######## keypad_scanner_flat ########
==> keypad_scanner_flat/layer_met2.png <==
Cells faint in the background.
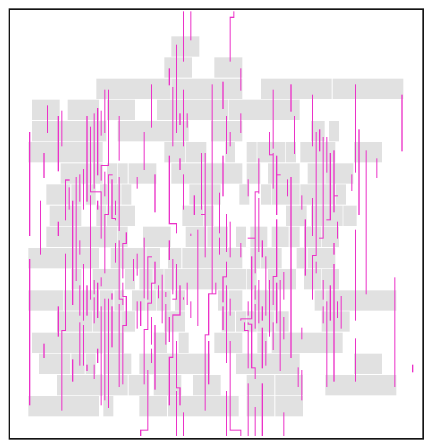

**src/rtl/keypad_scanner_if.sv**
```systemverilog
// Keypad pin and key-event bundle between keypad_scanner and its neighbours.
// master: the scanner (drives columns, reports keys); slave: keypad/consumer side.
// Pure signal grouping; no clocked logic lives here.
interface keypad_scanner_if;
    logic [3:0] rows;       // active-low row returns, pulled up externally
    logic [3:0] cols;       // active-low one-hot column drive
    logic [3:0] key;        // hex code of the last accepted key
    logic       key_valid;  // one-cycle strobe on a new accepted press
    logic       key_held;   // accepted key still down (HELD or RELEASE)

    modport master (
        input  rows,
        output cols,
        output key,
        output key_valid,
        output key_held
    );

    modport slave (
        output rows,
        input  cols,
        input  key,
        input  key_valid,
        input  key_held
    );
endinterface

```
**src/rtl/keypad_scanner.sv**
```systemverilog
// 4x4 active-low keypad scanner with debounce and single-key lockout; optional KEYSCAN_SYNC_EN adds a row synchronizer.
// Latency: key/key_valid DEBOUNCE_CYCLES+1 cycles after the evaluation cycle that first sees the press.
// No backpressure: key_valid is a single-cycle strobe that the consumer must take when it appears.
module keypad_scanner #(
    parameter int DEBOUNCE_CYCLES = 20
) (
    input  logic             clk,
    input  logic             reset,
    keypad_scanner_if.master kp
);

    localparam int            CW       = $clog2(DEBOUNCE_CYCLES + 1);
    localparam logic [CW-1:0] CNT_LAST = CW'(DEBOUNCE_CYCLES - 1);

    typedef enum logic [1:0] {
        ST_SCAN     = 2'd0,
        ST_DEBOUNCE = 2'd1,
        ST_HELD     = 2'd2,
        ST_RELEASE  = 2'd3
    } state_t;

    state_t        state_q, state_d;
    logic [1:0]    col_q, col_d;
    logic [1:0]    row_q, row_d;
    logic [CW-1:0] cnt_q, cnt_d;

    logic [3:0]    cols_q, cols_d;
    logic [3:0]    key_q, key_d;
    logic          key_valid_q, key_valid_d;
    logic          key_held_q, key_held_d;

    // Rows as seen by the decision logic, and whether this SCAN cycle may act on them.
    logic [3:0]    rows_s;
    logic          eval;
    logic [1:0]    low_idx;
    logic          row_lvl;

`ifdef KEYSCAN_SYNC_EN
    logic [3:0] sync1_q, sync2_q;
    logic [1:0] dwell_q, dwell_d;

    // Two-flop synchronizer on the raw row pins; idles at "no key".
    always_ff @(posedge clk or negedge reset) begin
        if (!reset) begin
            sync1_q <= 4'hF;
            sync2_q <= 4'hF;
        end else begin
            sync1_q <= kp.rows;
            sync2_q <= sync1_q;
        end
    end

    assign rows_s = sync2_q;
    // Only the third cycle of a column's dwell sees rows that belong to it.
    assign eval   = (dwell_q == 2'd2);

    // Dwell counter restarts whenever a column is (re)entered in SCAN.
    always_comb begin
        dwell_d = 2'd0;
        if (state_q == ST_SCAN && !eval) begin
            dwell_d = dwell_q + 2'd1;
        end
    end

    // Dwell counter register.
    always_ff @(posedge clk or negedge reset) begin
        if (!reset) begin
            dwell_q <= 2'd0;
        end else begin
            dwell_q <= dwell_d;
        end
    end
`else
    assign rows_s = kp.rows;
    assign eval   = 1'b1;
`endif

    // Map a latched (row, column) position to the keypad legend.
    function automatic logic [3:0] key_code(input logic [1:0] r, input logic [1:0] c);
        logic [3:0] code;
        case ({r, c})
            4'b00_00: code = 4'h1;
            4'b00_01: code = 4'h2;
            4'b00_10: code = 4'h3;
            4'b00_11: code = 4'hA;
            4'b01_00: code = 4'h4;
            4'b01_01: code = 4'h5;
            4'b01_10: code = 4'h6;
            4'b01_11: code = 4'hB;
            4'b10_00: code = 4'h7;
            4'b10_01: code = 4'h8;
            4'b10_10: code = 4'h9;
            4'b10_11: code = 4'hC;
            4'b11_00: code = 4'hE;
            4'b11_01: code = 4'h0;
            4'b11_10: code = 4'hF;
            default:  code = 4'hD;
        endcase
        return code;
    endfunction

    // Lowest-index low row wins a same-column tie.
    always_comb begin
        low_idx = 2'd0;
        for (int r = 3; r >= 0; r--) begin
            if (!rows_s[r]) begin
                low_idx = 2'(r);
            end
        end
    end

    // Level of the latched row: 0 = key closed, 1 = key open.
    assign row_lvl = rows_s[row_q];

    // State register and scan datapath (column, latched row, debounce counter).
    always_ff @(posedge clk or negedge reset) begin
        if (!reset) begin
            state_q <= ST_SCAN;
            col_q   <= 2'd0;
            row_q   <= 2'd0;
            cnt_q   <= '0;
        end else begin
            state_q <= state_d;
            col_q   <= col_d;
            row_q   <= row_d;
            cnt_q   <= cnt_d;
        end
    end

    // Next-state logic: scan, debounce the press, hold, debounce the release.
    always_comb begin
        state_d = state_q;
        col_d   = col_q;
        row_d   = row_q;
        cnt_d   = cnt_q;
        case (state_q)
            ST_SCAN: begin
                if (eval) begin
                    if (rows_s != 4'hF) begin
                        row_d   = low_idx;
                        cnt_d   = '0;
                        state_d = ST_DEBOUNCE;
                    end else begin
                        col_d = col_q + 2'd1;
                    end
                end
            end
            ST_DEBOUNCE: begin
                if (row_lvl) begin
                    // Bounce: abandon this key and continue past its column.
                    state_d = ST_SCAN;
                    col_d   = col_q + 2'd1;
                end else if (cnt_q == CNT_LAST) begin
                    state_d = ST_HELD;
                end else begin
                    cnt_d = cnt_q + CW'(1);
                end
            end
            ST_HELD: begin
                if (row_lvl) begin
                    cnt_d   = '0;
                    state_d = ST_RELEASE;
                end
            end
            ST_RELEASE: begin
                if (!row_lvl) begin
                    // Release bounce: the same key is still down, no new event.
                    state_d = ST_HELD;
                end else if (cnt_q == CNT_LAST) begin
                    state_d = ST_SCAN;
                    col_d   = col_q + 2'd1;
                end else begin
                    cnt_d = cnt_q + CW'(1);
                end
            end
            default: begin
                state_d = ST_SCAN;
            end
        endcase
    end

    // Output decode: computed from the next state so every output leaves a flop.
    always_comb begin
        cols_d      = ~(4'b0001 << col_d);
        key_d       = key_q;
        key_valid_d = 1'b0;
        if (state_q == ST_DEBOUNCE && state_d == ST_HELD) begin
            key_d       = key_code(row_q, col_q);
            key_valid_d = 1'b1;
        end
        key_held_d = (state_d == ST_HELD) || (state_d == ST_RELEASE);
    end

    // Output registers.
    always_ff @(posedge clk or negedge reset) begin
        if (!reset) begin
            cols_q      <= 4'b1110;
            key_q       <= 4'h0;
            key_valid_q <= 1'b0;
            key_held_q  <= 1'b0;
        end else begin
            cols_q      <= cols_d;
            key_q       <= key_d;
            key_valid_q <= key_valid_d;
            key_held_q  <= key_held_d;
        end
    end

    assign kp.cols      = cols_q;
    assign kp.key       = key_q;
    assign kp.key_valid = key_valid_q;
    assign kp.key_held  = key_held_q;

endmodule

```
**src/flat_wrapper.sv**
```systemverilog
// flat-port wrapper written by rule: the top's interface ports become plain ports
module keypad_scanner_flat 
#(
    parameter int DEBOUNCE_CYCLES = 20
)
  (clk, reset, kp_rows, kp_cols, kp_key, kp_key_valid, kp_key_held);
  keypad_scanner_if kp_i ();
  input  logic clk;
  input  logic reset;
  input wire logic [$bits(kp_i.rows)-1:0] kp_rows;
  output wire logic [$bits(kp_i.cols)-1:0] kp_cols;
  output wire logic [$bits(kp_i.key)-1:0] kp_key;
  output wire logic [$bits(kp_i.key_valid)-1:0] kp_key_valid;
  output wire logic [$bits(kp_i.key_held)-1:0] kp_key_held;
  assign kp_i.rows = kp_rows;
  assign kp_cols = kp_i.cols;
  assign kp_key = kp_i.key;
  assign kp_key_valid = kp_i.key_valid;
  assign kp_key_held = kp_i.key_held;
  keypad_scanner #(.DEBOUNCE_CYCLES(DEBOUNCE_CYCLES)) u_core (.clk(clk), .reset(reset), .kp(kp_i));
endmodule
```
**config.mk**
```make
export PLATFORM = sky130hd
export DESIGN_NAME = keypad_scanner_flat
export DESIGN_NICKNAME = d
export VERILOG_FILES = /design/src/rtl/keypad_scanner_if.sv /design/src/rtl/keypad_scanner.sv /design/src/flat_wrapper.sv
export SDC_FILE = /design/constraint.sdc
export NUM_CORES = 1
export LEC_CHECK = 0
export CAP_MARGIN = 20
export CORE_AREA = 2 2 51 53
export DETAILED_ROUTE_END_ITERATION = 7
export DIE_AREA = 0 0 53 55
export GPL_TIMING_DRIVEN = 0
export PLACE_DENSITY = 0.78
export SLEW_MARGIN = 0
export SYNTH_ARGS = -nofsm -noshare
export SYNTH_HDL_FRONTEND = slang
export SYNTH_SLANG_ARGS = --single-unit
export TNS_END_PERCENT = 30
```
**constraint.sdc**
```tcl
create_clock -name clk -period 2.7 [get_ports clk]
set_input_delay 0.54 -clock clk [delete_from_list [all_inputs] [get_ports clk]]
set_output_delay 0.54 -clock clk [all_outputs]
set_load 0.02 [all_outputs]
```
######## rpsc_hv_sequencer ########
$ cat src/rtl/rpsc_hv_sequencer.sv
// HV supply sequencer: debounces active-low permissives, ramps G2 then anode
// up and down, and latches the offending permissive vector on a trip.
module rpsc_hv_sequencer #(
  parameter int N_PERM   = 3,
  parameter int DEB_CYC  = 4,
  parameter int RAMP_CYC = 8
) (
  input  logic              clk,
  input  logic              reset,
  input  logic [N_PERM-1:0] i_perm_b,
  input  logic              i_hv_req,
  input  logic              i_fault_clr,
  input  logic              i_rf_perm,
  output logic              o_sb_on_b,
  output logic              o_sb_off_b,
  output logic              o_g2_en,
  output logic              o_anode_en,
  output logic              o_hv_on,
  output logic              o_hv_on_b,
  output logic              o_hv_ready,
  output logic              o_rf_perm,
  output logic              o_fault,
  output logic [N_PERM-1:0] o_fault_src
);

  typedef enum logic [2:0] {IDLE, G2_UP, RUN, G2_DOWN, FAULT} state_t;

  logic [N_PERM-1:0] sync1_q, sync2_q, deb_q, deb_d;
  logic              perm_ok;

  always_ff @(posedge clk) begin
    if (reset) begin
      sync1_q <= '1;
      sync2_q <= '1;
      deb_q   <= '1;
    end else begin
      sync1_q <= i_perm_b;
      sync2_q <= sync1_q;
      deb_q   <= deb_d;
    end
  end

  // Per-bit stability counter; any agreement with the debounced value restarts it.
  genvar gi;
  generate
    for (gi = 0; gi < N_PERM; gi++) begin : g_deb
      logic [7:0] cnt_q, cnt_d;
      logic       bit_d;

      always_comb begin
        bit_d = deb_q[gi];
        cnt_d = '0;
        if (sync2_q[gi] != deb_q[gi]) begin
          if (cnt_q == 8'(DEB_CYC - 1)) begin
            bit_d = sync2_q[gi];
          end else begin
            cnt_d = cnt_q + 8'd1;
          end
        end
      end

      always_ff @(posedge clk) begin
        if (reset) cnt_q <= '0;
        else       cnt_q <= cnt_d;
      end

      assign deb_d[gi] = bit_d;
    end
  endgenerate

  assign perm_ok = ~|deb_q;

  state_t            state_q, state_d;
  logic [7:0]        ramp_q, ramp_d;
  logic [N_PERM-1:0] src_q, src_d;

  always_comb begin
    state_d = state_q;
    ramp_d  = ramp_q;
    src_d   = src_q;
    case (state_q)
      IDLE: begin
        if (i_hv_req && perm_ok) begin
          state_d = G2_UP;
          ramp_d  = '0;
        end
      end
      G2_UP: begin
        if (!i_hv_req) begin
          state_d = G2_DOWN;
          ramp_d  = '0;
        end else if (ramp_q == 8'(RAMP_CYC - 1)) begin
          state_d = RUN;
        end else begin
          ramp_d = ramp_q + 8'd1;
        end
      end
      RUN: begin
        if (!i_hv_req) begin
          state_d = G2_DOWN;
          ramp_d  = '0;
        end
      end
      G2_DOWN: begin
        if (ramp_q == 8'(RAMP_CYC - 1)) state_d = IDLE;
        else                            ramp_d  = ramp_q + 8'd1;
      end
      FAULT: begin
        // Requiring hv_req low here forces a fresh request through IDLE.
        if (i_fault_clr && perm_ok && !i_hv_req) begin
          state_d = IDLE;
          src_d   = '0;
        end
      end
      default: state_d = IDLE;
    endcase
    if (!perm_ok && (state_q == G2_UP || state_q == RUN || state_q == G2_DOWN)) begin
      state_d = FAULT;
      ramp_d  = '0;
      src_d   = deb_q;
    end
  end

  logic g2_d, anode_d, ready_d, rf_d, fault_d, sb_on_b_d;
  logic g2_q, anode_q, ready_q, rf_q, fault_q, sb_on_b_q;

  // Outputs decode the next state so they change on the same edge as the state.
  always_comb begin
    g2_d      = (state_d == G2_UP) || (state_d == RUN) || (state_d == G2_DOWN);
    anode_d   = (state_d == RUN);
    ready_d   = (state_d == RUN);
    fault_d   = (state_d == FAULT);
    rf_d      = i_rf_perm && ready_q && ready_d;
    sb_on_b_d = |deb_d;
  end

  always_ff @(posedge clk) begin
    if (reset) begin
      state_q   <= IDLE;
      ramp_q    <= '0;
      src_q     <= '0;
      g2_q      <= 1'b0;
      anode_q   <= 1'b0;
      ready_q   <= 1'b0;
      rf_q      <= 1'b0;
      fault_q   <= 1'b0;
      sb_on_b_q <= 1'b1;
    end else begin
      state_q   <= state_d;
      ramp_q    <= ramp_d;
      src_q     <= src_d;
      g2_q      <= g2_d;
      anode_q   <= anode_d;
      ready_q   <= ready_d;
      rf_q      <= rf_d;
      fault_q   <= fault_d;
      sb_on_b_q <= sb_on_b_d;
    end
  end

  assign o_sb_on_b   = sb_on_b_q;
  assign o_sb_off_b  = ~sb_on_b_q;
  assign o_g2_en     = g2_q;
  assign o_anode_en  = anode_q;
  assign o_hv_on     = g2_q | anode_q;
  assign o_hv_on_b   = ~(g2_q & anode_q);
  assign o_hv_ready  = ready_q;
  assign o_rf_perm   = rf_q;
  assign o_fault     = fault_q;
  assign o_fault_src = src_q;

endmodule

$ cat config.mk
export PLATFORM = sky130hd
export DESIGN_NAME = rpsc_hv_sequencer
export DESIGN_NICKNAME = d
export VERILOG_FILES = /design/src/rtl/rpsc_hv_sequencer.sv
export SDC_FILE = /design/constraint.sdc
export NUM_CORES = 1
export LEC_CHECK = 0
export ABC_AREA = 1
export CAP_MARGIN = 20
export CORE_MARGIN = 8
export CORE_UTILIZATION = 37
export DETAILED_ROUTE_END_ITERATION = 12
export HOLD_SLACK_MARGIN = 0.08
export PLACE_DENSITY = 0.66
export RECOVER_POWER = 50
export SLEW_MARGIN = 20
export SYNTH_ARGS = -nofsm -noshare
export SYNTH_HDL_FRONTEND = slang
export SYNTH_SLANG_ARGS = --single-unit
$ cat constraint.sdc
create_clock -name clk -period 1.7 [get_ports clk]
set_input_delay 0.425 -clock clk [delete_from_list [all_inputs] [get_ports clk]]
set_output_delay 0.425 -clock clk [all_outputs]
set_load 0.03 [all_outputs]
######## vedic_mult_pipe ########
$ cat src/rtl/vedic_mult_pipe.sv
// Two-stage pipelined Vedic (Urdhva-Tiryagbhyam) multiplier, WIDTH x WIDTH -> 2*WIDTH, valid/ready on both sides.
// Define VEDIC_SIGNED_EN to add a signed_mode port for two's-complement operands; the default build is unsigned only.
module vedic_mult_pipe #(
  parameter int WIDTH = 8
) (
  input  logic               clk,
  input  logic               rst_n,
  input  logic               in_valid,
  output logic               in_ready,
  input  logic [WIDTH-1:0]   A,
  input  logic [WIDTH-1:0]   B,
`ifdef VEDIC_SIGNED_EN
  input  logic               signed_mode,
`endif
  output logic               out_valid,
  input  logic               out_ready,
  output logic [2*WIDTH-1:0] product
);

  localparam int H  = WIDTH / 2;
  localparam int PW = 2 * WIDTH;
  localparam int LV = $clog2(H);

  if (WIDTH < 4 || (WIDTH & (WIDTH - 1)) != 0) begin : g_width_check
    $error("vedic_mult_pipe: WIDTH must be a power of two and at least 4");
  end

  logic               en;
  logic               s1_v_reg;
  logic               s2_v_reg;
  logic [WIDTH-1:0]   s1_cp_reg [4];
  logic [WIDTH:0]     mid_sum;
  logic [PW-1:0]      mag_sum;
  logic [PW-1:0]      product_next;
  logic [PW-1:0]      product_reg;
  logic [WIDTH-1:0]   mag_a;
  logic [WIDTH-1:0]   mag_b;
  logic [WIDTH-1:0]   cp [4];

  // The whole pipe advances together; a stalled output freezes every stage.
  assign en        = ~s2_v_reg | out_ready;
  assign in_ready  = en;
  assign out_valid = s2_v_reg;
  assign product   = product_reg;

`ifdef VEDIC_SIGNED_EN
  logic neg_a;
  logic neg_b;
  logic s1_sign_reg;

  assign neg_a = signed_mode & A[WIDTH-1];
  assign neg_b = signed_mode & B[WIDTH-1];
  // -2^(WIDTH-1) negates to itself, which read unsigned is exactly its magnitude.
  assign mag_a = neg_a ? -A : A;
  assign mag_b = neg_b ? -B : B;
`else
  assign mag_a = A;
  assign mag_b = B;
`endif

  // cp[0]=LL, cp[1]=HL (A high x B low), cp[2]=LH, cp[3]=HH; each is an H x H tree of 2x2 cells.
  for (genvar gi = 0; gi < 4; gi++) begin : g_cp
    logic [H-1:0] op_a;
    logic [H-1:0] op_b;

    assign op_a = (gi % 2 == 1) ? mag_a[WIDTH-1:H] : mag_a[H-1:0];
    assign op_b = (gi / 2 == 1) ? mag_b[WIDTH-1:H] : mag_b[H-1:0];

    for (genvar gl = 0; gl < LV; gl++) begin : lvl
      localparam int W = 2 << gl;
      localparam int C = H / W;
      logic [2*W-1:0] pp [C][C];

      for (genvar gr = 0; gr < C; gr++) begin : g_row
        for (genvar gc = 0; gc < C; gc++) begin : g_col
          if (gl == 0) begin : g_cell
            logic [1:0] x;
            logic [1:0] y;
            logic       t1;
            logic       t2;
            logic       t3;
            logic       c1;

            assign x  = op_a[2*gr +: 2];
            assign y  = op_b[2*gc +: 2];
            assign t1 = x[1] & y[0];
            assign t2 = x[0] & y[1];
            assign c1 = t1 & t2;
            assign t3 = x[1] & y[1];
            assign pp[gr][gc] = {t3 & c1, t3 ^ c1, t1 ^ t2, x[0] & y[0]};
          end else begin : g_node
            localparam int HW = W / 2;
            logic [2*W-1:0] ll;
            logic [2*W-1:0] lh;
            logic [2*W-1:0] hl;
            logic [2*W-1:0] hh;

            assign ll = {{W{1'b0}}, lvl[gl-1].pp[2*gr][2*gc]};
            assign hl = {{W{1'b0}}, lvl[gl-1].pp[2*gr+1][2*gc]};
            assign lh = {{W{1'b0}}, lvl[gl-1].pp[2*gr][2*gc+1]};
            assign hh = {{W{1'b0}}, lvl[gl-1].pp[2*gr+1][2*gc+1]};
            assign pp[gr][gc] = ll + ((lh + hl) << HW) + (hh << W);
          end
        end
      end
    end

    assign cp[gi] = lvl[LV-1].pp[0][0];
  end

  always_ff @(posedge clk or negedge rst_n) begin
    if (!rst_n) begin
      s1_v_reg <= 1'b0;
      for (int i = 0; i < 4; i++) s1_cp_reg[i] <= '0;
`ifdef VEDIC_SIGNED_EN
      s1_sign_reg <= 1'b0;
`endif
    end else if (en) begin
      s1_v_reg <= in_valid;
      if (in_valid) begin
        for (int i = 0; i < 4; i++) s1_cp_reg[i] <= cp[i];
`ifdef VEDIC_SIGNED_EN
        s1_sign_reg <= neg_a ^ neg_b;
`endif
      end
    end
  end

  assign mid_sum = {1'b0, s1_cp_reg[1]} + {1'b0, s1_cp_reg[2]};
  assign mag_sum = PW'(s1_cp_reg[0]) + (PW'(mid_sum) << H) + (PW'(s1_cp_reg[3]) << WIDTH);

`ifdef VEDIC_SIGNED_EN
  assign product_next = s1_sign_reg ? -mag_sum : mag_sum;
`else
  assign product_next = mag_sum;
`endif

  // product only loads on a real result, so it keeps its last value across bubbles.
  always_ff @(posedge clk or negedge rst_n) begin
    if (!rst_n) begin
      s2_v_reg    <= 1'b0;
      product_reg <= '0;
    end else if (en) begin
      s2_v_reg <= s1_v_reg;
      if (s1_v_reg) product_reg <= product_next;
    end
  end

endmodule

$ cat config.mk
export PLATFORM = sky130hd
export DESIGN_NAME = vedic_mult_pipe
export DESIGN_NICKNAME = d
export VERILOG_FILES = /design/src/rtl/vedic_mult_pipe.sv
export SDC_FILE = /design/constraint.sdc
export NUM_CORES = 1
export LEC_CHECK = 0
export CORE_MARGIN = 2
export CORE_UTILIZATION = 36
export CTS_CLUSTER_DIAMETER = 100
export DETAILED_ROUTE_END_ITERATION = 8
export GPL_TIMING_DRIVEN = 0
export PLACE_DENSITY = 0.64
export SLEW_MARGIN = 15
export SYNTH_ARGS = -nofsm -noshare
export SYNTH_HDL_FRONTEND = slang
export SYNTH_SLANG_ARGS = --single-unit
$ cat constraint.sdc
create_clock -name clk -period 3.2 [get_ports clk]
set_clock_uncertainty 0.1 [all_clocks]
set_input_delay 0.48 -clock clk [delete_from_list [all_inputs] [get_ports clk]]
set_output_delay 0.48 -clock clk [all_outputs]
set_load 0.05 [all_outputs]

==> layout pictures side by side <==
Nets reached from selected ports.
Bar = 20 µm.
shot_01.png
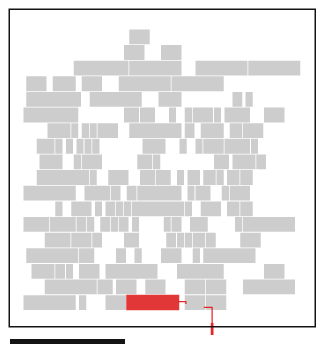
shot_02.png
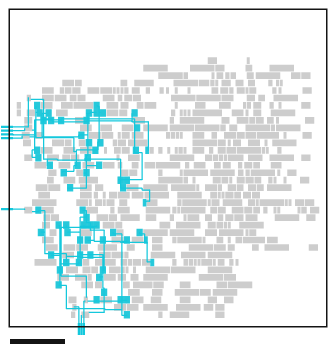
shot_03.png
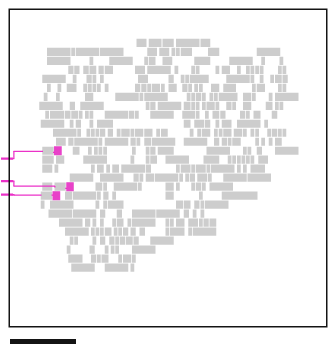
| from | picture |
|---|---|
| vedic_mult_pipe | shot_02.png |
| keypad_scanner_flat | shot_01.png |
| rpsc_hv_sequencer | shot_03.png |
- smallest die: shot_01.png
- most cells: shot_02.png

==> keypad_scanner_flat/flops_by_reg.png <==
Other sequential cells in the stronger grey, the rest of the logic in the fainter grey.
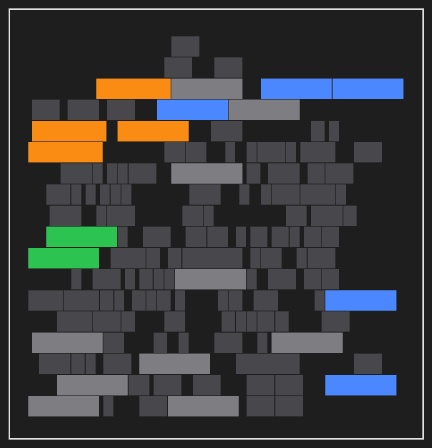
legend:
  blue:
    name_in_the_netlist: u_core.cnt_q
    placed_flops: 5
  green:
    name_in_the_netlist: u_core.col_q
    placed_flops: 2
  orange:
    name_in_the_netlist: u_core.kp.cols
    placed_flops: 4
    where: north-west
not coloured: 10
sequential fraction of total cell area: 37.6%
final cell utilization of the core: 59.5%

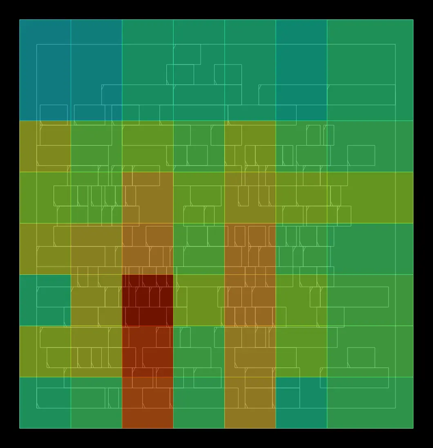
(keypad_scanner_flat/congestion.png)
GR Util met1: 21.9%
grt peak-use layer: met2
overall routing resource usage: 17.6%
met3 Track Usage GR: 3.76%
met2 Usage GRT: 29.8%

Notes on keypad_scanner_flat/layer_met2.png above:
longest straight run: 26.9 µm
nets with wire on the layer: 127
main direction: vertical
share of all routed wire: 53%
wire length on this layer: 1170 µm
Vias: 902
final WL: 2190 µm

==> run summary, keypad_scanner_flat <==
Synthesis and place-and-route results.

- The sequential share of power is 34.3%.
- The number of synthesized flops with an enable pin is 0.
- The tightest slew margin relative to the limit is between 30% and 40%.
- By instance count after routing, the leading logic cell types are dfrtp_1, clkdlybuf4s50_1, nand2_1.
- Setup repair after global routing left no endpoint under its margin.
- The report gives the cell count of the worst hold path as 1.
- STA lists the startpoint of the worst hold path as u_core.kp.key[1].
- The pre-CTS setup slack is -9.61 ps.
- Summing all multiplexer cells gives an area fraction of about 15%.
- The main area contributors are dfrtp_1, mux2i_1, dfstp_2.
- The number of register bits inferred by synthesis is 21.
- The clock arrives with around 4.7 ps of skew.
- The worst endpoint data arrival time is between 2000 and 3000 ps.
- The net total in the final layout is ~150.
- TritonCTS created 3 clock buffers.
- The clock network consumes a total of approximately 150 µW.
- Summed over all combinational cells, the power is just under 800 µW.
- The Yosys chip area is 1190 µm².
- The library cell used most frequently in the layout, excluding fill and tap cells, is dfrtp_1.
- The setup violation total in the final timing report is 0.
- The peak supply drop is roughly 650 µV.
- The flow ran to the end, and the final reports show no timing, DRC or antenna violations.
- The number of primary I/O pins is 16.
- The root buffer cell chosen for the clock tree is clkbuf_4.
- The pin closest to its max-slew limit shows a slew of 937 ps.
- The wire length of the first global-routing pass is about 3600 µm.
[keypad_scanner_flat: cell type report]
type	count	area (µm²)	share of cell area, %
Multi-Input combinational cell	85	618	44.0
Sequential cell	21	529	37.6
Tap cell	30	37.5	2.67
Inverter	7	26.3	1.87
Buffer	5	18.8	1.33
Timing Repair Buffer	15	150	10.7
Clock buffer	4	26.3	1.87
[keypad_scanner_flat: per-layer routing]
metal  share of wire (%)  vias up
met1                  43      434
met2                  53       14
li1                    -      452
met5                   0        -
met3                 3.3        2
met4                0.87        0
[keypad_scanner_flat: through the flow]
stage / TNS [ps] / instances / util, % / area [µm²]
global placement: 0 / 163 / 58.4 / 1380
global route: 0 / 167 / 59.5 / 1410
CTS: 0 / 167 / 59.5 / 1410
detailed placement: -9.61 / 163 / 58.4 / 1380
finish: 0 / 167 / 59.5 / 1410
floorplan: 0 / 118 / - / 1190
[keypad_scanner_flat: cells by family after synthesis]
family                     count (synthesis)
xor gates and xnor gates                   1
muxes                                     16
AOI/OAI and AO/OA                         22
and+or+nand+nor                           41
DFF                                       21
buffers and inverters                     12
adders and majority gates                  5
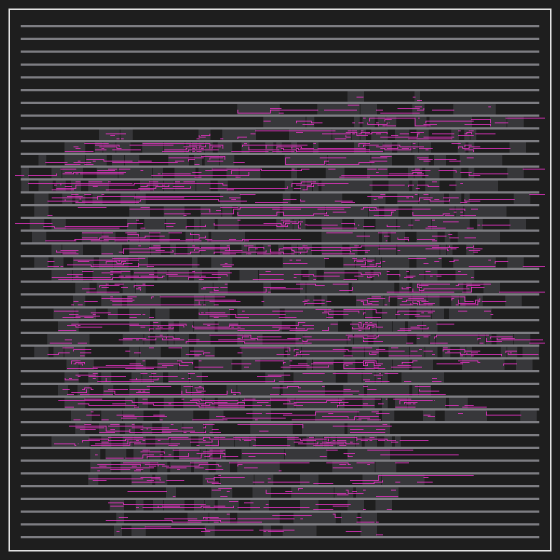
(vedic_mult_pipe/layer_met1.png)
Supply wires on this layer in grey. Cells faint in the background.
nets with wire on the layer: 586
share of all routed wire: 48%
wire length on this layer: 4600 µm
Vias: 3281
final WL: 9490 µm
GR Util met1: 21.1%

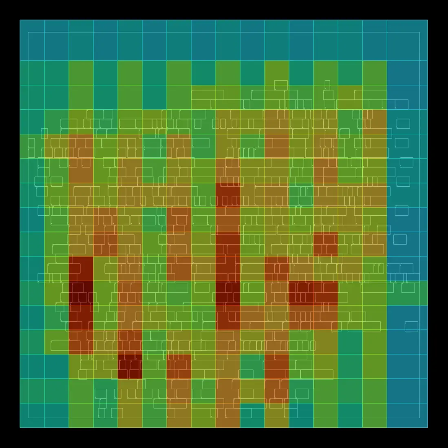
(vedic_mult_pipe/congestion.png)
grt peak-use layer: met2
met2 Usage GRT: 26.5%

==> run summary, vedic_mult_pipe <==
Synthesis and place-and-route results.

- The run finished, with violations left.
- The checks that failed: negative setup slack.
- The cell group occupying the most layout area is combinational gates.
- The final layout reports a setup TNS of -1160 ps.
- The post-route report lists met1 wire length as between 4000 and 5000 µm.
- The post-synthesis share of cell area spent on xor and xnor gates is 7.90%.
- The cell area after synthesis is 4430 µm².
- The commonest cells after synthesis are ha_1, and2_1, dfrtp_1, nand2_1, o21ai_0.
- The largest fanout on the critical path is 2.
- In this run, synthesis produced a sequential element count of 50.
- Counting the fill cells in the layout gives 1172.
- The pin count of the biggest net entering global routing is 28.
- The script logs the ratio of routed vias to standard cells as roughly 5.0.
- The library cells used most frequently in the layout, excluding fill and tap cells, are ha_1, and2_1, dfrtp_1.
- The part of the total power dissipated in the clock network is between 15 and 20%.
- CTS reports a maximum clock tree buffer depth of 2.
- Of the combinational cells, the family taking the most area is adder cells.
- The top contributor to total power is combinational logic.
- Per the synthesis report, the AND-OR/OR-AND share of the synthesized area is about 12%.
- The internal portion of total power is approximately 2300 µW.
- Across all setup checks in the final design, the least slack found is -354 ps.
- The final period demand of the worst path is 3550 ps.
- In the log, the iteration count for the first detailed-route pass is 4.
- The OpenROAD report gives the critical path a data arrival time of about 3600 ps.
- In the final report, the number of endpoints failing setup comes to 6.
- The register-to-register path setup slack is -350 ps.
- The final critical path takes up 111% of the cycle.
## vedic_mult_pipe: through the flow
step | cell area (µm²) | worst slack [ps] | utilization, % | power (µW)
floorplan | 4460 | -146 | - | 2500
global placement | 5020 | -480 | 41.8 | 2960
detailed placement | 5030 | -575 | 41.9 | 3030
CTS | 5310 | -398 | 44.2 | 3840
global route | 5370 | -513 | 44.7 | 4240
finish | 5370 | -354 | 44.7 | 3930
## vedic_mult_pipe: critical path, stage by stage (launching register included)
cell and delay [ps]:
dfrtp_1 420, ha_4 180, inv_2 50, fa_1 420
inv_2 90, ha_4 190, a21o_1 190, a21oi_2 160
nor2b_2 60, o21ai_2 210, xnor2_2 140, ha_1 260
a21o_1 180, a21oi_2 160, o21ai_2 80, o311a_1 300
xnor2_1 170, o21ai_1 80
## vedic_mult_pipe: worst max-delay path by stage
stage,from,endpoint,slack (ps),depth (start not counted)
2_1_floorplan,s1_cp_reg[8],product[15],-150,17
3_3_place_gp,B[0],s1_cp_reg[23],-480,11
3_5_place_dp,B[0],s1_cp_reg[23],-570,11
4_1_cts,s1_cp_reg[8],product[15],-400,17
5_1_grt,s1_cp_reg[8],product[15],-510,17
6_report,s1_cp_reg[8],product[15],-350,17
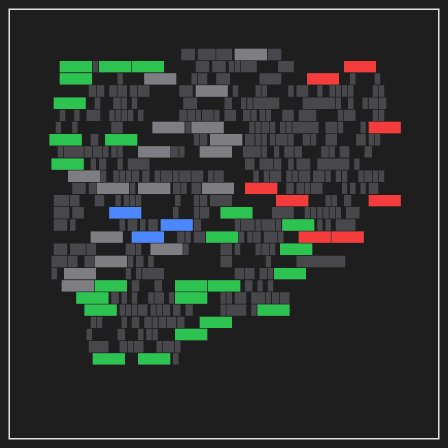
(rpsc_hv_sequencer/flops_by_reg.png)
Other sequential cells in the stronger grey, the rest of the logic in the fainter grey.
legend:
  green:
    name_in_the_netlist: g_deb.cnt_q
    placed_flops: 24
  blue:
    name_in_the_netlist: deb_q
    placed_flops: 3
  red:
    name_in_the_netlist: ramp_q
    placed_flops: 8
not coloured: 17
register area: 1040 µm²
sequential fraction of total cell area: 36.8%
power attributed to sequential cells: 1230 µW

==> run summary, rpsc_hv_sequencer <==
Synthesis and place-and-route results.

- Of all flip-flops after synthesis, the portion carrying an async set or reset was 0%.
- Of all cell types, the one taking the most synthesized area is dfxtp_1.
- Together, buffers and inverters on the worst path number 1.
- The final core utilization is 45.3%.
- The kind of launch point of the worst setup path is a flop.
- Excluding fillers, the count of instances in the completed layout stands at roughly 430.
- The clock latency on the worst-skew pair is 300 ps.
- The core area is approximately 6200 µm².
- Counting flops with a built-in enable in the synthesized netlist gives 0.
- The initial core utilization is 37.6%.
- The run finished with clean final reports.
- The final wirelength is between 4000 and 5000 µm.
- The start-to-end type of the worst setup path is reg2out.
- The via total after detailed routing is 1971.
- The tally of clock buffers in the finished layout is 6.
- The non-clock inverter count in the final layout is about 40.
- Per the post-synthesis report, the nets total ~330.
- The number of diodes added for antenna fixing is 0.
- Dividing total power by cell area gives a power density of 762 nW/µm².
- The initial antenna violation count came to 0.
- Per the synthesis report, the single largest cell type by area occupies between 40% and 50% of cell area.
- The fill cell total of the finished layout is ~630.
- Looking at the max-slew report, the worst-margin pin has a slew of 438 ps.
- The relative area of clock buffers and inverters in the final design is roughly 3.9%.
- The routed layout reports a DRC error count of 0.
- Sorting the synthesized cells by how often they occur yields nor2_1, nand2_1, dfxtp_1, inv_1, a21oi_1.
- Internal power comes to ~1700 µW.
- The clock network power is between 800 and 900 µW.
- VDD sags by at most between 400 and 500 µV.
rpsc_hv_sequencer: worst paths after layout:
check                           slack (ps)         end
worst max-delay path                    50     o_hv_on
worst min-delay path                   420  sync2_q[0]
worst max register to register         170   ramp_q[3]
worst min register to register         420  sync2_q[0]
rpsc_hv_sequencer: state kept, by name, indices dropped and copies added, names as in the netlist, 3 cells and up:
signal	cells
deb_q	3
o_fault_src	3
state_q	3
sync1_q	3
sync2_q	3
ramp_q	8
g_deb.cnt_q	24
rpsc_hv_sequencer: cells by family after synthesis:
family	share of synthesized area, %
xor+xnor	1.87
fa+ha+maj	2.13
compound gates	10.2
flops	44.4
buf+inv	7.04
simple gates	34.4
rpsc_hv_sequencer: placed cells by master, fill, tap and decap left out, types with 11 or more instances in the layout:
master	instances
a21oi_1	19
nor2_1	60
dlygate4sd2_1	11
nand2_1	58
or2_2	12
buf_4	11
nand3_1	16
dfxtp_1	52
inv_1	36
rpsc_hv_sequencer: routing by layer:
metal	up-vias	wire length [µm]	GRT usage [%]
met5	-	0	0
met4	0	66	4.35
met1	863	2170	12.4
li1	1085	-	-
met2	16	1860	15.8
met3	7	93	2.76

######## rf_dump_reader_flat ########
==> rf_dump_reader_flat/flops_by_reg.png <==
Other sequential cells in the stronger grey, the rest of the logic in the fainter grey.
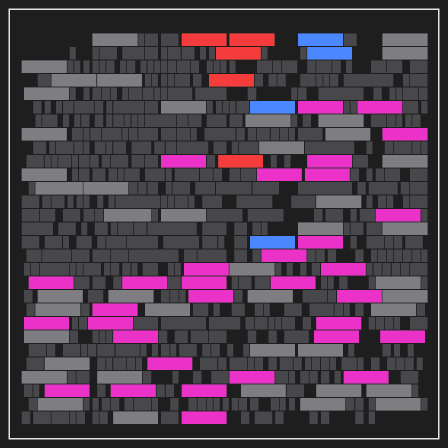

==> src/rtl/rf_pkg.sv <==
// rf_pkg: shared register-file geometry and dump FSM state encoding.
// No ports; imported by the dump reader, its beat stage, its interface and trace logic.
package rf_pkg;
   localparam int REG_SIZE     = 32;
   localparam int REGFILE_SIZE = 32;
   localparam int INDEX_SIZE   = 5;
   localparam int LAST_PAIR    = REGFILE_SIZE / 2 - 1;
   typedef enum logic [2:0] {IDLE, ISSUE, WAIT, SEND_A, SEND_B, DONE} rf_state_e;
endpackage

==> src/rtl/rf_dump_reader_if.sv <==
// rf_dump_reader_if: valid/ready beat channel carrying {addr,data} register dump beats.
// Signals: valid (producer), ready (consumer), addr (register index), data (register value).
// Modports: master = producer side, slave = consumer side.
interface rf_dump_reader_if;
   import rf_pkg::*;
   logic                  valid;
   logic                  ready;
   logic [INDEX_SIZE-1:0] addr;
   logic [REG_SIZE-1:0]   data;
   modport master(output valid, addr, data, input ready);
   modport slave(input valid, addr, data, output ready);
endinterface

==> src/rtl/rf_dump_beat_reg.sv <==
// rf_dump_beat_reg: two-entry capture of an even/odd register pair plus the valid/ready output stage.
// Ports: clock, reset_n (async active-low), clear (drop everything), capture (load pair),
//   base (even index of the pair), cap_in_a/cap_in_b (rf outA/outB),
//   fire_a/fire_b (handshake of the even/odd beat), dump (master side of the beat channel).
module rf_dump_beat_reg
   import rf_pkg::*;
(
   input  logic                  clock,
   input  logic                  reset_n,
   input  logic                  clear,
   input  logic                  capture,
   input  logic [INDEX_SIZE-1:0] base,
   input  logic [REG_SIZE-1:0]   cap_in_a,
   input  logic [REG_SIZE-1:0]   cap_in_b,
   output logic                  fire_a,
   output logic                  fire_b,
   rf_dump_reader_if.master      dump
);
   logic [REG_SIZE-1:0]   cap_a, cap_b;
   logic [INDEX_SIZE-1:0] base_q;
   logic                  sel, valid;
   always_ff @(posedge clock or negedge reset_n)
      if (!reset_n) begin
         cap_a  <= '0;
         cap_b  <= '0;
         base_q <= '0;
         sel    <= 1'b0;
         valid  <= 1'b0;
      end else if (clear) begin
         cap_a  <= '0;
         cap_b  <= '0;
         base_q <= '0;
         sel    <= 1'b0;
         valid  <= 1'b0;
      end else if (capture) begin
         cap_a  <= cap_in_a;
         cap_b  <= cap_in_b;
         base_q <= base;
         sel    <= 1'b0;
         valid  <= 1'b1;
      end else if (fire_a)
         sel <= 1'b1;
      else if (fire_b)
         valid <= 1'b0;
   always_comb begin
      fire_a = valid & dump.ready & ~sel;
      fire_b = valid & dump.ready & sel;
   end
   // base is always even, so OR-ing sel selects the odd partner
   assign dump.valid = valid;
   assign dump.addr  = base_q | INDEX_SIZE'(sel);
   assign dump.data  = sel ? cap_b : cap_a;
endmodule

==> src/rtl/rf_dump_reader.sv <==
// rf_dump_reader: walks the register file pairwise over both read ports and streams every register out.
// Ports: clock, reset_n (async active-low), start, abort,
//   read_addr_s/read_addr_t (even/odd rf read addresses), rf_outA/rf_outB (rf read data),
//   dump (master side of the beat channel), busy (not IDLE), finish (one-cycle end pulse).
module rf_dump_reader
   import rf_pkg::*;
#(
   parameter int RD_LATENCY = 1
)(
   input  logic                  clock,
   input  logic                  reset_n,
   input  logic                  start,
   input  logic                  abort,
   output logic [INDEX_SIZE-1:0] read_addr_s,
   output logic [INDEX_SIZE-1:0] read_addr_t,
   input  logic [REG_SIZE-1:0]   rf_outA,
   input  logic [REG_SIZE-1:0]   rf_outB,
   rf_dump_reader_if.master      dump,
   output logic                  busy,
   output logic                  finish
);
   localparam int LAT_W = RD_LATENCY > 1 ? $clog2(RD_LATENCY) : 1;
   rf_state_e             state;
   logic [INDEX_SIZE-2:0] pair;
   logic [LAT_W-1:0]      lat;
   logic                  capture, fire_a, fire_b;
   assign capture = state == WAIT && lat == LAT_W'(RD_LATENCY - 1);
   always_ff @(posedge clock or negedge reset_n)
      if (!reset_n) begin
         state       <= IDLE;
         pair        <= '0;
         lat         <= '0;
         read_addr_s <= '0;
         read_addr_t <= '0;
         busy        <= 1'b0;
         finish      <= 1'b0;
      end else if (abort) begin
         state  <= IDLE;
         pair   <= '0;
         lat    <= '0;
         busy   <= 1'b0;
         finish <= 1'b0;
      end else
         case (state)
            IDLE:
               if (start) begin
                  state       <= ISSUE;
                  busy        <= 1'b1;
                  read_addr_s <= {pair, 1'b0};
                  read_addr_t <= {pair, 1'b1};
               end
            ISSUE: begin
               state <= WAIT;
               lat   <= '0;
            end
            WAIT:
               if (capture) state <= SEND_A;
               else lat <= lat + 1'b1;
            SEND_A:
               if (fire_a) state <= SEND_B;
            SEND_B:
               if (fire_b) begin
                  if (pair == (INDEX_SIZE-1)'(LAST_PAIR)) begin
                     state  <= DONE;
                     finish <= 1'b1;
                  end else begin
                     state       <= ISSUE;
                     pair        <= pair + 1'b1;
                     read_addr_s <= {pair + 1'b1, 1'b0};
                     read_addr_t <= {pair + 1'b1, 1'b1};
                  end
               end
            DONE: begin
               state  <= IDLE;
               pair   <= '0;
               busy   <= 1'b0;
               finish <= 1'b0;
            end
            default: state <= IDLE;
         endcase
   rf_dump_beat_reg beat_reg (
      .clock    (clock),
      .reset_n  (reset_n),
      .clear    (abort),
      .capture  (capture),
      .base     (read_addr_s),
      .cap_in_a (rf_outA),
      .cap_in_b (rf_outB),
      .fire_a   (fire_a),
      .fire_b   (fire_b),
      .dump     (dump)
   );
endmodule

==> src/flat_wrapper.sv <==
// flat-port wrapper written by rule: the top's interface ports become plain ports
module rf_dump_reader_flat import rf_pkg::*;
#(
   parameter int RD_LATENCY = 1
)
  (clock, reset_n, start, abort, read_addr_s, read_addr_t, rf_outA, rf_outB, busy, finish, dump_valid, dump_addr, dump_data, dump_ready);
  rf_dump_reader_if dump_i ();
  input  logic clock;
  input  logic reset_n;
  input  logic start;
  input  logic abort;
  output logic [INDEX_SIZE-1:0] read_addr_s;
  output logic [INDEX_SIZE-1:0] read_addr_t;
  input  logic [REG_SIZE-1:0] rf_outA;
  input  logic [REG_SIZE-1:0] rf_outB;
  output logic busy;
  output logic finish;
  output wire logic [$bits(dump_i.valid)-1:0] dump_valid;
  output wire logic [$bits(dump_i.addr)-1:0] dump_addr;
  output wire logic [$bits(dump_i.data)-1:0] dump_data;
  input wire logic [$bits(dump_i.ready)-1:0] dump_ready;
  assign dump_valid = dump_i.valid;
  assign dump_addr = dump_i.addr;
  assign dump_data = dump_i.data;
  assign dump_i.ready = dump_ready;
  rf_dump_reader #(.RD_LATENCY(RD_LATENCY)) u_core (.clock(clock), .reset_n(reset_n), .start(start), .abort(abort), .read_addr_s(read_addr_s), .read_addr_t(read_addr_t), .rf_outA(rf_outA), .rf_outB(rf_outB), .dump(dump_i), .busy(busy), .finish(finish));
endmodule
==> config.mk <==
export PLATFORM = sky130hd
export DESIGN_NAME = rf_dump_reader_flat
export DESIGN_NICKNAME = d
export VERILOG_FILES = /design/src/rtl/rf_pkg.sv /design/src/rtl/rf_dump_reader_if.sv /design/src/rtl/rf_dump_beat_reg.sv /design/src/rtl/rf_dump_reader.sv /design/src/flat_wrapper.sv
export SDC_FILE = /design/constraint.sdc
export NUM_CORES = 1
export LEC_CHECK = 0
export ABC_AREA = 1
export CORE_MARGIN = 2
export CORE_UTILIZATION = 63
export CTS_CLUSTER_SIZE = 24
export DETAILED_ROUTE_END_ITERATION = 7
export DONT_BUFFER_PORTS = 1
export GPL_ROUTABILITY_DRIVEN = 1
export PLACE_DENSITY_LB_ADDON = 0.1
export SYNTH_ARGS = -nofsm -noshare
export SYNTH_HDL_FRONTEND = slang
export SYNTH_SLANG_ARGS = --single-unit
==> constraint.sdc <==
create_clock -name clock -period 1.4 [get_ports clock]
set_input_delay 0.21 -clock clock [delete_from_list [all_inputs] [get_ports clock]]
set_output_delay 0.21 -clock clock [all_outputs]
set_load 0.01 [all_outputs]
######## blackjack_table ########
`src/rtl/blackjack_table.sv`:
```
// blackjack_table: turn-based blackjack engine for NUM_PLAYERS seats fed by
// one 16-bit LFSR card source. One FSM runs the initial deal, each seat's
// hit/stand turn in seat order, a resolve step, then holds the result.
//
// Ports:
//   clk         rising-edge clock
//   clr         synchronous active-high reset (returns to IDLE, reloads LFSR)
//   start       begin a hand; honoured only in IDLE or DONE
//   hit/stand   per-seat requests; only the active seat's bits are sampled
//   score       seat i at [i*SCORE_W +: SCORE_W], best (soft) total
//   busted      per-seat hard total > 21
//   active      seat whose turn it is (meaningful in TURN only)
//   card_valid  one-cycle pulse per dealt card, card_value 1..10 alongside
//   game_over   high while in DONE; winner mask valid with it
//   dbg_state   current FSM state encoding, for checkers and debug
//
// Handshake: hit/stand are level requests sampled every cycle with no
// acknowledge; holding hit deals one card per cycle. card_valid is a
// single-cycle pulse with no backpressure -- the consumer must take it.
module blackjack_table #(
  parameter int          NUM_PLAYERS = 2,
  parameter int          SCORE_W     = 6,
  parameter logic [15:0] LFSR_SEED   = 16'hACE1
) (
  input  logic                           clk,
  input  logic                           clr,
  input  logic                           start,
  input  logic [NUM_PLAYERS-1:0]         hit,
  input  logic [NUM_PLAYERS-1:0]         stand,
  output logic [NUM_PLAYERS*SCORE_W-1:0] score,
  output logic [NUM_PLAYERS-1:0]         busted,
  output logic [2:0]                     active,
  output logic                           card_valid,
  output logic [3:0]                     card_value,
  output logic                           game_over,
  output logic [NUM_PLAYERS-1:0]         winner,
  output logic [2:0]                     dbg_state
);

  typedef enum logic [2:0] {
    S_IDLE    = 3'd0,
    S_DEAL    = 3'd1,
    S_TURN    = 3'd2,
    S_RESOLVE = 3'd3,
    S_DONE    = 3'd4
  } state_t;

  // The start edge deals the first card, DEAL deals the remaining 2N-1 and
  // spends its final cycle handing over to TURN, so DEAL lasts 2N cycles.
  localparam logic [4:0] DEAL_LAST = 5'(2 * NUM_PLAYERS);
  localparam logic [2:0] SEAT_LAST = 3'(NUM_PLAYERS - 1);

  state_t                 state;
  logic [15:0]            lfsr;
  logic [4:0]             hard [NUM_PLAYERS];
  logic [NUM_PLAYERS-1:0] has_ace;
  logic [4:0]             deal_cnt;
  logic [2:0]             deal_seat;

  logic                   fb;
  logic [7:0]             rank_m;
  logic [3:0]             draw;
  logic [4:0]             soft_v [NUM_PLAYERS];
  logic [4:0]             best;
  logic [NUM_PLAYERS-1:0] win_mask;
  logic [4:0]             cur_hard;
  logic [4:0]             new_hard;
  logic [4:0]             new_soft;
  logic                   cur_ace;
  logic                   new_ace;
  logic                   cur_hit;
  logic                   cur_stand;
  logic                   advance;

  assign dbg_state = state;

  // Card drawn from the LFSR value of the current cycle.
  always_comb begin
    fb     = lfsr[15] ^ lfsr[13] ^ lfsr[12] ^ lfsr[10];
    rank_m = lfsr[7:0] % 8'd13;               // rank - 1, 0..12
    draw   = (rank_m >= 8'd10) ? 4'd10 : rank_m[3:0] + 4'd1;
  end

  // Per-seat reported totals, bust flags and the resolve-time winner mask.
  always_comb begin
    score    = '0;
    busted   = '0;
    best     = '0;
    win_mask = '0;
    for (int i = 0; i < NUM_PLAYERS; i++) begin
      soft_v[i] = (has_ace[i] && hard[i] <= 5'd11) ? hard[i] + 5'd10 : hard[i];
      busted[i] = hard[i] > 5'd21;
      score[i*SCORE_W +: SCORE_W] = SCORE_W'(soft_v[i]);
    end
    for (int i = 0; i < NUM_PLAYERS; i++) begin
      if (!busted[i] && soft_v[i] > best) best = soft_v[i];
    end
    for (int i = 0; i < NUM_PLAYERS; i++) begin
      win_mask[i] = !busted[i] && (soft_v[i] == best);
    end
  end

  // Active seat's hand and requests, plus the hand it would hold after a hit.
  always_comb begin
    cur_hard  = '0;
    cur_ace   = 1'b0;
    cur_hit   = 1'b0;
    cur_stand = 1'b0;
    for (int i = 0; i < NUM_PLAYERS; i++) begin
      if (active == 3'(i)) begin
        cur_hard  = hard[i];
        cur_ace   = has_ace[i];
        cur_hit   = hit[i];
        cur_stand = stand[i];
      end
    end
    new_hard = cur_hard + {1'b0, draw};
    new_ace  = cur_ace | (draw == 4'd1);
    new_soft = (new_ace && new_hard <= 5'd11) ? new_hard + 5'd10 : new_hard;
    // Stand wins over hit; a hit that busts or lands on 21 ends the turn.
    advance  = cur_stand | (cur_hit & ((new_hard > 5'd21) | (new_soft == 5'd21)));
  end

  always_ff @(posedge clk) begin
    if (clr) begin
      state      <= S_IDLE;
      lfsr       <= LFSR_SEED;
      active     <= '0;
      card_valid <= 1'b0;
      card_value <= '0;
      game_over  <= 1'b0;
      winner     <= '0;
      deal_cnt   <= '0;
      deal_seat  <= '0;
      has_ace    <= '0;
      for (int i = 0; i < NUM_PLAYERS; i++) hard[i] <= '0;
    end else begin
      lfsr       <= {lfsr[14:0], fb};
      card_valid <= 1'b0;
      case (state)
        S_IDLE, S_DONE: begin
          if (start) begin
            // Clear every seat, then the first card goes to seat 0 at once.
            for (int i = 0; i < NUM_PLAYERS; i++) hard[i] <= '0;
            has_ace    <= '0;
            hard[0]    <= {1'b0, draw};
            has_ace[0] <= (draw == 4'd1);
            card_valid <= 1'b1;
            card_value <= draw;
            deal_cnt   <= 5'd1;
            deal_seat  <= (SEAT_LAST == 3'd0) ? 3'd0 : 3'd1;
            game_over  <= 1'b0;
            winner     <= '0;
            active     <= '0;
            state      <= S_DEAL;
          end
        end
        S_DEAL: begin
          if (deal_cnt == DEAL_LAST) begin
            active <= '0;
            state  <= S_TURN;
          end else begin
            for (int i = 0; i < NUM_PLAYERS; i++) begin
              if (deal_seat == 3'(i)) begin
                hard[i] <= hard[i] + {1'b0, draw};
                if (draw == 4'd1) has_ace[i] <= 1'b1;
              end
            end
            card_valid <= 1'b1;
            card_value <= draw;
            deal_cnt   <= deal_cnt + 5'd1;
            deal_seat  <= (deal_seat == SEAT_LAST) ? 3'd0 : deal_seat + 3'd1;
          end
        end
        S_TURN: begin
          if (cur_hit && !cur_stand) begin
            for (int i = 0; i < NUM_PLAYERS; i++) begin
              if (active == 3'(i)) begin
                hard[i]    <= new_hard;
                has_ace[i] <= new_ace;
              end
            end
            card_valid <= 1'b1;
            card_value <= draw;
          end
          if (advance) begin
            if (active == SEAT_LAST) state <= S_RESOLVE;
            else                     active <= active + 3'd1;
          end
        end
        S_RESOLVE: begin
          winner    <= win_mask;
          game_over <= 1'b1;
          state     <= S_DONE;
        end
        default: state <= S_IDLE;
      endcase
    end
  end

endmodule
```
`config.mk`:
```
export PLATFORM = sky130hd
export DESIGN_NAME = blackjack_table
export DESIGN_NICKNAME = d
export VERILOG_FILES = /design/src/rtl/blackjack_table.sv
export SDC_FILE = /design/constraint.sdc
export NUM_CORES = 1
export LEC_CHECK = 0
export ABC_CLOCK_PERIOD_IN_PS = 15600
export CORE_ASPECT_RATIO = 0.7
export CORE_UTILIZATION = 50
export CTS_CLUSTER_DIAMETER = 100
export DETAILED_ROUTE_END_ITERATION = 8
export PLACE_DENSITY = 0.77
export SETUP_SLACK_MARGIN = 0.4
export SYNTH_ARGS = -nofsm -noshare
export SYNTH_HDL_FRONTEND = slang
export SYNTH_SLANG_ARGS = --single-unit
```
`constraint.sdc`:
```
create_clock -name clk -period 15.6 [get_ports clk]
set_input_delay 3.9 -clock clk [delete_from_list [all_inputs] [get_ports clk]]
set_output_delay 3.9 -clock clk [all_outputs]
set_load 0.01 [all_outputs]
```
######## sync_fifo_flex ########
[src/rtl/sync_fifo_flex.sv]
// -----------------------------------------------------------------------------
// sync_fifo_flex
// Single-clock parametrised FIFO with fill level, programmable almost-full /
// almost-empty thresholds, synchronous flush and optional first-word-fall-
// through output.
//
// Optional feature macro: SYNC_FIFO_FWFT_EN
//   defined   -> data_out is driven combinationally from the head entry and is
//                valid whenever empty is low (first-word-fall-through).
//   undefined -> data_out is registered, updated one cycle after an accepted
//                read and held otherwise.
//
// Ports:
//   clk          rising-edge clock
//   rst_n        asynchronous active-low reset
//   clr          synchronous flush, overrides w_en / r_en
//   w_en, r_en   write / read requests
//   data_in      write data
//   data_out     read data
//   full, empty  occupancy == DEPTH / == 0
//   almost_full  level >= AF_LEVEL
//   almost_empty level <= AE_LEVEL
//   level        occupancy 0..DEPTH
//   write_error  one-cycle pulse after a write was rejected because full
//   read_error   one-cycle pulse after a read was rejected because empty
// -----------------------------------------------------------------------------
module sync_fifo_flex #(
    parameter int DATA_WIDTH = 8,
    parameter int DEPTH      = 256,
    parameter int PTR_WIDTH  = 8,
    parameter int AF_LEVEL   = DEPTH - 4,
    parameter int AE_LEVEL   = 4
) (
    input  logic                  clk,
    input  logic                  rst_n,
    input  logic                  clr,
    input  logic                  w_en,
    input  logic                  r_en,
    input  logic [DATA_WIDTH-1:0] data_in,
    output logic [DATA_WIDTH-1:0] data_out,
    output logic                  full,
    output logic                  empty,
    output logic                  almost_full,
    output logic                  almost_empty,
    output logic [PTR_WIDTH:0]    level,
    output logic                  write_error,
    output logic                  read_error
);

    localparam int CW = PTR_WIDTH + 1;
    localparam logic [CW-1:0] DEPTH_C = CW'(DEPTH);
    localparam logic [CW-1:0] AF_C    = CW'(AF_LEVEL);
    localparam logic [CW-1:0] AE_C    = CW'(AE_LEVEL);

    // Elaboration-time parameter sanity checks.
    generate
        if (DEPTH < 4 || (DEPTH & (DEPTH - 1)) != 0) begin : g_bad_depth
            $error("sync_fifo_flex: DEPTH must be a power of 2 and at least 4");
        end
        if ((1 << PTR_WIDTH) != DEPTH) begin : g_bad_ptr
            $error("sync_fifo_flex: PTR_WIDTH must equal log2(DEPTH)");
        end
        if (AF_LEVEL < 0 || AF_LEVEL > DEPTH) begin : g_bad_af
            $error("sync_fifo_flex: AF_LEVEL outside 0..DEPTH");
        end
        if (AE_LEVEL < 0 || AE_LEVEL > DEPTH) begin : g_bad_ae
            $error("sync_fifo_flex: AE_LEVEL outside 0..DEPTH");
        end
    endgenerate

    logic [DATA_WIDTH-1:0] mem [DEPTH];

    logic [CW-1:0] wptr_reg, wptr_next;
    logic [CW-1:0] rptr_reg, rptr_next;
    logic [CW-1:0] level_reg, level_next;
    logic          full_reg, full_next;
    logic          empty_reg, empty_next;
    logic          af_reg, af_next;
    logic          ae_reg, ae_next;
    logic          werr_reg, werr_next;
    logic          rerr_reg, rerr_next;
    logic          w_acc, r_acc;

    // Acceptance uses the registered flags; clr suppresses both requests.
    always_comb begin
        w_acc      = w_en && !full_reg  && !clr;
        r_acc      = r_en && !empty_reg && !clr;
        wptr_next  = clr ? '0 : wptr_reg + CW'(w_acc);
        rptr_next  = clr ? '0 : rptr_reg + CW'(r_acc);
        // Modulo-2^CW difference stays correct across any number of wraps.
        level_next = wptr_next - rptr_next;
        full_next  = (level_next == DEPTH_C);
        empty_next = (level_next == '0);
        af_next    = (level_next >= AF_C);
        ae_next    = (level_next <= AE_C);
        werr_next  = !clr && w_en && full_reg;
        rerr_next  = !clr && r_en && empty_reg;
    end

    always_ff @(posedge clk or negedge rst_n) begin
        if (!rst_n) begin
            wptr_reg  <= '0;
            rptr_reg  <= '0;
            level_reg <= '0;
            full_reg  <= 1'b0;
            empty_reg <= 1'b1;
            af_reg    <= 1'b0;
            ae_reg    <= 1'b1;
            werr_reg  <= 1'b0;
            rerr_reg  <= 1'b0;
        end else begin
            wptr_reg  <= wptr_next;
            rptr_reg  <= rptr_next;
            level_reg <= level_next;
            full_reg  <= full_next;
            empty_reg <= empty_next;
            af_reg    <= af_next;
            ae_reg    <= ae_next;
            werr_reg  <= werr_next;
            rerr_reg  <= rerr_next;
        end
    end

    // Storage is not reset so it can map onto block RAM.
    always_ff @(posedge clk) begin
        if (w_acc) begin
            mem[wptr_reg[PTR_WIDTH-1:0]] <= data_in;
        end
    end

`ifdef SYNC_FIFO_FWFT_EN
    // Head entry falls through; meaningful only while empty is low.
    assign data_out = mem[rptr_reg[PTR_WIDTH-1:0]];
`else
    logic [DATA_WIDTH-1:0] dout_reg;

    always_ff @(posedge clk or negedge rst_n) begin
        if (!rst_n) begin
            dout_reg <= '0;
        end else if (clr) begin
            dout_reg <= '0;
        end else if (r_acc) begin
            dout_reg <= mem[rptr_reg[PTR_WIDTH-1:0]];
        end
    end

    assign data_out = dout_reg;
`endif

    assign full         = full_reg;
    assign empty        = empty_reg;
    assign almost_full  = af_reg;
    assign almost_empty = ae_reg;
    assign level        = level_reg;
    assign write_error  = werr_reg;
    assign read_error   = rerr_reg;

endmodule

[config.mk]
export PLATFORM = sky130hd
export DESIGN_NAME = sync_fifo_flex
export DESIGN_NICKNAME = d
export VERILOG_FILES = /design/src/rtl/sync_fifo_flex.sv
export SDC_FILE = /design/constraint.sdc
export NUM_CORES = 2
export LEC_CHECK = 0
export CAP_MARGIN = 15
export CORE_MARGIN = 2
export CORE_UTILIZATION = 57
export CTS_CLUSTER_DIAMETER = 150
export DETAILED_ROUTE_END_ITERATION = 6
export HOLD_SLACK_MARGIN = 0.08
export PLACE_DENSITY_LB_ADDON = 0.05
export REMOVE_ABC_BUFFERS = 1
export SETUP_SLACK_MARGIN = 0.02
export SYNTH_ARGS = -nofsm -noshare
export SYNTH_HDL_FRONTEND = slang
export SYNTH_SLANG_ARGS = --single-unit
[constraint.sdc]
create_clock -name clk -period 4 [get_ports clk]
set_clock_uncertainty 0.15 [all_clocks]
set_input_delay 1.2 -clock clk [delete_from_list [all_inputs] [get_ports clk]]
set_output_delay 1.2 -clock clk [all_outputs]
set_load 0.01 [all_outputs]
######## parser ########
### src/rtl/parser.sv
// Receive-side front end: rebuilds 16-bit puzzle words from UART bytes and
// decodes dimensions and clues into registered one-cycle strobes.
module parser #(
    parameter int MAX_DIM = 11
) (
    input  logic       clk,
    input  logic       rst,
    input  logic       valid_in,
    input  logic [7:0] byte_in,
    output logic [3:0] n,
    output logic [3:0] m,
    output logic       size_valid,
    output logic       clue_valid,
    output logic [3:0] clue_value,
    output logic [4:0] clue_line,
    output logic [2:0] clue_group,
    output logic [2:0] clue_pos,
    output logic       line_done,
    output logic       done,
    output logic       error,
    output logic [2:0] dbg_state
);

    typedef enum logic [2:0] {
        S_WAIT_N    = 3'd0,
        S_WAIT_M    = 3'd1,
        S_WAIT_LINE = 3'd2,
        S_IN_LINE   = 3'd3,
        S_DONE      = 3'd4,
        S_ERR       = 3'd5
    } state_t;

    localparam logic [2:0] OP_START      = 3'b111;
    localparam logic [2:0] OP_LINE_START = 3'b110;
    localparam logic [2:0] OP_VALUE      = 3'b101;
    localparam logic [2:0] OP_GROUP_SEP  = 3'b010;
    localparam logic [2:0] OP_LINE_END   = 3'b001;
    localparam logic [2:0] OP_STOP       = 3'b000;
    localparam logic [3:0] MAX_V         = 4'(MAX_DIM);

    state_t      state, state_d;
    logic        phase;
    logic [7:0]  hi_byte;
    logic [4:0]  lines, lines_d;
    logic [2:0]  group, group_d;
    // pos is one bit wider so a ninth VALUE in a group can be detected
    logic [3:0]  pos, pos_d;

    logic [3:0]  n_d, m_d, clue_value_d;
    logic [4:0]  clue_line_d;
    logic [2:0]  clue_group_d, clue_pos_d;
    logic        size_valid_d, clue_valid_d, line_done_d, done_d, error_d;

    logic [15:0] word;
    logic [2:0]  op;
    logic [3:0]  val;
    logic [4:0]  total;
    logic        word_ok, dim_ok, bad;

    assign word      = {hi_byte, byte_in};
    assign op        = word[15:13];
    assign val       = word[3:0];
    assign total     = {1'b0, n} + {1'b0, m};
    assign word_ok   = valid_in & phase;
    assign dim_ok    = (val != 4'd0) && (val <= MAX_V);
    assign dbg_state = state;

    always_comb begin
        state_d      = state;
        n_d          = n;
        m_d          = m;
        lines_d      = lines;
        group_d      = group;
        pos_d        = pos;
        size_valid_d = 1'b0;
        clue_valid_d = 1'b0;
        line_done_d  = 1'b0;
        clue_value_d = clue_value;
        clue_line_d  = clue_line;
        clue_group_d = clue_group;
        clue_pos_d   = clue_pos;
        done_d       = done;
        error_d      = error;
        bad          = 1'b0;
        if (word_ok) begin
            case (state)
                S_WAIT_N: begin
                    if (op == OP_START && dim_ok) begin
                        n_d     = val;
                        state_d = S_WAIT_M;
                    end else begin
                        bad = 1'b1;
                    end
                end
                S_WAIT_M: begin
                    if (op == OP_START && dim_ok) begin
                        m_d          = val;
                        size_valid_d = 1'b1;
                        state_d      = S_WAIT_LINE;
                    end else begin
                        bad = 1'b1;
                    end
                end
                S_WAIT_LINE: begin
                    if (op == OP_LINE_START && lines != total) begin
                        group_d = 3'd0;
                        pos_d   = 4'd0;
                        state_d = S_IN_LINE;
                    end else if (op == OP_STOP && lines == total) begin
                        done_d  = 1'b1;
                        state_d = S_DONE;
                    end else begin
                        bad = 1'b1;
                    end
                end
                S_IN_LINE: begin
                    if (op == OP_VALUE && !pos[3]) begin
                        clue_valid_d = 1'b1;
                        clue_value_d = val;
                        clue_line_d  = lines;
                        clue_group_d = group;
                        clue_pos_d   = pos[2:0];
                        pos_d        = pos + 4'd1;
                    end else if (op == OP_GROUP_SEP && group != 3'd7) begin
                        group_d = group + 3'd1;
                        pos_d   = 4'd0;
                    end else if (op == OP_LINE_END) begin
                        line_done_d = 1'b1;
                        clue_line_d = lines;
                        lines_d     = lines + 5'd1;
                        state_d     = S_WAIT_LINE;
                    end else begin
                        bad = 1'b1;
                    end
                end
                default: ;
            endcase
        end
        if (bad) begin
            state_d = S_ERR;
            error_d = 1'b1;
        end
    end

    always_ff @(posedge clk or posedge rst) begin
        if (rst) begin
            state      <= S_WAIT_N;
            phase      <= 1'b0;
            hi_byte    <= 8'd0;
            lines      <= 5'd0;
            group      <= 3'd0;
            pos        <= 4'd0;
            n          <= 4'd0;
            m          <= 4'd0;
            size_valid <= 1'b0;
            clue_valid <= 1'b0;
            line_done  <= 1'b0;
            clue_value <= 4'd0;
            clue_line  <= 5'd0;
            clue_group <= 3'd0;
            clue_pos   <= 3'd0;
            done       <= 1'b0;
            error      <= 1'b0;
        end else begin
            if (valid_in) begin
                phase <= ~phase;
                if (!phase) hi_byte <= byte_in;
            end
            state      <= state_d;
            lines      <= lines_d;
            group      <= group_d;
            pos        <= pos_d;
            n          <= n_d;
            m          <= m_d;
            size_valid <= size_valid_d;
            clue_valid <= clue_valid_d;
            line_done  <= line_done_d;
            clue_value <= clue_value_d;
            clue_line  <= clue_line_d;
            clue_group <= clue_group_d;
            clue_pos   <= clue_pos_d;
            done       <= done_d;
            error      <= error_d;
        end
    end

endmodule

### config.mk
export PLATFORM = sky130hd
export DESIGN_NAME = parser
export DESIGN_NICKNAME = d
export VERILOG_FILES = /design/src/rtl/parser.sv
export SDC_FILE = /design/constraint.sdc
export NUM_CORES = 1
export LEC_CHECK = 0
export ABC_CLOCK_PERIOD_IN_PS = 3000
export CORE_MARGIN = 10
export CORE_UTILIZATION = 30
export DETAILED_ROUTE_END_ITERATION = 16
export HOLD_SLACK_MARGIN = 0.02
export MAX_ROUTING_LAYER = met4
export PLACE_DENSITY = 0.59
export REMOVE_ABC_BUFFERS = 1
export SLEW_MARGIN = 20
export SYNTH_ARGS = -nofsm -noshare
export SYNTH_HDL_FRONTEND = slang
export SYNTH_SLANG_ARGS = --single-unit
export TNS_END_PERCENT = 10
### constraint.sdc
create_clock -name clk -period 3 [get_ports clk]
set_clock_uncertainty 0.15 [all_clocks]
set_input_delay 0.6 -clock clk [delete_from_list [all_inputs] [get_ports clk]]
set_output_delay 0.6 -clock clk [all_outputs]
set_load 0.03 [all_outputs]

## Gallery

Nets reached from selected ports.
Plate I
Bar = 20 µm.
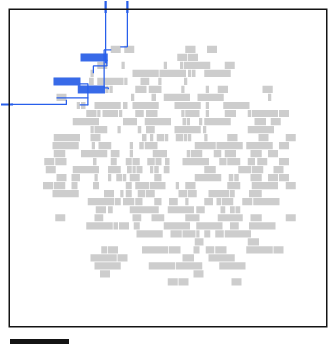
Plate II
Bar = 20 µm.
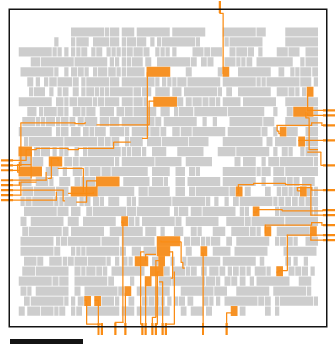
Plate III
Bar = 20 µm.
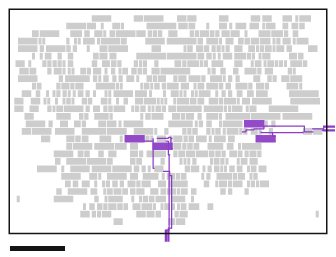
Plate IV
Bar = 100 µm.
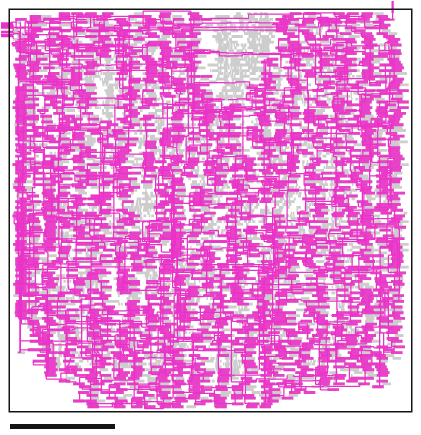
For sync_fifo_flex, see Plate IV.
For blackjack_table, see Plate III.
For rf_dump_reader_flat, see Plate II.
For parser, see Plate I.

Key to Plate I:
legend:
  blue:
    port: clue_group
    bits: 3
    direction: output
    edge: 2 north, 1 west
    end_cells: 3
    buffers: 3
    wire: 102 µm

==> parser/congestion.png <==
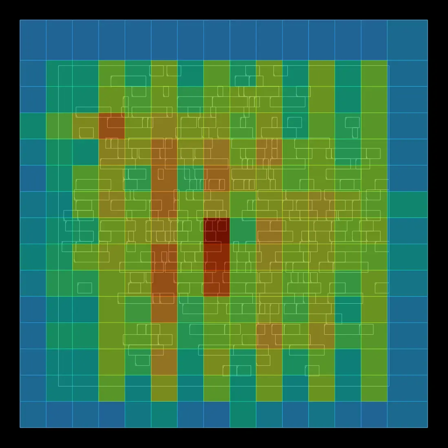
final cell utilization of the core: 39.8%
met2 Usage GRT: 13.8%

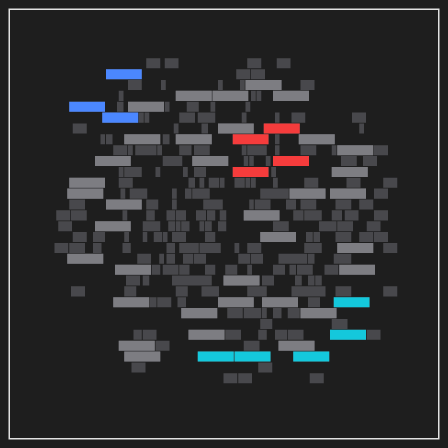
(parser/flops_by_reg.png)
Other sequential cells in the stronger grey, the rest of the logic in the fainter grey.
legend:
  cyan:
    name_in_the_netlist: clue_line
    placed_flops: 5
  blue:
    name_in_the_netlist: clue_group
    placed_flops: 3
  red:
    name_in_the_netlist: clue_value
    placed_flops: 4
sequential fraction of total cell area: 40.3%
register area: 1180 µm²
power attributed to sequential cells: 896 µW

==> run summary, parser <==
Synthesis and place-and-route results.

- The flow ran to the end, and the final reports show no timing, DRC or antenna violations.
- Per the OpenROAD floorplan log, the area of the die is 11500 µm².
- The area fraction of the largest cell type after synthesis is between 50 and 60%.
- By count the netlist is led by dfrtp_1, nand2_1, mux2_2, ha_1, nor2_1.
- The library cell used as clock root buffer is clkbuf_8.
- The transition time recorded at the tightest slew-check pin is roughly 530 ps.
- In the layout the commonest cells are dfrtp_1, clkdlybuf4s50_1, nand2_1.
- Entering global routing, the biggest net connects 25 pins.
- Measured in cells, the most critical reg-to-reg path has a length of 8.
- Counting along the longest clock path gives a buffer depth of 2.
- For reference, the critical path is captured by pos[0].
- After layout the signal buffers, clock cells excluded, come to between 10% and 20% of cell area.
- The post-synthesis simple-gate area fraction is ~18%.
- The relative area of clock buffers and inverters in the final design is under 10%.
- The part of the total power dissipated in the clock network is 19.3%.
- The final layout contains 264 nets.
- After detailed routing, the total wire length is roughly 5100 µm.
- The power report lists the combinational group at a little under 700 µW.
- The number of buffers inserted by port buffering is approximately 40.
- Looking at the group totals, the largest power group turns out to be registers.
- The portion of netlist area occupied by mux cells is 11.4%.
- The quantity of gates resized following cts is 0.
- Yosys stat counts around 200 cells in the synthesized netlist.
- The number of buffers inserted for hold repair after clock tree synthesis is 0.
- After detailed routing, the average wire length per cell comes to between 10 and 15 µm.
- The synthesized area per cell is 11.6 µm².
- The via count of the first global-routing pass is 1644.
parser: how the worst min path moves through the flow:
stage	startpoint	to	slack (ps)	cells after the start
after CTS	error	error	330	1
final	error	error	330	1
after global routing	error	error	340	1
after global placement	error	error	300	1
after detailed placement	error	error	310	1
after floorplan	pos[3]	pos[3]	300	1
parser: stage by stage:
stage          hold slack [ps]  worst slack, ps  cells  utilization (%)  cell area, µm²
2_1_floorplan              299              333    192                -            2260
3_3_place_gp               301              244    336             38.7            2840
3_5_place_dp               310              251    336             38.7            2840
4_1_cts                    334              205    344             39.8            2920
5_1_grt                    344              132    344             39.8            2920
6_report                   325              257    344             39.8            2920
parser: metal layers:
metal	GRT usage, %	wire, µm	vias to the layer above
met5	-	0	-
met2	13.8	2320	52
met1	11.7	2380	802
met4	2.32	28	0
met3	3.11	331	4
li1	-	-	786
parser: worst max-delay path, stage by stage (launching register included):
cell	delay, ps
dfrtp_1	400
ha_1	230
fa_1	400
xnor2_1	190
xnor2_1	160
nor3_2	90
a2111oi_0	470
o21ai_1	230
mux2_2	300
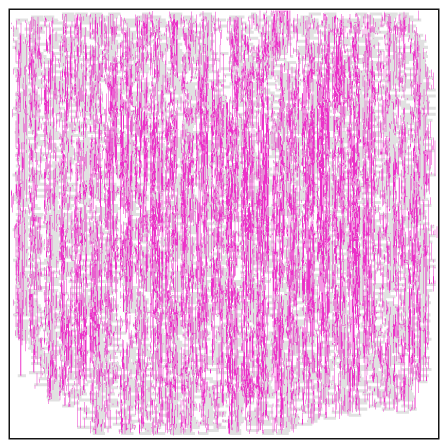
(sync_fifo_flex/layer_met2.png)
Cells faint in the background.
longest straight run: 125 µm
share of all routed wire: 49%
nets with wire on the layer: 4026
wire length on this layer: 103 mm
Vias: 42.4k
met2 Usage GRT: 46.7%
final WL: 212000 µm

==> run summary, sync_fifo_flex <==
Synthesis and place-and-route results.

- The count of max-cap constraint violations is 0.
- The number of antenna-violating nets in the routed design is 0.
- The run finished with clean final reports.
- The post-detailed-placement cell area is 87900 µm².
- Broken down by cell family, the worst path's largest delay share belongs to AND-OR/OR-AND gates.
- The clock latency on the worst-skew pair is approximately 840 ps.
- The fill cell total of the finished layout is roughly 9.3k.
- Per the run report, area growth between synthesis and finish was 15.7%.
- Hold-check failures listed in the final report amount to 0.
- The peak supply drop is 545 µV.
- The routability congestion estimate from global placement is 0.872.
- The number of synthesized flops with an enable pin is between 2k and 2.5k.
- The floorplan report lists the tap cell count as between 1.5k and 2k.
- TritonCTS reports the number of clock sinks as between 2k and 2.5k.
- Gates resized during post-CTS repair numbered 10.
- The share of the Yosys chip area taken by registers is between 70% and 80%.
- The combined global-route utilization of all metal layers is about 29%.
- In this run the tool buffered the top-level ports with 35 buffer cells.
==> sync_fifo_flex: worst min-delay path by stage <==
stage	end	start
global route	write_error	rst_n
floorplan	read_error	empty
detailed placement	read_error	empty
CTS	rptr_reg[3]	rst_n
finish	write_error	rst_n
global placement	read_error	empty
==> sync_fifo_flex: power by group through the flow <==
| stage | clock [µW] | combinational, µW | sequential (µW) |
|---|---|---|---|
| floorplan | 0 | 2530 | 24900 |
| global placement | 0 | 3520 | 24600 |
| CTS | 19200 | 3590 | 24200 |
| global route | 20000 | 3810 | 24100 |
| finish | 18900 | 3600 | 24200 |
| detailed placement | 0 | 3570 | 24600 |
==> sync_fifo_flex: cell families after synthesis <==
logic type                 Yosys count  synth area share [%]
muxes                              667                  15.3
buffers and inverters              258                  1.75
DFF                               2089                  76.4
AOI/OAI and AO/OA                  364                  3.17
adders and majority gates           13                 0.208
xor gates and xnor gates            18                 0.193
and+or+nand+nor                    553                  2.96
==> sync_fifo_flex: layer usage <==
layer | part of all wire [%] | wire, µm
met1 | 40 | 83900
met2 | 49 | 103000
met3 | 8.5 | 18000
met4 | 3.2 | 6870
met5 | 0.0066 | 14
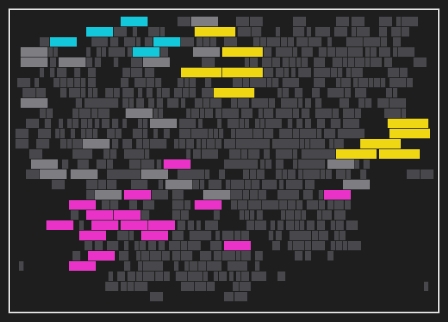
(blackjack_table/flops_by_reg.png)
Other sequential cells in the stronger grey, the rest of the logic in the fainter grey.
legend:
  cyan:
    name_in_the_netlist: deal_cnt
    placed_flops: 5
  yellow:
    name_in_the_netlist: hard
    placed_flops: 10
  magenta:
    name_in_the_netlist: lfsr
    placed_flops: 16
power attributed to sequential cells: 212 µW
sequential fraction of total cell area: 22.6%
register area: 1100 µm²

==> run summary, blackjack_table <==
Synthesis and place-and-route results.

- The run finished with clean final reports.
- The wire length of the first global-routing pass is around 19000 µm.
- The register with the most flip-flops in the final layout is lfsr.
- The routability congestion estimate from global placement is 0.914.
- The kind of launch point of the worst setup path is a flop.
- The setup TNS after final layout is 0 ps.
- The count of max-cap constraint violations is 0.
- The endpoint identified for the worst register-to-register timing path is active[2].
- Post-route period utilization is reported as a little over two fifths.
- The post-route cell area is 4870 µm².
- The length of the first detailed-routing pass in iterations is 5.
- The pre-CTS setup slack is roughly 9000 ps.
- For this run, the script counts the antenna cells in the layout as 0.
- Entering global routing, the biggest net connects about 48 pins.
- The filler cells instantiated in the layout total approximately 760.
- The register with the most flip-flops in the layout has 16 of them.
- The number of cells on the worst hold path is listed as 1.
- Per the synthesis report, the AND-OR/OR-AND share of the synthesized area is between 20% and 30%.
- The number of antenna-violating nets in the routed design is 0.
- The post-synthesis simple-gate area fraction is 24.9%.
- Per the synth log, the flip-flop and latch total comes to around 50.
- The global routing report lists combined usage of all routing layers as between 20% and 30%.
- After synthesis, the design contains 566 cells according to Yosys.
- The post-route utilization of the core is recorded as a little under three fifths.
- Among the non-sequential cells, AND-OR/OR-AND gates take the most area.
- The worst setup path is of the reg2out kind.
- The standby leakage power is approximately 0.0020 µW.
- The registers reported with the highest flop counts are lfsr (16), hard (10), deal_cnt (5).
- The largest cell class by area is combinational gates.
- The vertical extent of the die is between 80 and 90 µm.
- The number of buffers between clock root and the deepest sink is 2.
- The largest total area in the synthesized netlist belongs to dfxtp_1.
- Static timing analysis puts the maximum clock frequency at between 100 and 150 MHz.
==> blackjack_table: power breakdown <==
| group | switching (µW) | leakage, µW | internal [µW] |
|---|---|---|---|
| Clock | 52.3 | 0.0000759 | 61.2 |
| Combinational | 361 | 0.00145 | 257 |
| Sequential | 48.6 | 0.000438 | 164 |
| Total | 462 | 0.00197 | 482 |
==> blackjack_table: per-layer routing <==
metal	up-vias	GRT usage, %
li1	2066	-
met1	2034	37.9
met2	183	37.5
met3	26	4.83
met4	0	5.97
met5	-	0
==> blackjack_table: placed cells by master (no fill, tap or decap), types with 12 or more instances in the layout <==
| master | Yosys | final |
|---|---|---|
| or2_2 | 12 | 12 |
| inv_1 | 30 | 30 |
| o21ai_0 | 32 | 32 |
| xnor2_1 | 12 | 12 |
| nand2b_1 | 12 | 12 |
| xor2_1 | 14 | 14 |
| clkdlybuf4s50_1 | 0 | 32 |
| nor3_1 | 14 | 14 |
| dfxtp_1 | 40 | 40 |
| a21oi_1 | 51 | 51 |
| nand3_1 | 17 | 17 |
| nor2_1 | 52 | 52 |
| ha_1 | 33 | 33 |
| nand2_1 | 50 | 50 |
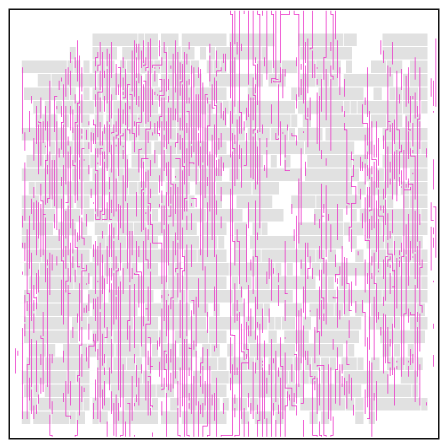
(rf_dump_reader_flat/layer_met2.png)
Cells faint in the background.
longest straight run: 29.4 µm
wire length on this layer: 5700 µm
main direction: vertical
share of all routed wire: 50%
Vias: 3758
final WL: 11500 µm
met2 Usage GRT: 44.3%

## Picture notes: rf_dump_reader_flat/flops_by_reg.png
legend:
  red:
    name_in_the_netlist: u_core.read_addr_t
    placed_flops: 5
    where: north
  blue:
    name_in_the_netlist: u_core.beat_reg.base_q
    placed_flops: 4
  magenta:
    name_in_the_netlist: u_core.beat_reg.cap_b
    placed_flops: 32
not coloured: 44
register area: 2130 µm²
sequential fraction of total cell area: 39.0%

==> run summary, rf_dump_reader_flat <==
Synthesis and place-and-route results.

- The global-route congestion overflow total is 0.
- The logic share of the area is about a third.
- The total count of hold-check failures in the final report is 87.
- The die is around 86 µm wide.
- The type of the tightest min-delay check is in2async.
- Setup repair after global routing could not meet its margin everywhere.
- The initial utilization of the core area, before any placement, comes to 66.0%.
- The first global-routing pass estimated roughly 16000 µm of wire.
- Endpoints with negative setup slack in the final report add up to 35.
- The post-route worst setup slack is -165 ps.
- The startpoint of the worst-slack reg-to-reg timing path is u_core.state[0].
- Per the OpenROAD power report, switching power amounts to approximately 2600 µW.
- The report lists the power per cell area as roughly 1400 nW/µm².
- Across all hold checks on the routed design, the worst slack comes to -453 ps.
- The worst-case IR drop observed on VDD is between 800 and 900 µV.
- Sequential elements use approximately 50% of the synthesized area.
- The power in combinational cells is roughly 2600 µW.
- The TritonCTS sink count is 85.
- The initial antenna violation count is 0.
- The non-clock inverter count in the final layout is between 80 and 90.
- The sequential share of power is between 40% and 50%.
- The placement report lists the number of port buffers as 0.
- The post-placement cell area is between 4000 and 5000 µm².
- The largest part of the power goes to registers.
- STA classifies the critical path startpoint as a flop.
- After technology mapping, the gate count stands at approximately 500.
- The combined global-route utilization of all metal layers is between 20% and 30%.
- The final reports fail on negative hold slack, negative setup slack.
- The post-synthesis share of cell area spent on full adders, half adders and majority gates is less than 1%.
- Data on the critical path arrives at its endpoint at approximately 1400 ps.
- The area of the chip is around 7400 µm².
- The total of warnings raised by yosys is 0.
- The cell count listed in synth_stat.txt is slightly above 500.
- The flow ran to the end, but the final reports show violations.
- For this run, the detailed router's first-pass iteration total came to 5.
[rf_dump_reader_flat: registers in the layout, summed over array words and instances (netlist names)]
| register | count |
|---|---|
| u_core.busy | 1 |
| u_core.pair | 4 |
| u_core.lat | 1 |
| u_core.beat_reg.sel | 1 |
| u_core.read_addr_t | 5 |
| u_core.state | 3 |
| u_core.beat_reg.dump.valid | 1 |
| u_core.beat_reg.cap_a | 32 |
| u_core.beat_reg.base_q | 4 |
| u_core.finish | 1 |
| u_core.beat_reg.cap_b | 32 |
[rf_dump_reader_flat: repair_timing]
| action | 4_1_cts | 5_1_grt |
|---|---|---|
| hold buffers | 11 | 12 |
| pin swaps | 2 | 9 |
| setup endpoints to repair | 59 | 114 |
| gates resized | 44 | 67 |
| endpoints found under the hold margin | 96 | 97 |
| setup buffers | 0 | 16 |
| cloned | 4 | 4 |
[rf_dump_reader_flat: layer usage]
metal / routed length, µm / vias up
li1: - / 1754
met1: 4720 / 1801
met2: 5700 / 185
met3: 903 / 18
met4: 149 / 0
met5: 0 / -
[rf_dump_reader_flat: through the flow]
stage,cells,total power [µW]
floorplan,510,4340
detailed placement,583,4800
global placement,583,4750
global route,645,7830
finish,645,7460
CTS,614,6880

######## ex_mem_reg ########
==> ex_mem_reg/io_fan.png <==
Bar = 20 µm.
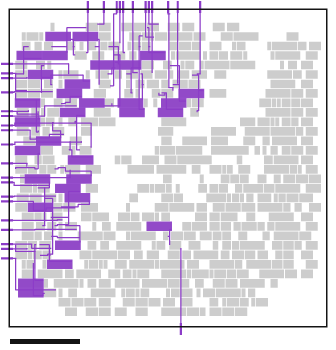

--- config.mk ---
export PLATFORM = sky130hd
export DESIGN_NAME = ex_mem_reg
export DESIGN_NICKNAME = d
export VERILOG_FILES = /design/src/rtl/ex_mem_reg.sv
export SDC_FILE = /design/constraint.sdc
export NUM_CORES = 1
export LEC_CHECK = 0
export CORE_UTILIZATION = 38
export DETAILED_ROUTE_END_ITERATION = 7
export PLACE_DENSITY = 0.95
export SETUP_SLACK_MARGIN = 0.2
export SKIP_CTS_REPAIR_TIMING = 1
export SYNTH_ARGS = -nofsm -noshare
export SYNTH_HDL_FRONTEND = slang
export SYNTH_SLANG_ARGS = --single-unit
--- constraint.sdc ---
create_clock -name clk -period 2.2 [get_ports clk]
set_input_delay 0.44 -clock clk [delete_from_list [all_inputs] [get_ports clk]]
set_output_delay 0.44 -clock clk [all_outputs]
set_load 0.05 [all_outputs]
--- src/rtl/ex_mem_reg.sv ---
// Execute-to-memory pipeline boundary: owns the {ZF,SF,OF} condition codes,
// evaluates jump/cmov conditions, and latches the M-stage register.
module ex_mem_reg #(
    parameter int         W     = 32,
    parameter logic [3:0] RNONE = 4'hF
) (
    input  logic         clk,
    input  logic         rst,
    input  logic         stall_i,
    input  logic         bubble_i,
    input  logic         set_cc_i,
    input  logic [3:0]   icode_i,
    input  logic [3:0]   ifun_i,
    input  logic [W-1:0] valA_i,
    input  logic [W-1:0] valB_i,
    input  logic [W-1:0] valE_i,
    input  logic [3:0]   dstE_i,
    input  logic [3:0]   dstM_i,
    output logic [2:0]   cc_o,
    output logic         e_cnd_o,
    output logic [3:0]   m_icode_o,
    output logic         m_cnd_o,
    output logic [W-1:0] m_valE_o,
    output logic [W-1:0] m_valA_o,
    output logic [3:0]   m_dstE_o,
    output logic [3:0]   m_dstM_o,
    output logic         m_valid_o
);

    localparam logic [3:0] I_NOP    = 4'h1;
    localparam logic [3:0] I_RRMOVL = 4'h2;
    localparam logic [3:0] I_OPL    = 4'h6;
    localparam logic [3:0] I_JXX    = 4'h7;

    localparam logic [3:0] F_ADDL = 4'h0;
    localparam logic [3:0] F_SUBL = 4'h1;
    localparam logic [3:0] F_XORL = 4'h3;

    logic       zf, sf, of;
    logic       cond;
    logic       cc_we;
    logic       sa, sb, se;
    logic       new_of;
    logic [3:0] dstE_sq;

    assign {zf, sf, of} = cc_o;

    always_comb begin
        cond = 1'b0;
        case (ifun_i)
            4'h0:    cond = 1'b1;
            4'h1:    cond = (sf ^ of) | zf;
            4'h2:    cond = sf ^ of;
            4'h3:    cond = zf;
            4'h4:    cond = ~zf;
            4'h5:    cond = ~(sf ^ of);
            4'h6:    cond = ~(sf ^ of) & ~zf;
            default: cond = 1'b0;
        endcase
    end

    assign e_cnd_o = ((icode_i == I_JXX) || (icode_i == I_RRMOVL)) ? cond : 1'b0;

    // A cmov whose condition fails must not write its destination.
    assign dstE_sq = ((icode_i == I_RRMOVL) && !e_cnd_o) ? RNONE : dstE_i;

    assign sa = valA_i[W-1];
    assign sb = valB_i[W-1];
    assign se = valE_i[W-1];

    always_comb begin
        new_of = 1'b0;
        if (ifun_i == F_ADDL)
            new_of = (sa == sb) && (se != sa);
        else if (ifun_i == F_SUBL)
            new_of = (sa != sb) && (se != sb);
    end

    // Flags update only for the four ALU ops; unknown OPL ifuns leave CC alone.
    assign cc_we = (icode_i == I_OPL) && (ifun_i <= F_XORL) && set_cc_i && !stall_i;

    always_ff @(posedge clk) begin
        if (rst) begin
            cc_o      <= 3'b100;
            m_icode_o <= I_NOP;
            m_cnd_o   <= 1'b0;
            m_valE_o  <= '0;
            m_valA_o  <= '0;
            m_dstE_o  <= RNONE;
            m_dstM_o  <= RNONE;
            m_valid_o <= 1'b0;
        end else if (!stall_i) begin
            if (cc_we)
                cc_o <= {(valE_i == '0), se, new_of};
            if (bubble_i) begin
                m_icode_o <= I_NOP;
                m_cnd_o   <= 1'b0;
                m_valE_o  <= '0;
                m_valA_o  <= '0;
                m_dstE_o  <= RNONE;
                m_dstM_o  <= RNONE;
                m_valid_o <= 1'b0;
            end else begin
                m_icode_o <= icode_i;
                m_cnd_o   <= e_cnd_o;
                m_valE_o  <= valE_i;
                m_valA_o  <= valA_i;
                m_dstE_o  <= dstE_sq;
                m_dstM_o  <= dstM_i;
                m_valid_o <= 1'b1;
            end
        end
    end

endmodule
######## ifid_fetch_stage ########
$ cat config.mk
export PLATFORM = sky130hd
export DESIGN_NAME = ifid_fetch_stage
export DESIGN_NICKNAME = d
export VERILOG_FILES = /design/src/rtl/ifid_fetch_stage.sv
export SDC_FILE = /design/constraint.sdc
export NUM_CORES = 1
export LEC_CHECK = 0
export CORE_MARGIN = 4
export CORE_UTILIZATION = 46
export CTS_CLUSTER_SIZE = 40
export DETAILED_ROUTE_END_ITERATION = 8
export PLACE_DENSITY = 0.92
export SYNTH_ARGS = -nofsm -noshare
export SYNTH_HDL_FRONTEND = slang
export SYNTH_SLANG_ARGS = --single-unit
$ cat constraint.sdc
create_clock -name clk_i -period 4.9 [get_ports clk_i]
set_input_delay 0.735 -clock clk_i [delete_from_list [all_inputs] [get_ports clk_i]]
set_output_delay 0.735 -clock clk_i [all_outputs]
set_load 0.05 [all_outputs]
$ cat src/rtl/ifid_fetch_stage.sv
// rtl/ifid_fetch_stage.sv - fetch PC, IF/ID register, load-use hazard detection and branch flush
// One prioritised action per cycle: flush, hold, load-use stall or advance.
module ifid_fetch_stage #(
  parameter logic [31:0] PC_RESET  = 32'h0000_0000,
  parameter logic [31:0] PC_STEP   = 32'd4,
  parameter logic [31:0] NOP_INSTR = 32'h0000_0013,
  parameter int          CNT_W     = 16
) (
  input  logic             clk_i,
  input  logic             rst_i,
  input  logic [31:0]      instr_i,
  input  logic             hold_i,
  input  logic             branch_taken_i,
  input  logic [31:0]      branch_target_i,
  input  logic             idex_memread_i,
  input  logic [4:0]       idex_rd_i,
  output logic [31:0]      pc_o,
  output logic [31:0]      ifid_pc_o,
  output logic [31:0]      ifid_instr_o,
  output logic             ifid_valid_o,
  output logic             bubble_o,
  output logic             flush_o,
  output logic [CNT_W-1:0] stall_cnt_o,
  output logic [CNT_W-1:0] flush_cnt_o
);

  typedef enum logic [1:0] {
    ACT_ADVANCE,
    ACT_FLUSH,
    ACT_HOLD,
    ACT_STALL
  } action_e;

  localparam logic [6:0] OP_LUI   = 7'b0110111;
  localparam logic [6:0] OP_AUIPC = 7'b0010111;
  localparam logic [6:0] OP_JAL   = 7'b1101111;
  localparam logic [6:0] OP_R     = 7'b0110011;
  localparam logic [6:0] OP_S     = 7'b0100011;
  localparam logic [6:0] OP_B     = 7'b1100011;
  localparam logic [CNT_W-1:0] CNT_MAX = '1;

  logic [31:0]      pc_q;
  logic [31:0]      ifid_pc_q;
  logic [31:0]      ifid_instr_q;
  logic             ifid_valid_q;
  logic [CNT_W-1:0] stall_cnt_q;
  logic [CNT_W-1:0] flush_cnt_q;

  logic [6:0] opcode;
  logic [4:0] rs1;
  logic [4:0] rs2;
  logic       uses_rs1;
  logic       uses_rs2;
  logic       load_use;
  action_e    act;

  assign opcode = ifid_instr_q[6:0];
  assign rs1    = ifid_instr_q[19:15];
  assign rs2    = ifid_instr_q[24:20];

  // Only register fields that are actually read count; immediates overlapping rs1/rs2 are ignored.
  always_comb begin
    uses_rs1 = !((opcode == OP_LUI) || (opcode == OP_AUIPC) || (opcode == OP_JAL));
    uses_rs2 = (opcode == OP_R) || (opcode == OP_S) || (opcode == OP_B);
    load_use = ifid_valid_q && idex_memread_i && (idex_rd_i != 5'd0) &&
               ((uses_rs1 && (rs1 == idex_rd_i)) || (uses_rs2 && (rs2 == idex_rd_i)));
  end

  always_comb begin
    act = ACT_ADVANCE;
    if (branch_taken_i) begin
      act = ACT_FLUSH;
    end else if (hold_i) begin
      act = ACT_HOLD;
    end else if (load_use) begin
      act = ACT_STALL;
    end
  end

  always_ff @(posedge clk_i or posedge rst_i) begin
    if (rst_i) begin
      pc_q         <= PC_RESET;
      ifid_pc_q    <= 32'h0000_0000;
      ifid_instr_q <= NOP_INSTR;
      ifid_valid_q <= 1'b0;
      stall_cnt_q  <= '0;
      flush_cnt_q  <= '0;
    end else begin
      case (act)
        ACT_FLUSH: begin
          pc_q         <= branch_target_i;
          ifid_pc_q    <= pc_q;
          ifid_instr_q <= NOP_INSTR;
          ifid_valid_q <= 1'b0;
          if (flush_cnt_q != CNT_MAX) begin
            flush_cnt_q <= flush_cnt_q + CNT_W'(1);
          end
        end
        ACT_HOLD: begin
        end
        ACT_STALL: begin
          if (stall_cnt_q != CNT_MAX) begin
            stall_cnt_q <= stall_cnt_q + CNT_W'(1);
          end
        end
        default: begin
          pc_q         <= pc_q + PC_STEP;
          ifid_pc_q    <= pc_q;
          ifid_instr_q <= instr_i;
          ifid_valid_q <= 1'b1;
        end
      endcase
    end
  end

  assign pc_o         = pc_q;
  assign ifid_pc_o    = ifid_pc_q;
  assign ifid_instr_o = ifid_instr_q;
  assign ifid_valid_o = ifid_valid_q;
  assign bubble_o     = (act == ACT_STALL) && !rst_i;
  assign flush_o      = (act == ACT_FLUSH) && !rst_i;
  assign stall_cnt_o  = stall_cnt_q;
  assign flush_cnt_o  = flush_cnt_q;

endmodule

######## game_controller ########
--- config.mk ---
export PLATFORM = sky130hd
export DESIGN_NAME = game_controller
export DESIGN_NICKNAME = d
export VERILOG_FILES = /design/src/rtl/bombsquad_pkg.sv /design/src/rtl/button_edge.sv /design/src/rtl/game_controller.sv
export SDC_FILE = /design/constraint.sdc
export NUM_CORES = 1
export LEC_CHECK = 0
export CORE_ASPECT_RATIO = 1.2
export CORE_UTILIZATION = 35
export DETAILED_ROUTE_END_ITERATION = 6
export PLACE_DENSITY = 0.73
export SYNTH_ARGS = -nofsm -noshare
export SYNTH_HDL_FRONTEND = slang
export SYNTH_HIERARCHICAL = 1
export SYNTH_SLANG_ARGS = --single-unit
--- constraint.sdc ---
create_clock -name clk -period 1.8 [get_ports clk]
set_input_delay 0.36 -clock clk [delete_from_list [all_inputs] [get_ports clk]]
set_output_delay 0.36 -clock clk [all_outputs]
set_load 0.005 [all_outputs]
--- src/rtl/bombsquad_pkg.sv ---
// bombsquad_pkg: shared game-state codes and BCD digit width for the
// controller, countdown and display blocks.
package bombsquad_pkg;

    localparam int BCD_W = 4;

    typedef enum logic [7:0] {
        GS_IDLE     = 8'h00,
        GS_RUN      = 8'h10,
        GS_DEFUSED  = 8'h20,
        GS_EXPLODED = 8'h30
    } game_state_e;

    // Literal compare: non-BCD patterns never count as zero.
    function automatic logic bcd_is_zero(
        input logic [BCD_W-1:0] d2,
        input logic [BCD_W-1:0] d1,
        input logic [BCD_W-1:0] d0
    );
        return (d2 == '0) && (d1 == '0) && (d0 == '0);
    endfunction

endpackage

--- src/rtl/button_edge.sv ---
// button_edge: 2-flop synchronizer plus falling-edge detector for a raw
// active-low button. Ports: clk, reset (async low), btn_n in, press_p out.
module button_edge (
    input  logic clk,
    input  logic reset,
    input  logic btn_n,
    output logic press_p
);

    // [0],[1] synchronize; [2] is the previous synchronized sample.
    logic [2:0] sync_q;

    always_ff @(posedge clk or negedge reset) begin
        if (!reset) begin
            sync_q <= 3'b111;
        end else begin
            sync_q <= {sync_q[1:0], btn_n};
        end
    end

    assign press_p = sync_q[2] & ~sync_q[1];

endmodule

--- src/rtl/game_controller.sv ---
// game_controller: round sequencer IDLE/RUN/DEFUSED/EXPLODED driving game_state.
// Ports: clk, reset (async low), start_n, value_three/two/one (BCD),
// modules_solved, strike in; game_state, strike_count, time_zero out.
// Build option: STRIKE_LIMIT_EN enables strike counting and strike explosion.
module game_controller
    import bombsquad_pkg::*;
#(
    parameter int NUM_MODULES = 3,
    parameter int STRIKE_MAX  = 3,
    parameter int ARM_GUARD   = 2
) (
    input  logic                   clk,
    input  logic                   reset,
    input  logic                   start_n,
    input  logic [BCD_W-1:0]       value_three,
    input  logic [BCD_W-1:0]       value_two,
    input  logic [BCD_W-1:0]       value_one,
    input  logic [NUM_MODULES-1:0] modules_solved,
    input  logic                   strike,
    output logic [7:0]             game_state,
    output logic [1:0]             strike_count,
    output logic                   time_zero
);

    localparam logic [3:0] GUARD_LOAD = 4'(ARM_GUARD);

    game_state_e state_q, state_d;
    logic        start_p;
    logic        digits_zero;
    logic        all_solved;
    logic        guard_done;
    logic        strike_out;
    logic        arm;
    logic [3:0]  guard_q;

    button_edge u_start (
        .clk     (clk),
        .reset   (reset),
        .btn_n   (start_n),
        .press_p (start_p)
    );

    assign digits_zero = bcd_is_zero(value_three, value_two, value_one);
    assign all_solved  = &modules_solved;
    assign guard_done  = (guard_q == 4'd0);
    assign arm         = (state_q == GS_IDLE) && start_p;

`ifdef STRIKE_LIMIT_EN
    localparam logic [1:0] SMAX = 2'(STRIKE_MAX);

    logic [1:0] strikes_q;
    logic [1:0] strikes_d;
    logic [2:0] strike_sum;

    // Sum includes this cycle's pulse so the final strike ends the round
    // on its own edge.
    assign strike_sum = {1'b0, strikes_q} + {2'b00, strike};
    assign strike_out = (strike_sum >= {1'b0, SMAX});
    assign strikes_d  = strike_out ? SMAX : strike_sum[1:0];

    always_ff @(posedge clk or negedge reset) begin
        if (!reset) begin
            strikes_q <= 2'd0;
        end else if (arm) begin
            strikes_q <= 2'd0;
        end else if (state_q == GS_RUN) begin
            strikes_q <= strikes_d;
        end
    end

    assign strike_count = strikes_q;
`else
    logic unused_strike;

    assign unused_strike = strike;
    assign strike_out    = 1'b0;
    assign strike_count  = 2'd0;
`endif

    // Guard masks stale 000 digits left over from the previous round.
    always_ff @(posedge clk or negedge reset) begin
        if (!reset) begin
            guard_q <= 4'd0;
        end else if (arm) begin
            guard_q <= GUARD_LOAD;
        end else if ((state_q == GS_RUN) && !guard_done) begin
            guard_q <= guard_q - 4'd1;
        end
    end

    always_ff @(posedge clk or negedge reset) begin
        if (!reset) begin
            time_zero <= 1'b0;
        end else begin
            time_zero <= digits_zero;
        end
    end

    always_ff @(posedge clk or negedge reset) begin
        if (!reset) begin
            state_q <= GS_IDLE;
        end else begin
            state_q <= state_d;
        end
    end

    always_comb begin
        state_d = state_q;
        unique case (state_q)
            GS_IDLE: begin
                if (start_p) state_d = GS_RUN;
            end
            GS_RUN: begin
                if (guard_done) begin
                    if (all_solved) begin
                        state_d = GS_DEFUSED;
                    end else if (digits_zero || strike_out) begin
                        state_d = GS_EXPLODED;
                    end
                end
            end
            GS_DEFUSED, GS_EXPLODED: begin
                if (start_p) state_d = GS_IDLE;
            end
            default: state_d = GS_IDLE;
        endcase
    end

    always_comb begin
        game_state = state_q;
    end

endmodule

######## sym_seq_detector_flat ########
<file path="src/rtl/sym_seq_detector_pkg.sv">
// Shared definitions for the symbol sequence detector: symbol width, FSM
// encodings and the fill-counter width helper.
package sym_seq_pkg;

    localparam int SYM_W = 2;

    localparam logic [1:0] ST_EMPTY   = 2'd0;
    localparam logic [1:0] ST_FILLING = 2'd1;
    localparam logic [1:0] ST_ARMED   = 2'd2;

    typedef enum logic [1:0] {
        S_EMPTY   = ST_EMPTY,
        S_FILLING = ST_FILLING,
        S_ARMED   = ST_ARMED
    } state_t;

    // The fill counter has to hold the values 0..n inclusive.
    function automatic int fill_width(input int n);
        return $clog2(n + 1);
    endfunction

endpackage

</file>
<file path="src/rtl/sym_seq_detector_if.sv">
// Symbol/pattern/status bundle between the symbol source and the detector.
// master drives symbols and control; slave is the detector.
interface sym_seq_detector_if #(
    parameter int N_SYM = 4,
    parameter int CNT_W = 8
) ();

    logic                 load_pat;
    logic [2*N_SYM-1:0]   pat_in;
    logic                 sym_valid;
    logic [1:0]           sym_in;
    logic                 clear_cnt;
    logic                 match;
    logic [CNT_W-1:0]     match_cnt;
    logic                 cnt_sat;
    logic                 window_full;

    modport master (
        output load_pat, pat_in, sym_valid, sym_in, clear_cnt,
        input  match, match_cnt, cnt_sat, window_full
    );

    modport slave (
        input  load_pat, pat_in, sym_valid, sym_in, clear_cnt,
        output match, match_cnt, cnt_sat, window_full
    );

endinterface

</file>
<file path="src/rtl/sym_seq_detector_sym_eq.sv">
// Combinational equality of one window symbol against one pattern symbol.
module sym_eq_2bit
    import sym_seq_pkg::*;
(
    input  logic [SYM_W-1:0] a,
    input  logic [SYM_W-1:0] b,
    output logic             eq
);

    assign eq = (a == b);

endmodule

</file>
<file path="src/rtl/sym_seq_detector.sv">
// Sliding-window detector for a programmable N_SYM-symbol pattern with
// overlapping matches, a registered match pulse and a saturating hit counter.
module sym_seq_detector
    import sym_seq_pkg::*;
#(
    parameter int N_SYM = 4,
    parameter int CNT_W = 8
) (
    input  logic              clk,
    input  logic              reset,
    sym_seq_detector_if.slave bus
);

    localparam int                WIN_W    = SYM_W * N_SYM;
    localparam int                FILL_W   = fill_width(N_SYM);
    localparam logic [FILL_W-1:0] FILL_MAX = FILL_W'(N_SYM);
    localparam logic [CNT_W-1:0]  CNT_MAX  = '1;

    logic [WIN_W-1:0]  pattern_q;
    logic [WIN_W-1:0]  window_q;
    logic [WIN_W-1:0]  window_next;
    logic [FILL_W-1:0] fill_q;
    logic [FILL_W-1:0] fill_next;
    state_t            state_q;
    logic              match_q;
    logic              full_q;
    logic [CNT_W-1:0]  cnt_q;
    logic [CNT_W-1:0]  cnt_inc;
    logic              sat_q;
    logic              accept;
    logic              hit;
    logic [N_SYM-1:0]  slot_eq;

    // A load in the same cycle as a symbol wins; the symbol is dropped.
    assign accept      = bus.sym_valid & ~bus.load_pat;
    assign window_next = {window_q[WIN_W-SYM_W-1:0], bus.sym_in};
    assign fill_next   = (fill_q == FILL_MAX) ? fill_q : fill_q + FILL_W'(1);
    assign cnt_inc     = cnt_q + CNT_W'(1);

    // Compare against the post-shift window so the new symbol takes part.
    for (genvar i = 0; i < N_SYM; i++) begin : g_slot
        sym_eq_2bit u_eq (
            .a  (window_next[SYM_W*i +: SYM_W]),
            .b  (pattern_q[SYM_W*i +: SYM_W]),
            .eq (slot_eq[i])
        );
    end

    assign hit = (&slot_eq) && (fill_next == FILL_MAX);

    always_ff @(posedge clk) begin
        if (reset) begin
            pattern_q <= '0;
            window_q  <= '0;
            fill_q    <= '0;
            full_q    <= 1'b0;
            state_q   <= S_EMPTY;
            match_q   <= 1'b0;
        end else if (bus.load_pat) begin
            pattern_q <= bus.pat_in;
            window_q  <= '0;
            fill_q    <= '0;
            full_q    <= 1'b0;
            state_q   <= S_EMPTY;
            match_q   <= 1'b0;
        end else if (accept) begin
            window_q <= window_next;
            match_q  <= hit;
            case (state_q)
                S_EMPTY, S_FILLING: begin
                    fill_q  <= fill_next;
                    full_q  <= (fill_next == FILL_MAX);
                    state_q <= (fill_next == FILL_MAX) ? S_ARMED : S_FILLING;
                end
                S_ARMED: begin
                    state_q <= S_ARMED;
                end
                default: begin
                    fill_q  <= '0;
                    full_q  <= 1'b0;
                    state_q <= S_EMPTY;
                end
            endcase
        end else begin
            match_q <= 1'b0;
        end
    end

    // Counter follows the registered pulse; clear beats a same-cycle increment.
    always_ff @(posedge clk) begin
        if (reset || bus.clear_cnt) begin
            cnt_q <= '0;
            sat_q <= 1'b0;
        end else if (match_q) begin
            if (cnt_q != CNT_MAX) begin
                cnt_q <= cnt_inc;
                if (cnt_inc == CNT_MAX) begin
                    sat_q <= 1'b1;
                end
            end else begin
                sat_q <= 1'b1;
            end
        end
    end

    assign bus.match       = match_q;
    assign bus.match_cnt   = cnt_q;
    assign bus.cnt_sat     = sat_q;
    assign bus.window_full = full_q;

endmodule
</file>
<file path="src/flat_wrapper.sv">
// flat-port wrapper written by rule: the top's interface ports become plain ports
module sym_seq_detector_flat import sym_seq_pkg::*;
#(
    parameter int N_SYM = 4,
    parameter int CNT_W = 8
)
  (clk, reset, bus_load_pat, bus_pat_in, bus_sym_valid, bus_sym_in, bus_clear_cnt, bus_match, bus_match_cnt, bus_cnt_sat, bus_window_full);
  sym_seq_detector_if #(.N_SYM(N_SYM), .CNT_W(CNT_W)) bus_i ();
  input  logic clk;
  input  logic reset;
  input wire logic [$bits(bus_i.load_pat)-1:0] bus_load_pat;
  input wire logic [$bits(bus_i.pat_in)-1:0] bus_pat_in;
  input wire logic [$bits(bus_i.sym_valid)-1:0] bus_sym_valid;
  input wire logic [$bits(bus_i.sym_in)-1:0] bus_sym_in;
  input wire logic [$bits(bus_i.clear_cnt)-1:0] bus_clear_cnt;
  output wire logic [$bits(bus_i.match)-1:0] bus_match;
  output wire logic [$bits(bus_i.match_cnt)-1:0] bus_match_cnt;
  output wire logic [$bits(bus_i.cnt_sat)-1:0] bus_cnt_sat;
  output wire logic [$bits(bus_i.window_full)-1:0] bus_window_full;
  assign bus_i.load_pat = bus_load_pat;
  assign bus_i.pat_in = bus_pat_in;
  assign bus_i.sym_valid = bus_sym_valid;
  assign bus_i.sym_in = bus_sym_in;
  assign bus_i.clear_cnt = bus_clear_cnt;
  assign bus_match = bus_i.match;
  assign bus_match_cnt = bus_i.match_cnt;
  assign bus_cnt_sat = bus_i.cnt_sat;
  assign bus_window_full = bus_i.window_full;
  sym_seq_detector #(.N_SYM(N_SYM), .CNT_W(CNT_W)) u_core (.clk(clk), .reset(reset), .bus(bus_i));
endmodule
</file>
<file path="config.mk">
export PLATFORM = sky130hd
export DESIGN_NAME = sym_seq_detector_flat
export DESIGN_NICKNAME = d
export VERILOG_FILES = /design/src/rtl/sym_seq_detector_pkg.sv /design/src/rtl/sym_seq_detector_if.sv /design/src/rtl/sym_seq_detector_sym_eq.sv /design/src/rtl/sym_seq_detector.sv /design/src/flat_wrapper.sv
export SDC_FILE = /design/constraint.sdc
export NUM_CORES = 1
export LEC_CHECK = 0
export CAP_MARGIN = 20
export CORE_AREA = 3 3 57 59
export CTS_CLUSTER_SIZE = 28
export DETAILED_ROUTE_END_ITERATION = 7
export DIE_AREA = 0 0 60 62
export GPL_ROUTABILITY_DRIVEN = 0
export PLACE_DENSITY = 0.85
export SETUP_SLACK_MARGIN = 0.4
export SYNTH_ARGS = -nofsm -noshare
export SYNTH_HDL_FRONTEND = slang
export SYNTH_SLANG_ARGS = --single-unit
export TNS_END_PERCENT = 1
</file>
<file path="constraint.sdc">
create_clock -name clk -period 2 [get_ports clk]
set_clock_uncertainty 0.15 [all_clocks]
set_input_delay 0.3 -clock clk [delete_from_list [all_inputs] [get_ports clk]]
set_output_delay 0.3 -clock clk [all_outputs]
set_load 0.01 [all_outputs]
</file>

==> notes/layouts.md <==
Pictures saved along the way, in no particular order.

Nets reached from selected ports.
picture 1
Bar = 10 µm.
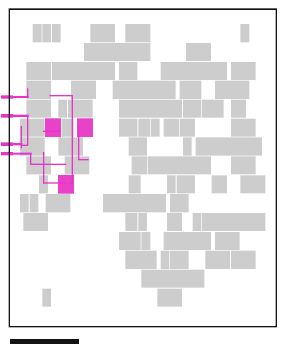
picture 2
Bar = 20 µm.
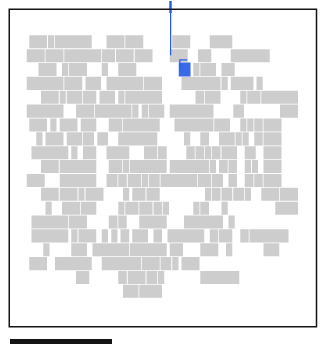
picture 3
Bar = 20 µm.
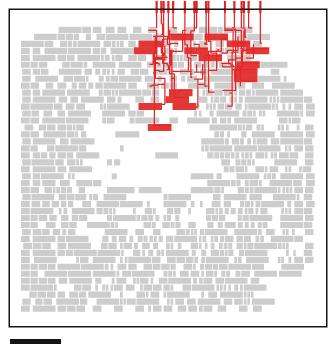
| from | picture |
|---|---|
| ifid_fetch_stage | picture 3 |
| sym_seq_detector_flat | picture 2 |
| game_controller | picture 1 |

==> game_controller/flops_by_reg.png <==
Other sequential cells in the stronger grey, the rest of the logic in the fainter grey.
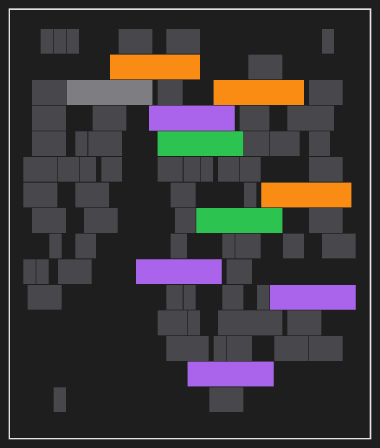
legend:
  green:
    name_in_the_netlist: game_state
    placed_flops: 2
  orange:
    name_in_the_netlist: u_start/sync_q
    placed_flops: 3
  purple:
    name_in_the_netlist: guard_q
    placed_flops: 4
not coloured: 1
final cell utilization of the core: 53.0%
sequential fraction of total cell area: 33.2%
register area: 254 µm²

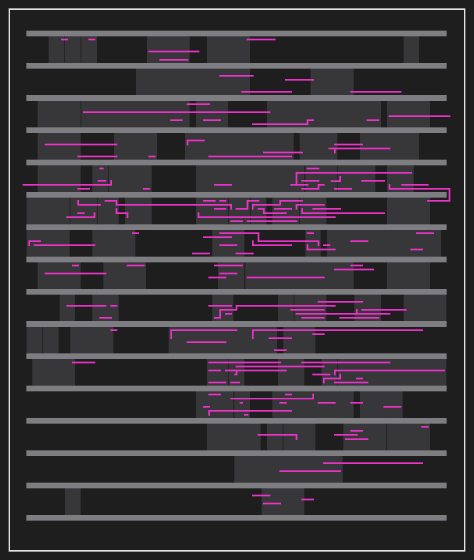
(game_controller/layer_met1.png)
Supply wires on this layer in grey. Cells faint in the background.
nets with wire on the layer: 75
main direction: horizontal
final WL: 992 µm
GR Util met1: 16.8%

==> run summary, game_controller <==
Synthesis and place-and-route results.

- Listed in order, past its start point the critical path passes clkdlybuf4s50_1.
- The HPWL after detailed placement is just over 800 µm.
- In the post-synthesis netlist, the biggest area contributors are dfrtp_1, dfstp_2, buf_4.
- The peak supply drop is approximately 420 µV.
- The TritonCTS sink count is 10.
- The vertical extent of the die is between 40 and 50 µm.
- Per the synthesis report, the simple-gate share of the synthesized area is between 20% and 30%.
- The die covers between 1500 and 2000 µm².
- The number of sequential cells reported for the layout is 10.
- According to the timing report, the critical path is launched from game_state[4].
- Yosys reported that registers with async set or reset make up 100%.
- The congestion estimate from routability-driven global placement came to 0.628.
- In the finished design, the share of the clock period the worst path needs comes to a little under nine tenths.
- The final period demand of the worst path is 1540 ps.
- The script extracted a total leakage power of 0.000339 µW.
- The start-to-end type of the worst setup path is reg2out.
- The library cell with the largest summed area after synthesis is dfrtp_1.
- The global-route congestion overflow total is 0.
- The timing report attributes the biggest portion of critical-path delay to buffers and inverters.
- The via count of the first global-routing pass was approximately 450.
- The cell group occupying the most layout area is sequential cells.
- The library cell used as clock root buffer is clkbuf_4.
- Counting the fill cells in the layout gives approximately 140.
- The CTS tree is done.
- The clock transition at the registers of the reported paths is approximately 70 ps.
- The flow ran to the end, and the final reports show no timing, DRC or antenna violations.
- Looking at the clock tree report, the H-tree level count equals 1.
-- game_controller: layout by cell type (no fill, tap or decap), types with 2 or more instances in the layout --
cell,synthesis,routed
mux2i_1,2,2
clkbuf_4,0,3
dfrtp_1,7,7
inv_1,3,3
nor4_1,3,3
conb_1,1,8
dfstp_2,3,3
or3_1,2,2
o21ai_0,3,3
clkdlybuf4s50_1,0,20
nand2_1,3,3
-- game_controller: final timing paths --
check	to	slack (ps)	cells past startpoint
setup / recovery	game_state[4]	260	1
hold / removal	u_start/sync_q[1]	360	0
setup reg to reg	guard_q[0]	330	3
hold reg to reg	u_start/sync_q[1]	360	0
max in group asynchronous	u_start/sync_q[1]	1040	1
min in group asynchronous	guard_q[2]	400	1
-- game_controller: power breakdown --
group          total (µW)  internal [µW]  switching [µW]
logic                 342            189             153
registers             360            295            65.9
clock network         159           85.2            73.3
total                 861            569             292
-- game_controller: layer usage --
metal / track usage [%] / wire [µm]
met1: 16.8 / 406
met5: 0 / 0
met3: 1.47 / 59
met4: 12.9 / 31
met2: 23.1 / 495
-- game_controller: registers in the layout (all words and copies together) (netlist names) --
signal / count
game_state: 2
guard_q: 4
time_zero: 1
u_start/sync_q: 3
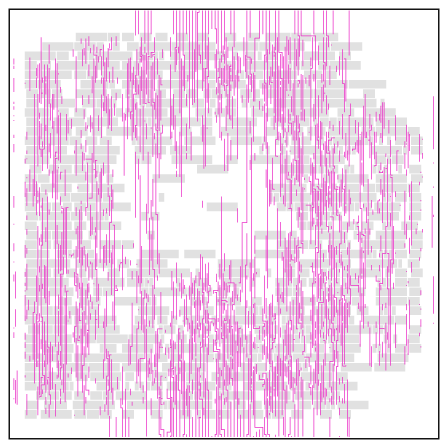
(ifid_fetch_stage/layer_met2.png)
Cells faint in the background.
longest straight run: 68.7 µm
main direction: vertical
Vias: 5619
final WL: 18300 µm
met2 Usage GRT: 40.7%

==> run summary, ifid_fetch_stage <==
Synthesis and place-and-route results.

- The run finished with clean final reports.
- For the pin with the worst max-slew slack, the measured transition is 992 ps.
- In this run the worst setup path begins at hold_i.
- After clock tree synthesis, the repair step resized 0 gates.
- The core area is around 13000 µm².
- In this run the VDD rail shows a maximum IR drop of 323 µV.
- The portion of netlist area occupied by mux cells is between 1 and 1.5%.
- The STA report counts the stages on the worst setup path as 6.
- The total nets after synthesis is between 700 and 800.
- The number of max-slew violations in the final report is 0.
- The main area contributors are dfrtp_1, nand2_1, a22o_1.
- The number of primary I/O pins is ~200.
- The tree built by TritonCTS fans out to approximately 130 sinks.
- The number of well taps is around 170.
- The number of antenna-violating nets in the routed design is 0.
- Looking at area per cell type in the netlist, the leader is dfrtp_1.
- The fraction of area in registers is 36.1%.
ifid_fetch_stage: metal layers:
metal	GRT usage [%]	share of wire, %	wire length, µm	up-vias
met3	6.95	7.9	1450	44
li1	-	-	-	2628
met4	10.4	2.4	444	0
met5	0	0	0	-
met1	30.8	39	7190	2693
met2	40.7	50	9190	254
ifid_fetch_stage: how the worst min path moves through the flow:
stage	from	to	slack (ps)
2_1_floorplan	ifid_instr_o[0]	ifid_instr_o[0]	680
3_5_place_dp	ifid_pc_o[0]	ifid_pc_o[0]	460
3_3_place_gp	ifid_pc_o[13]	ifid_pc_o[13]	460
6_report	ifid_pc_o[15]	ifid_pc_o[15]	470
4_1_cts	ifid_pc_o[0]	ifid_pc_o[0]	480
5_1_grt	ifid_pc_o[0]	ifid_pc_o[0]	490
ifid_fetch_stage: flip-flops by register name, summed over array words and instances, names as in the netlist:
signal / flops
stall_cnt_o: 16
pc_o: 32
flush_cnt_o: 16
ifid_pc_o: 32
ifid_valid_o: 1
ifid_instr_o: 32
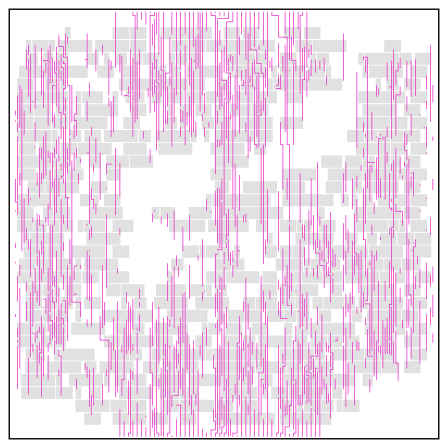
(ex_mem_reg/layer_met2.png)
Cells faint in the background.
nets with wire on the layer: 515
longest straight run: 34.7 µm
wire length on this layer: 4940 µm
Vias: 3087
final WL: 9340 µm

## Picture notes: ex_mem_reg/io_fan.png
legend:
  purple:
    port: m_valE_o
    bits: 32
    direction: output
    edge: 19 west, 12 north, 1 south
    end_cells: 32
    buffers: 32
    wire: 932 µm
Port Buffer Count: 167
I/O pin total: 199

==> run summary, ex_mem_reg <==
Synthesis and place-and-route results.

- After floorplanning, the die was sized to cover 8200 µm².
- The non-clock inverters instantiated in the layout total 2.
- The register area share after synthesis is 54.4%.
- The area share of buffers outside the clock network is a little over a third.
- The ratio of cells with drive above 1 in the final layout is ~9.9%.
- The most critical setup path has its startpoint at cc_o[0].
- The via count of the first global-routing pass is 3073.
- Per the layout area report, the combinational fraction of cell area is approximately a quarter.
- The clock latency on the worst-skew pair is between 300 and 400 ps.
- The sequential share of power is a little under half.
- After Yosys synthesis, and, or, nand and nor cells account for about 19% of the synthesized area.
- The dominant kind of combinational cell is AND-OR/OR-AND gates.
- The placed cell count is 568.
- The fraction of area in registers is roughly 32%.
- The worst endpoint required time is 1760 ps.
- The core area is about 7400 µm².
- In this run, the clock network consumes between 30% and 40% of the power.
- The tightest slew margin relative to the limit is 62.2%.
- Per STA, the worst path accumulates the most delay in the family AND-OR/OR-AND gates.
- For this floorplan the total number of well-tap instances is ~99.
- The total count of hold-check failures in the final report is 0.
- The run finished with clean final reports.
- The count of max-cap constraint violations is 0.
- After layout, the worst path uses about 95% of the clock period.
- The multi-input combinational cell count is between 200 and 250.
- Setup repair after global routing could not meet its margin everywhere.
- Counting the clock-network buffers in the layout gives 11.
- By instance count after routing, the leading logic cell type is clkdlybuf4s50_1.
- The length of the first detailed-routing pass in iterations is 5.
- The area occupied by multi-input gates is 1290 µm².
- Each instance of the synthesized netlist takes up on average about 9.6 µm².
- After synthesis the netlist holds a flip-flop and latch count of slightly above 80.
## ex_mem_reg: metrics by stage
stage          hold slack (ps)  worst slack, ps  cell area [µm²]  TNS, ps
6_report                   488              102             5080        0
5_1_grt                    521             53.4             5080        0
4_1_cts                    487             -116             5000     -116
3_5_place_dp               475             -110             4800     -110
3_3_place_gp               460            -85.1             4800    -85.1
2_1_floorplan              583              209             2990        0
## ex_mem_reg: power groups by stage
stage / sequential [µW] / clock (µW) / combinational [µW]
global placement: 1580 / 0 / 662
floorplan: 1770 / 0 / 158
CTS: 1550 / 1140 / 678
global route: 1550 / 1190 / 716
detailed placement: 1580 / 0 / 676
finish: 1550 / 1110 / 680
## ex_mem_reg: state kept, by name, indices dropped and copies added (netlist names)
register / cells
cc_o: 3
m_cnd_o: 1
m_dstE_o: 4
m_dstM_o: 4
m_icode_o: 4
m_valA_o: 32
m_valE_o: 32
m_valid_o: 1
## ex_mem_reg: layer usage
metal  vias up  track usage (%)  wire length, µm
met5         -                0                0
met4         0             9.81              197
met3        18             5.72              603
met1      1476             24.9             3610
met2       120             39.4             4940
li1       1473                -                -
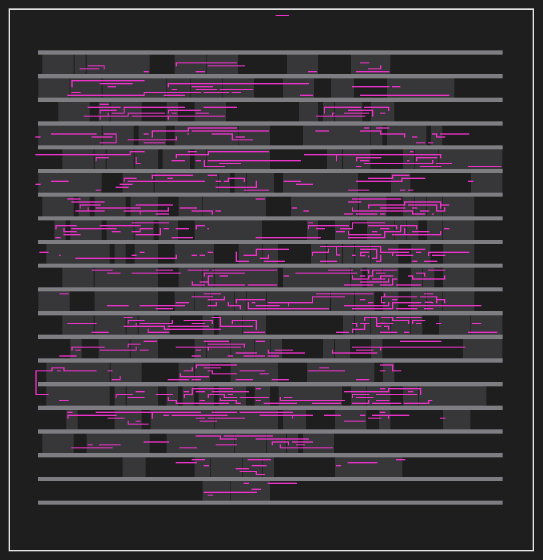
(sym_seq_detector_flat/layer_met1.png)
Supply wires on this layer in grey. Cells faint in the background.
main direction: horizontal
nets with wire on the layer: 181
GR Util met1: 19.1%
final WL: 3020 µm

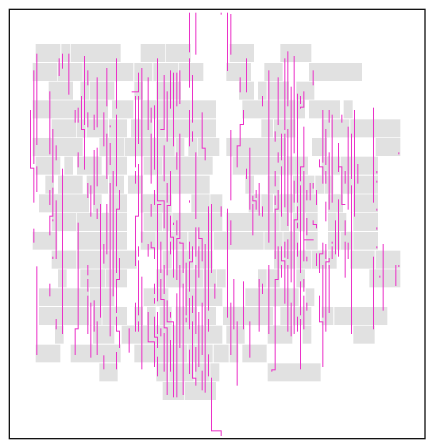
(sym_seq_detector_flat/layer_met2.png)
Cells faint in the background.
share of all routed wire: 54%
main direction: vertical
met2 Usage GRT: 32.1%
Vias: 1243

==> run summary, sym_seq_detector_flat <==
Synthesis and place-and-route results.

- Summed over its instances, the top area cell type makes up 42.8% of the synthesized netlist area.
- In this run, the clock network consumes approximately 31% of the power.
- In this run the most used layer during global routing was met2.
- The switching part of the total power is roughly a quarter.
- The share of total power in combinational logic is approximately a tenth.
- Setup repair after global routing could not meet its margin everywhere.
- The largest fanout on the critical path is 7.
- The total nets after synthesis is between 150 and 200.
- The vertical extent of the die is ~62 µm.
- The final critical path takes up 86.1% of the cycle.
- Across the VDD grid, the largest voltage drop is 584 µV.
- The dominant kind of combinational cell is simple AND/OR/NAND/NOR gates.
- Per the post-run analysis, buffers plus inverters along the critical path come to 1.
- The clock passes through at most 2 buffers.
- The CTS log lists the clock sinks for this run as 30.
- In this run, the synthesized area fraction spent on xor and xnor cells is recorded as under 10%.
- The synthesized area per cell is just under 9 µm².
- Of all flip-flops after synthesis, the portion carrying an async set or reset was 0%.
- The start-to-end type of the worst setup path is reg2out.
- According to the floorplan report, the die width is approximately 60 µm.
- The OpenROAD report gives the critical path a data arrival time of about 1300 ps.
- The uppermost layer routed is met4.
- After the flow finishes, the layout carries non-filler instances totaling ~220.
- The sum of met2 wire segment lengths after detailed routing is ~1600 µm.
- The number of synthesized flops with an enable pin is 0.
- The kind of launch point of the worst setup path is a flop.
- The flow ran to the end, and the final reports show no timing, DRC or antenna violations.
==> sym_seq_detector_flat: sequential cells by signal, indices dropped and copies added, names as in the netlist <==
register	flops
u_core.pattern_q	8
u_core.bus.window_full	1
u_core.bus.match	1
u_core.window_q	6
u_core.state_q	2
u_core.bus.cnt_sat	1
u_core.fill_q	3
u_core.bus.match_cnt	8
==> sym_seq_detector_flat: final cells by class <==
type                       count  area (µm²)
fill                         229         997
multi-input combinational    119         766
sequential                    30         616
timing repair buffer          29         282
tap                           31        38.8
clock buffer                   5        37.5
inverter                       3        11.3
clock inverter                 2        10.0
==> sym_seq_detector_flat: final timing paths <==
check | startpoint | to | slack [ps] | cells past startpoint
worst max register to register | u_core.fill_q[0] | u_core.state_q[0] | 300 | 6
worst max-delay path | u_core.bus.match_cnt[0] | bus_match_cnt[0] | 280 | 1
worst min register to register | u_core.fill_q[0] | u_core.fill_q[0] | 340 | 2
worst min-delay path | u_core.fill_q[0] | u_core.fill_q[0] | 340 | 2
==> sym_seq_detector_flat: through the flow <==
stage                     hold slack (ps)  total power [µW]  setup WS [ps]
after floorplan                       297               694            402
after global placement                329               735            276
after detailed placement              334               739            214
after CTS                             346              1070            256
after global routing                  370              1100            217
final                                 339              1050            278


==> layout pictures side by side <==
Sequential cells grouped by signal name.
Other sequential cells in the stronger grey, the rest of the logic in the fainter grey.
image #1
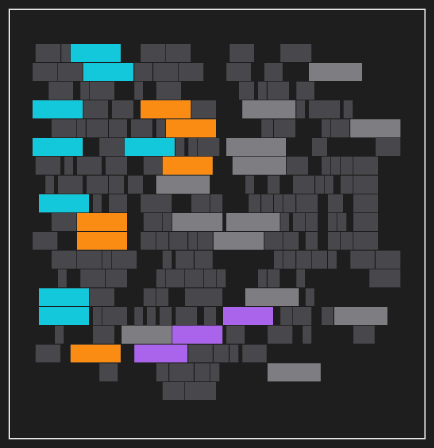
image #2
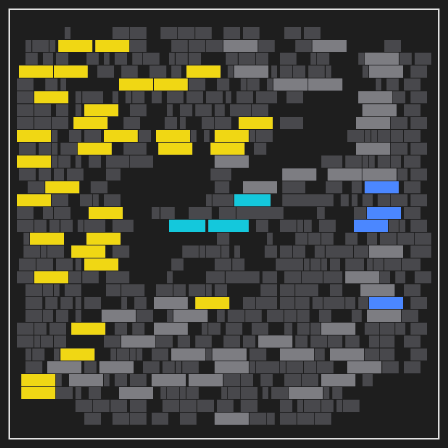
image #3
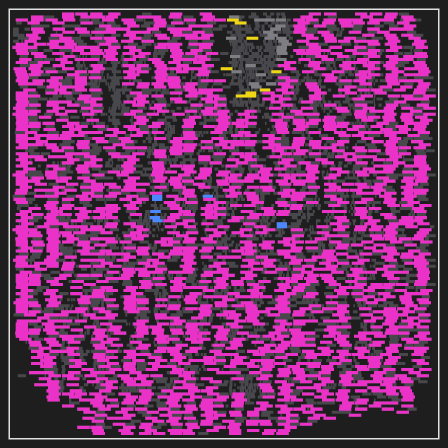
image #4
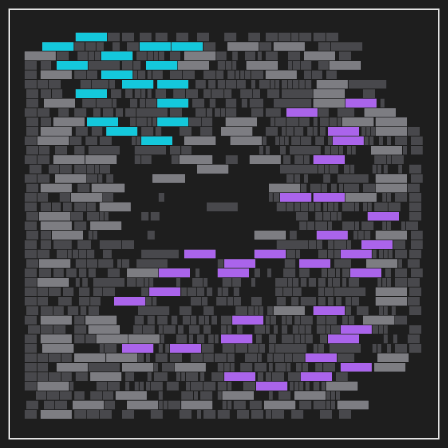
image #5
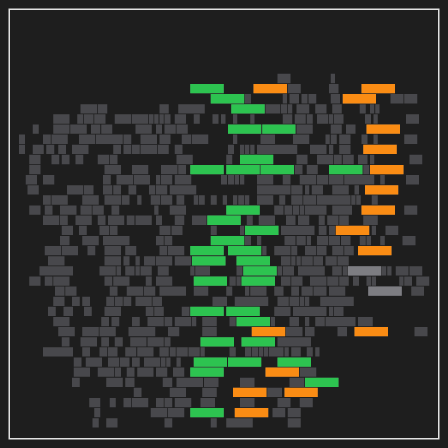
The one with the most cells is image #3.
sym_seq_detector_flat -> image #1
ifid_fetch_stage -> image #4
sync_fifo_flex -> image #3
vedic_mult_pipe -> image #5
ex_mem_reg -> image #2


==> layout pictures side by side <==
The metal 1 layer.
Supply wires on this layer in grey. Cells faint in the background.
(a)
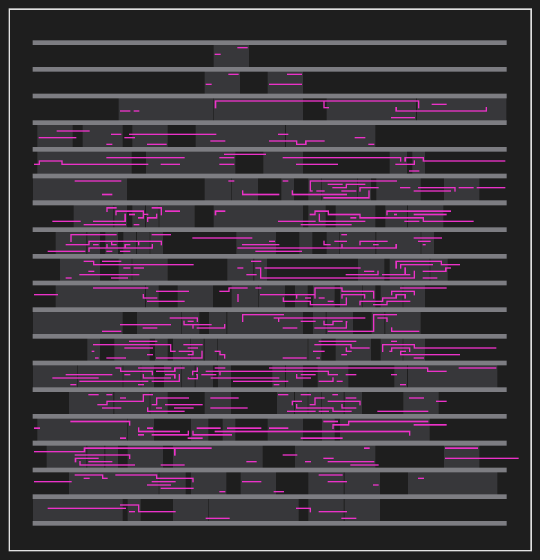
(b)
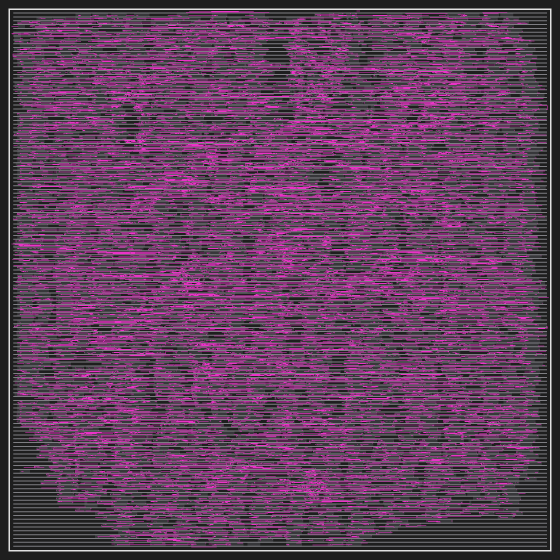
(c)
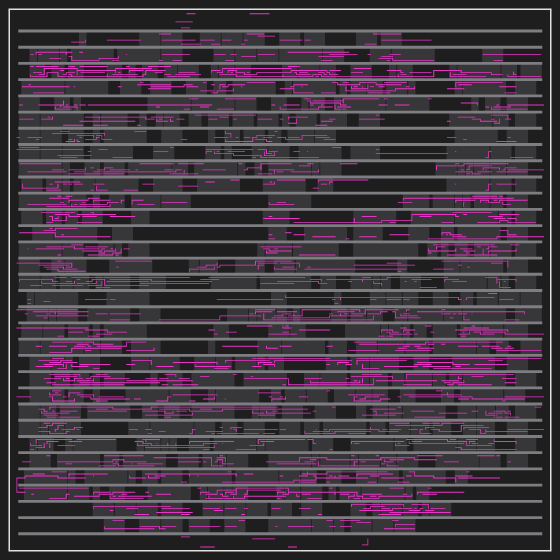
(d)
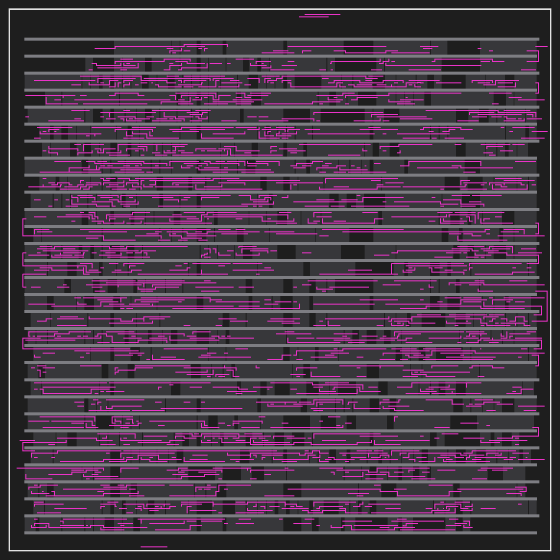
(e)
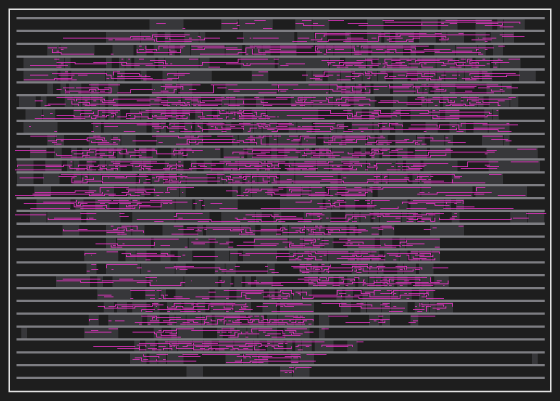
(f)
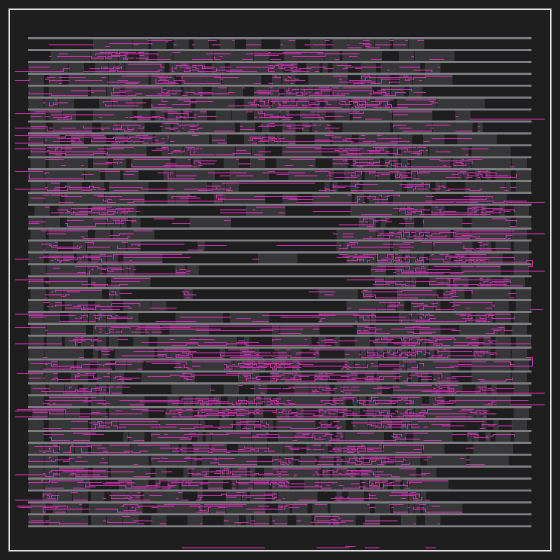
| from | picture |
|---|---|
| blackjack_table | (e) |
| keypad_scanner_flat | (a) |
| rf_dump_reader_flat | (d) |
| ex_mem_reg | (c) |
| sync_fifo_flex | (b) |
| ifid_fetch_stage | (f) |

Key to (d):
wire length on this layer: 4720 µm
main direction: horizontal
share of all routed wire: 41%
longest straight run: 24.4 µm
nets with wire on the layer: 570

Power is estimated from default activity; no workload was simulated.
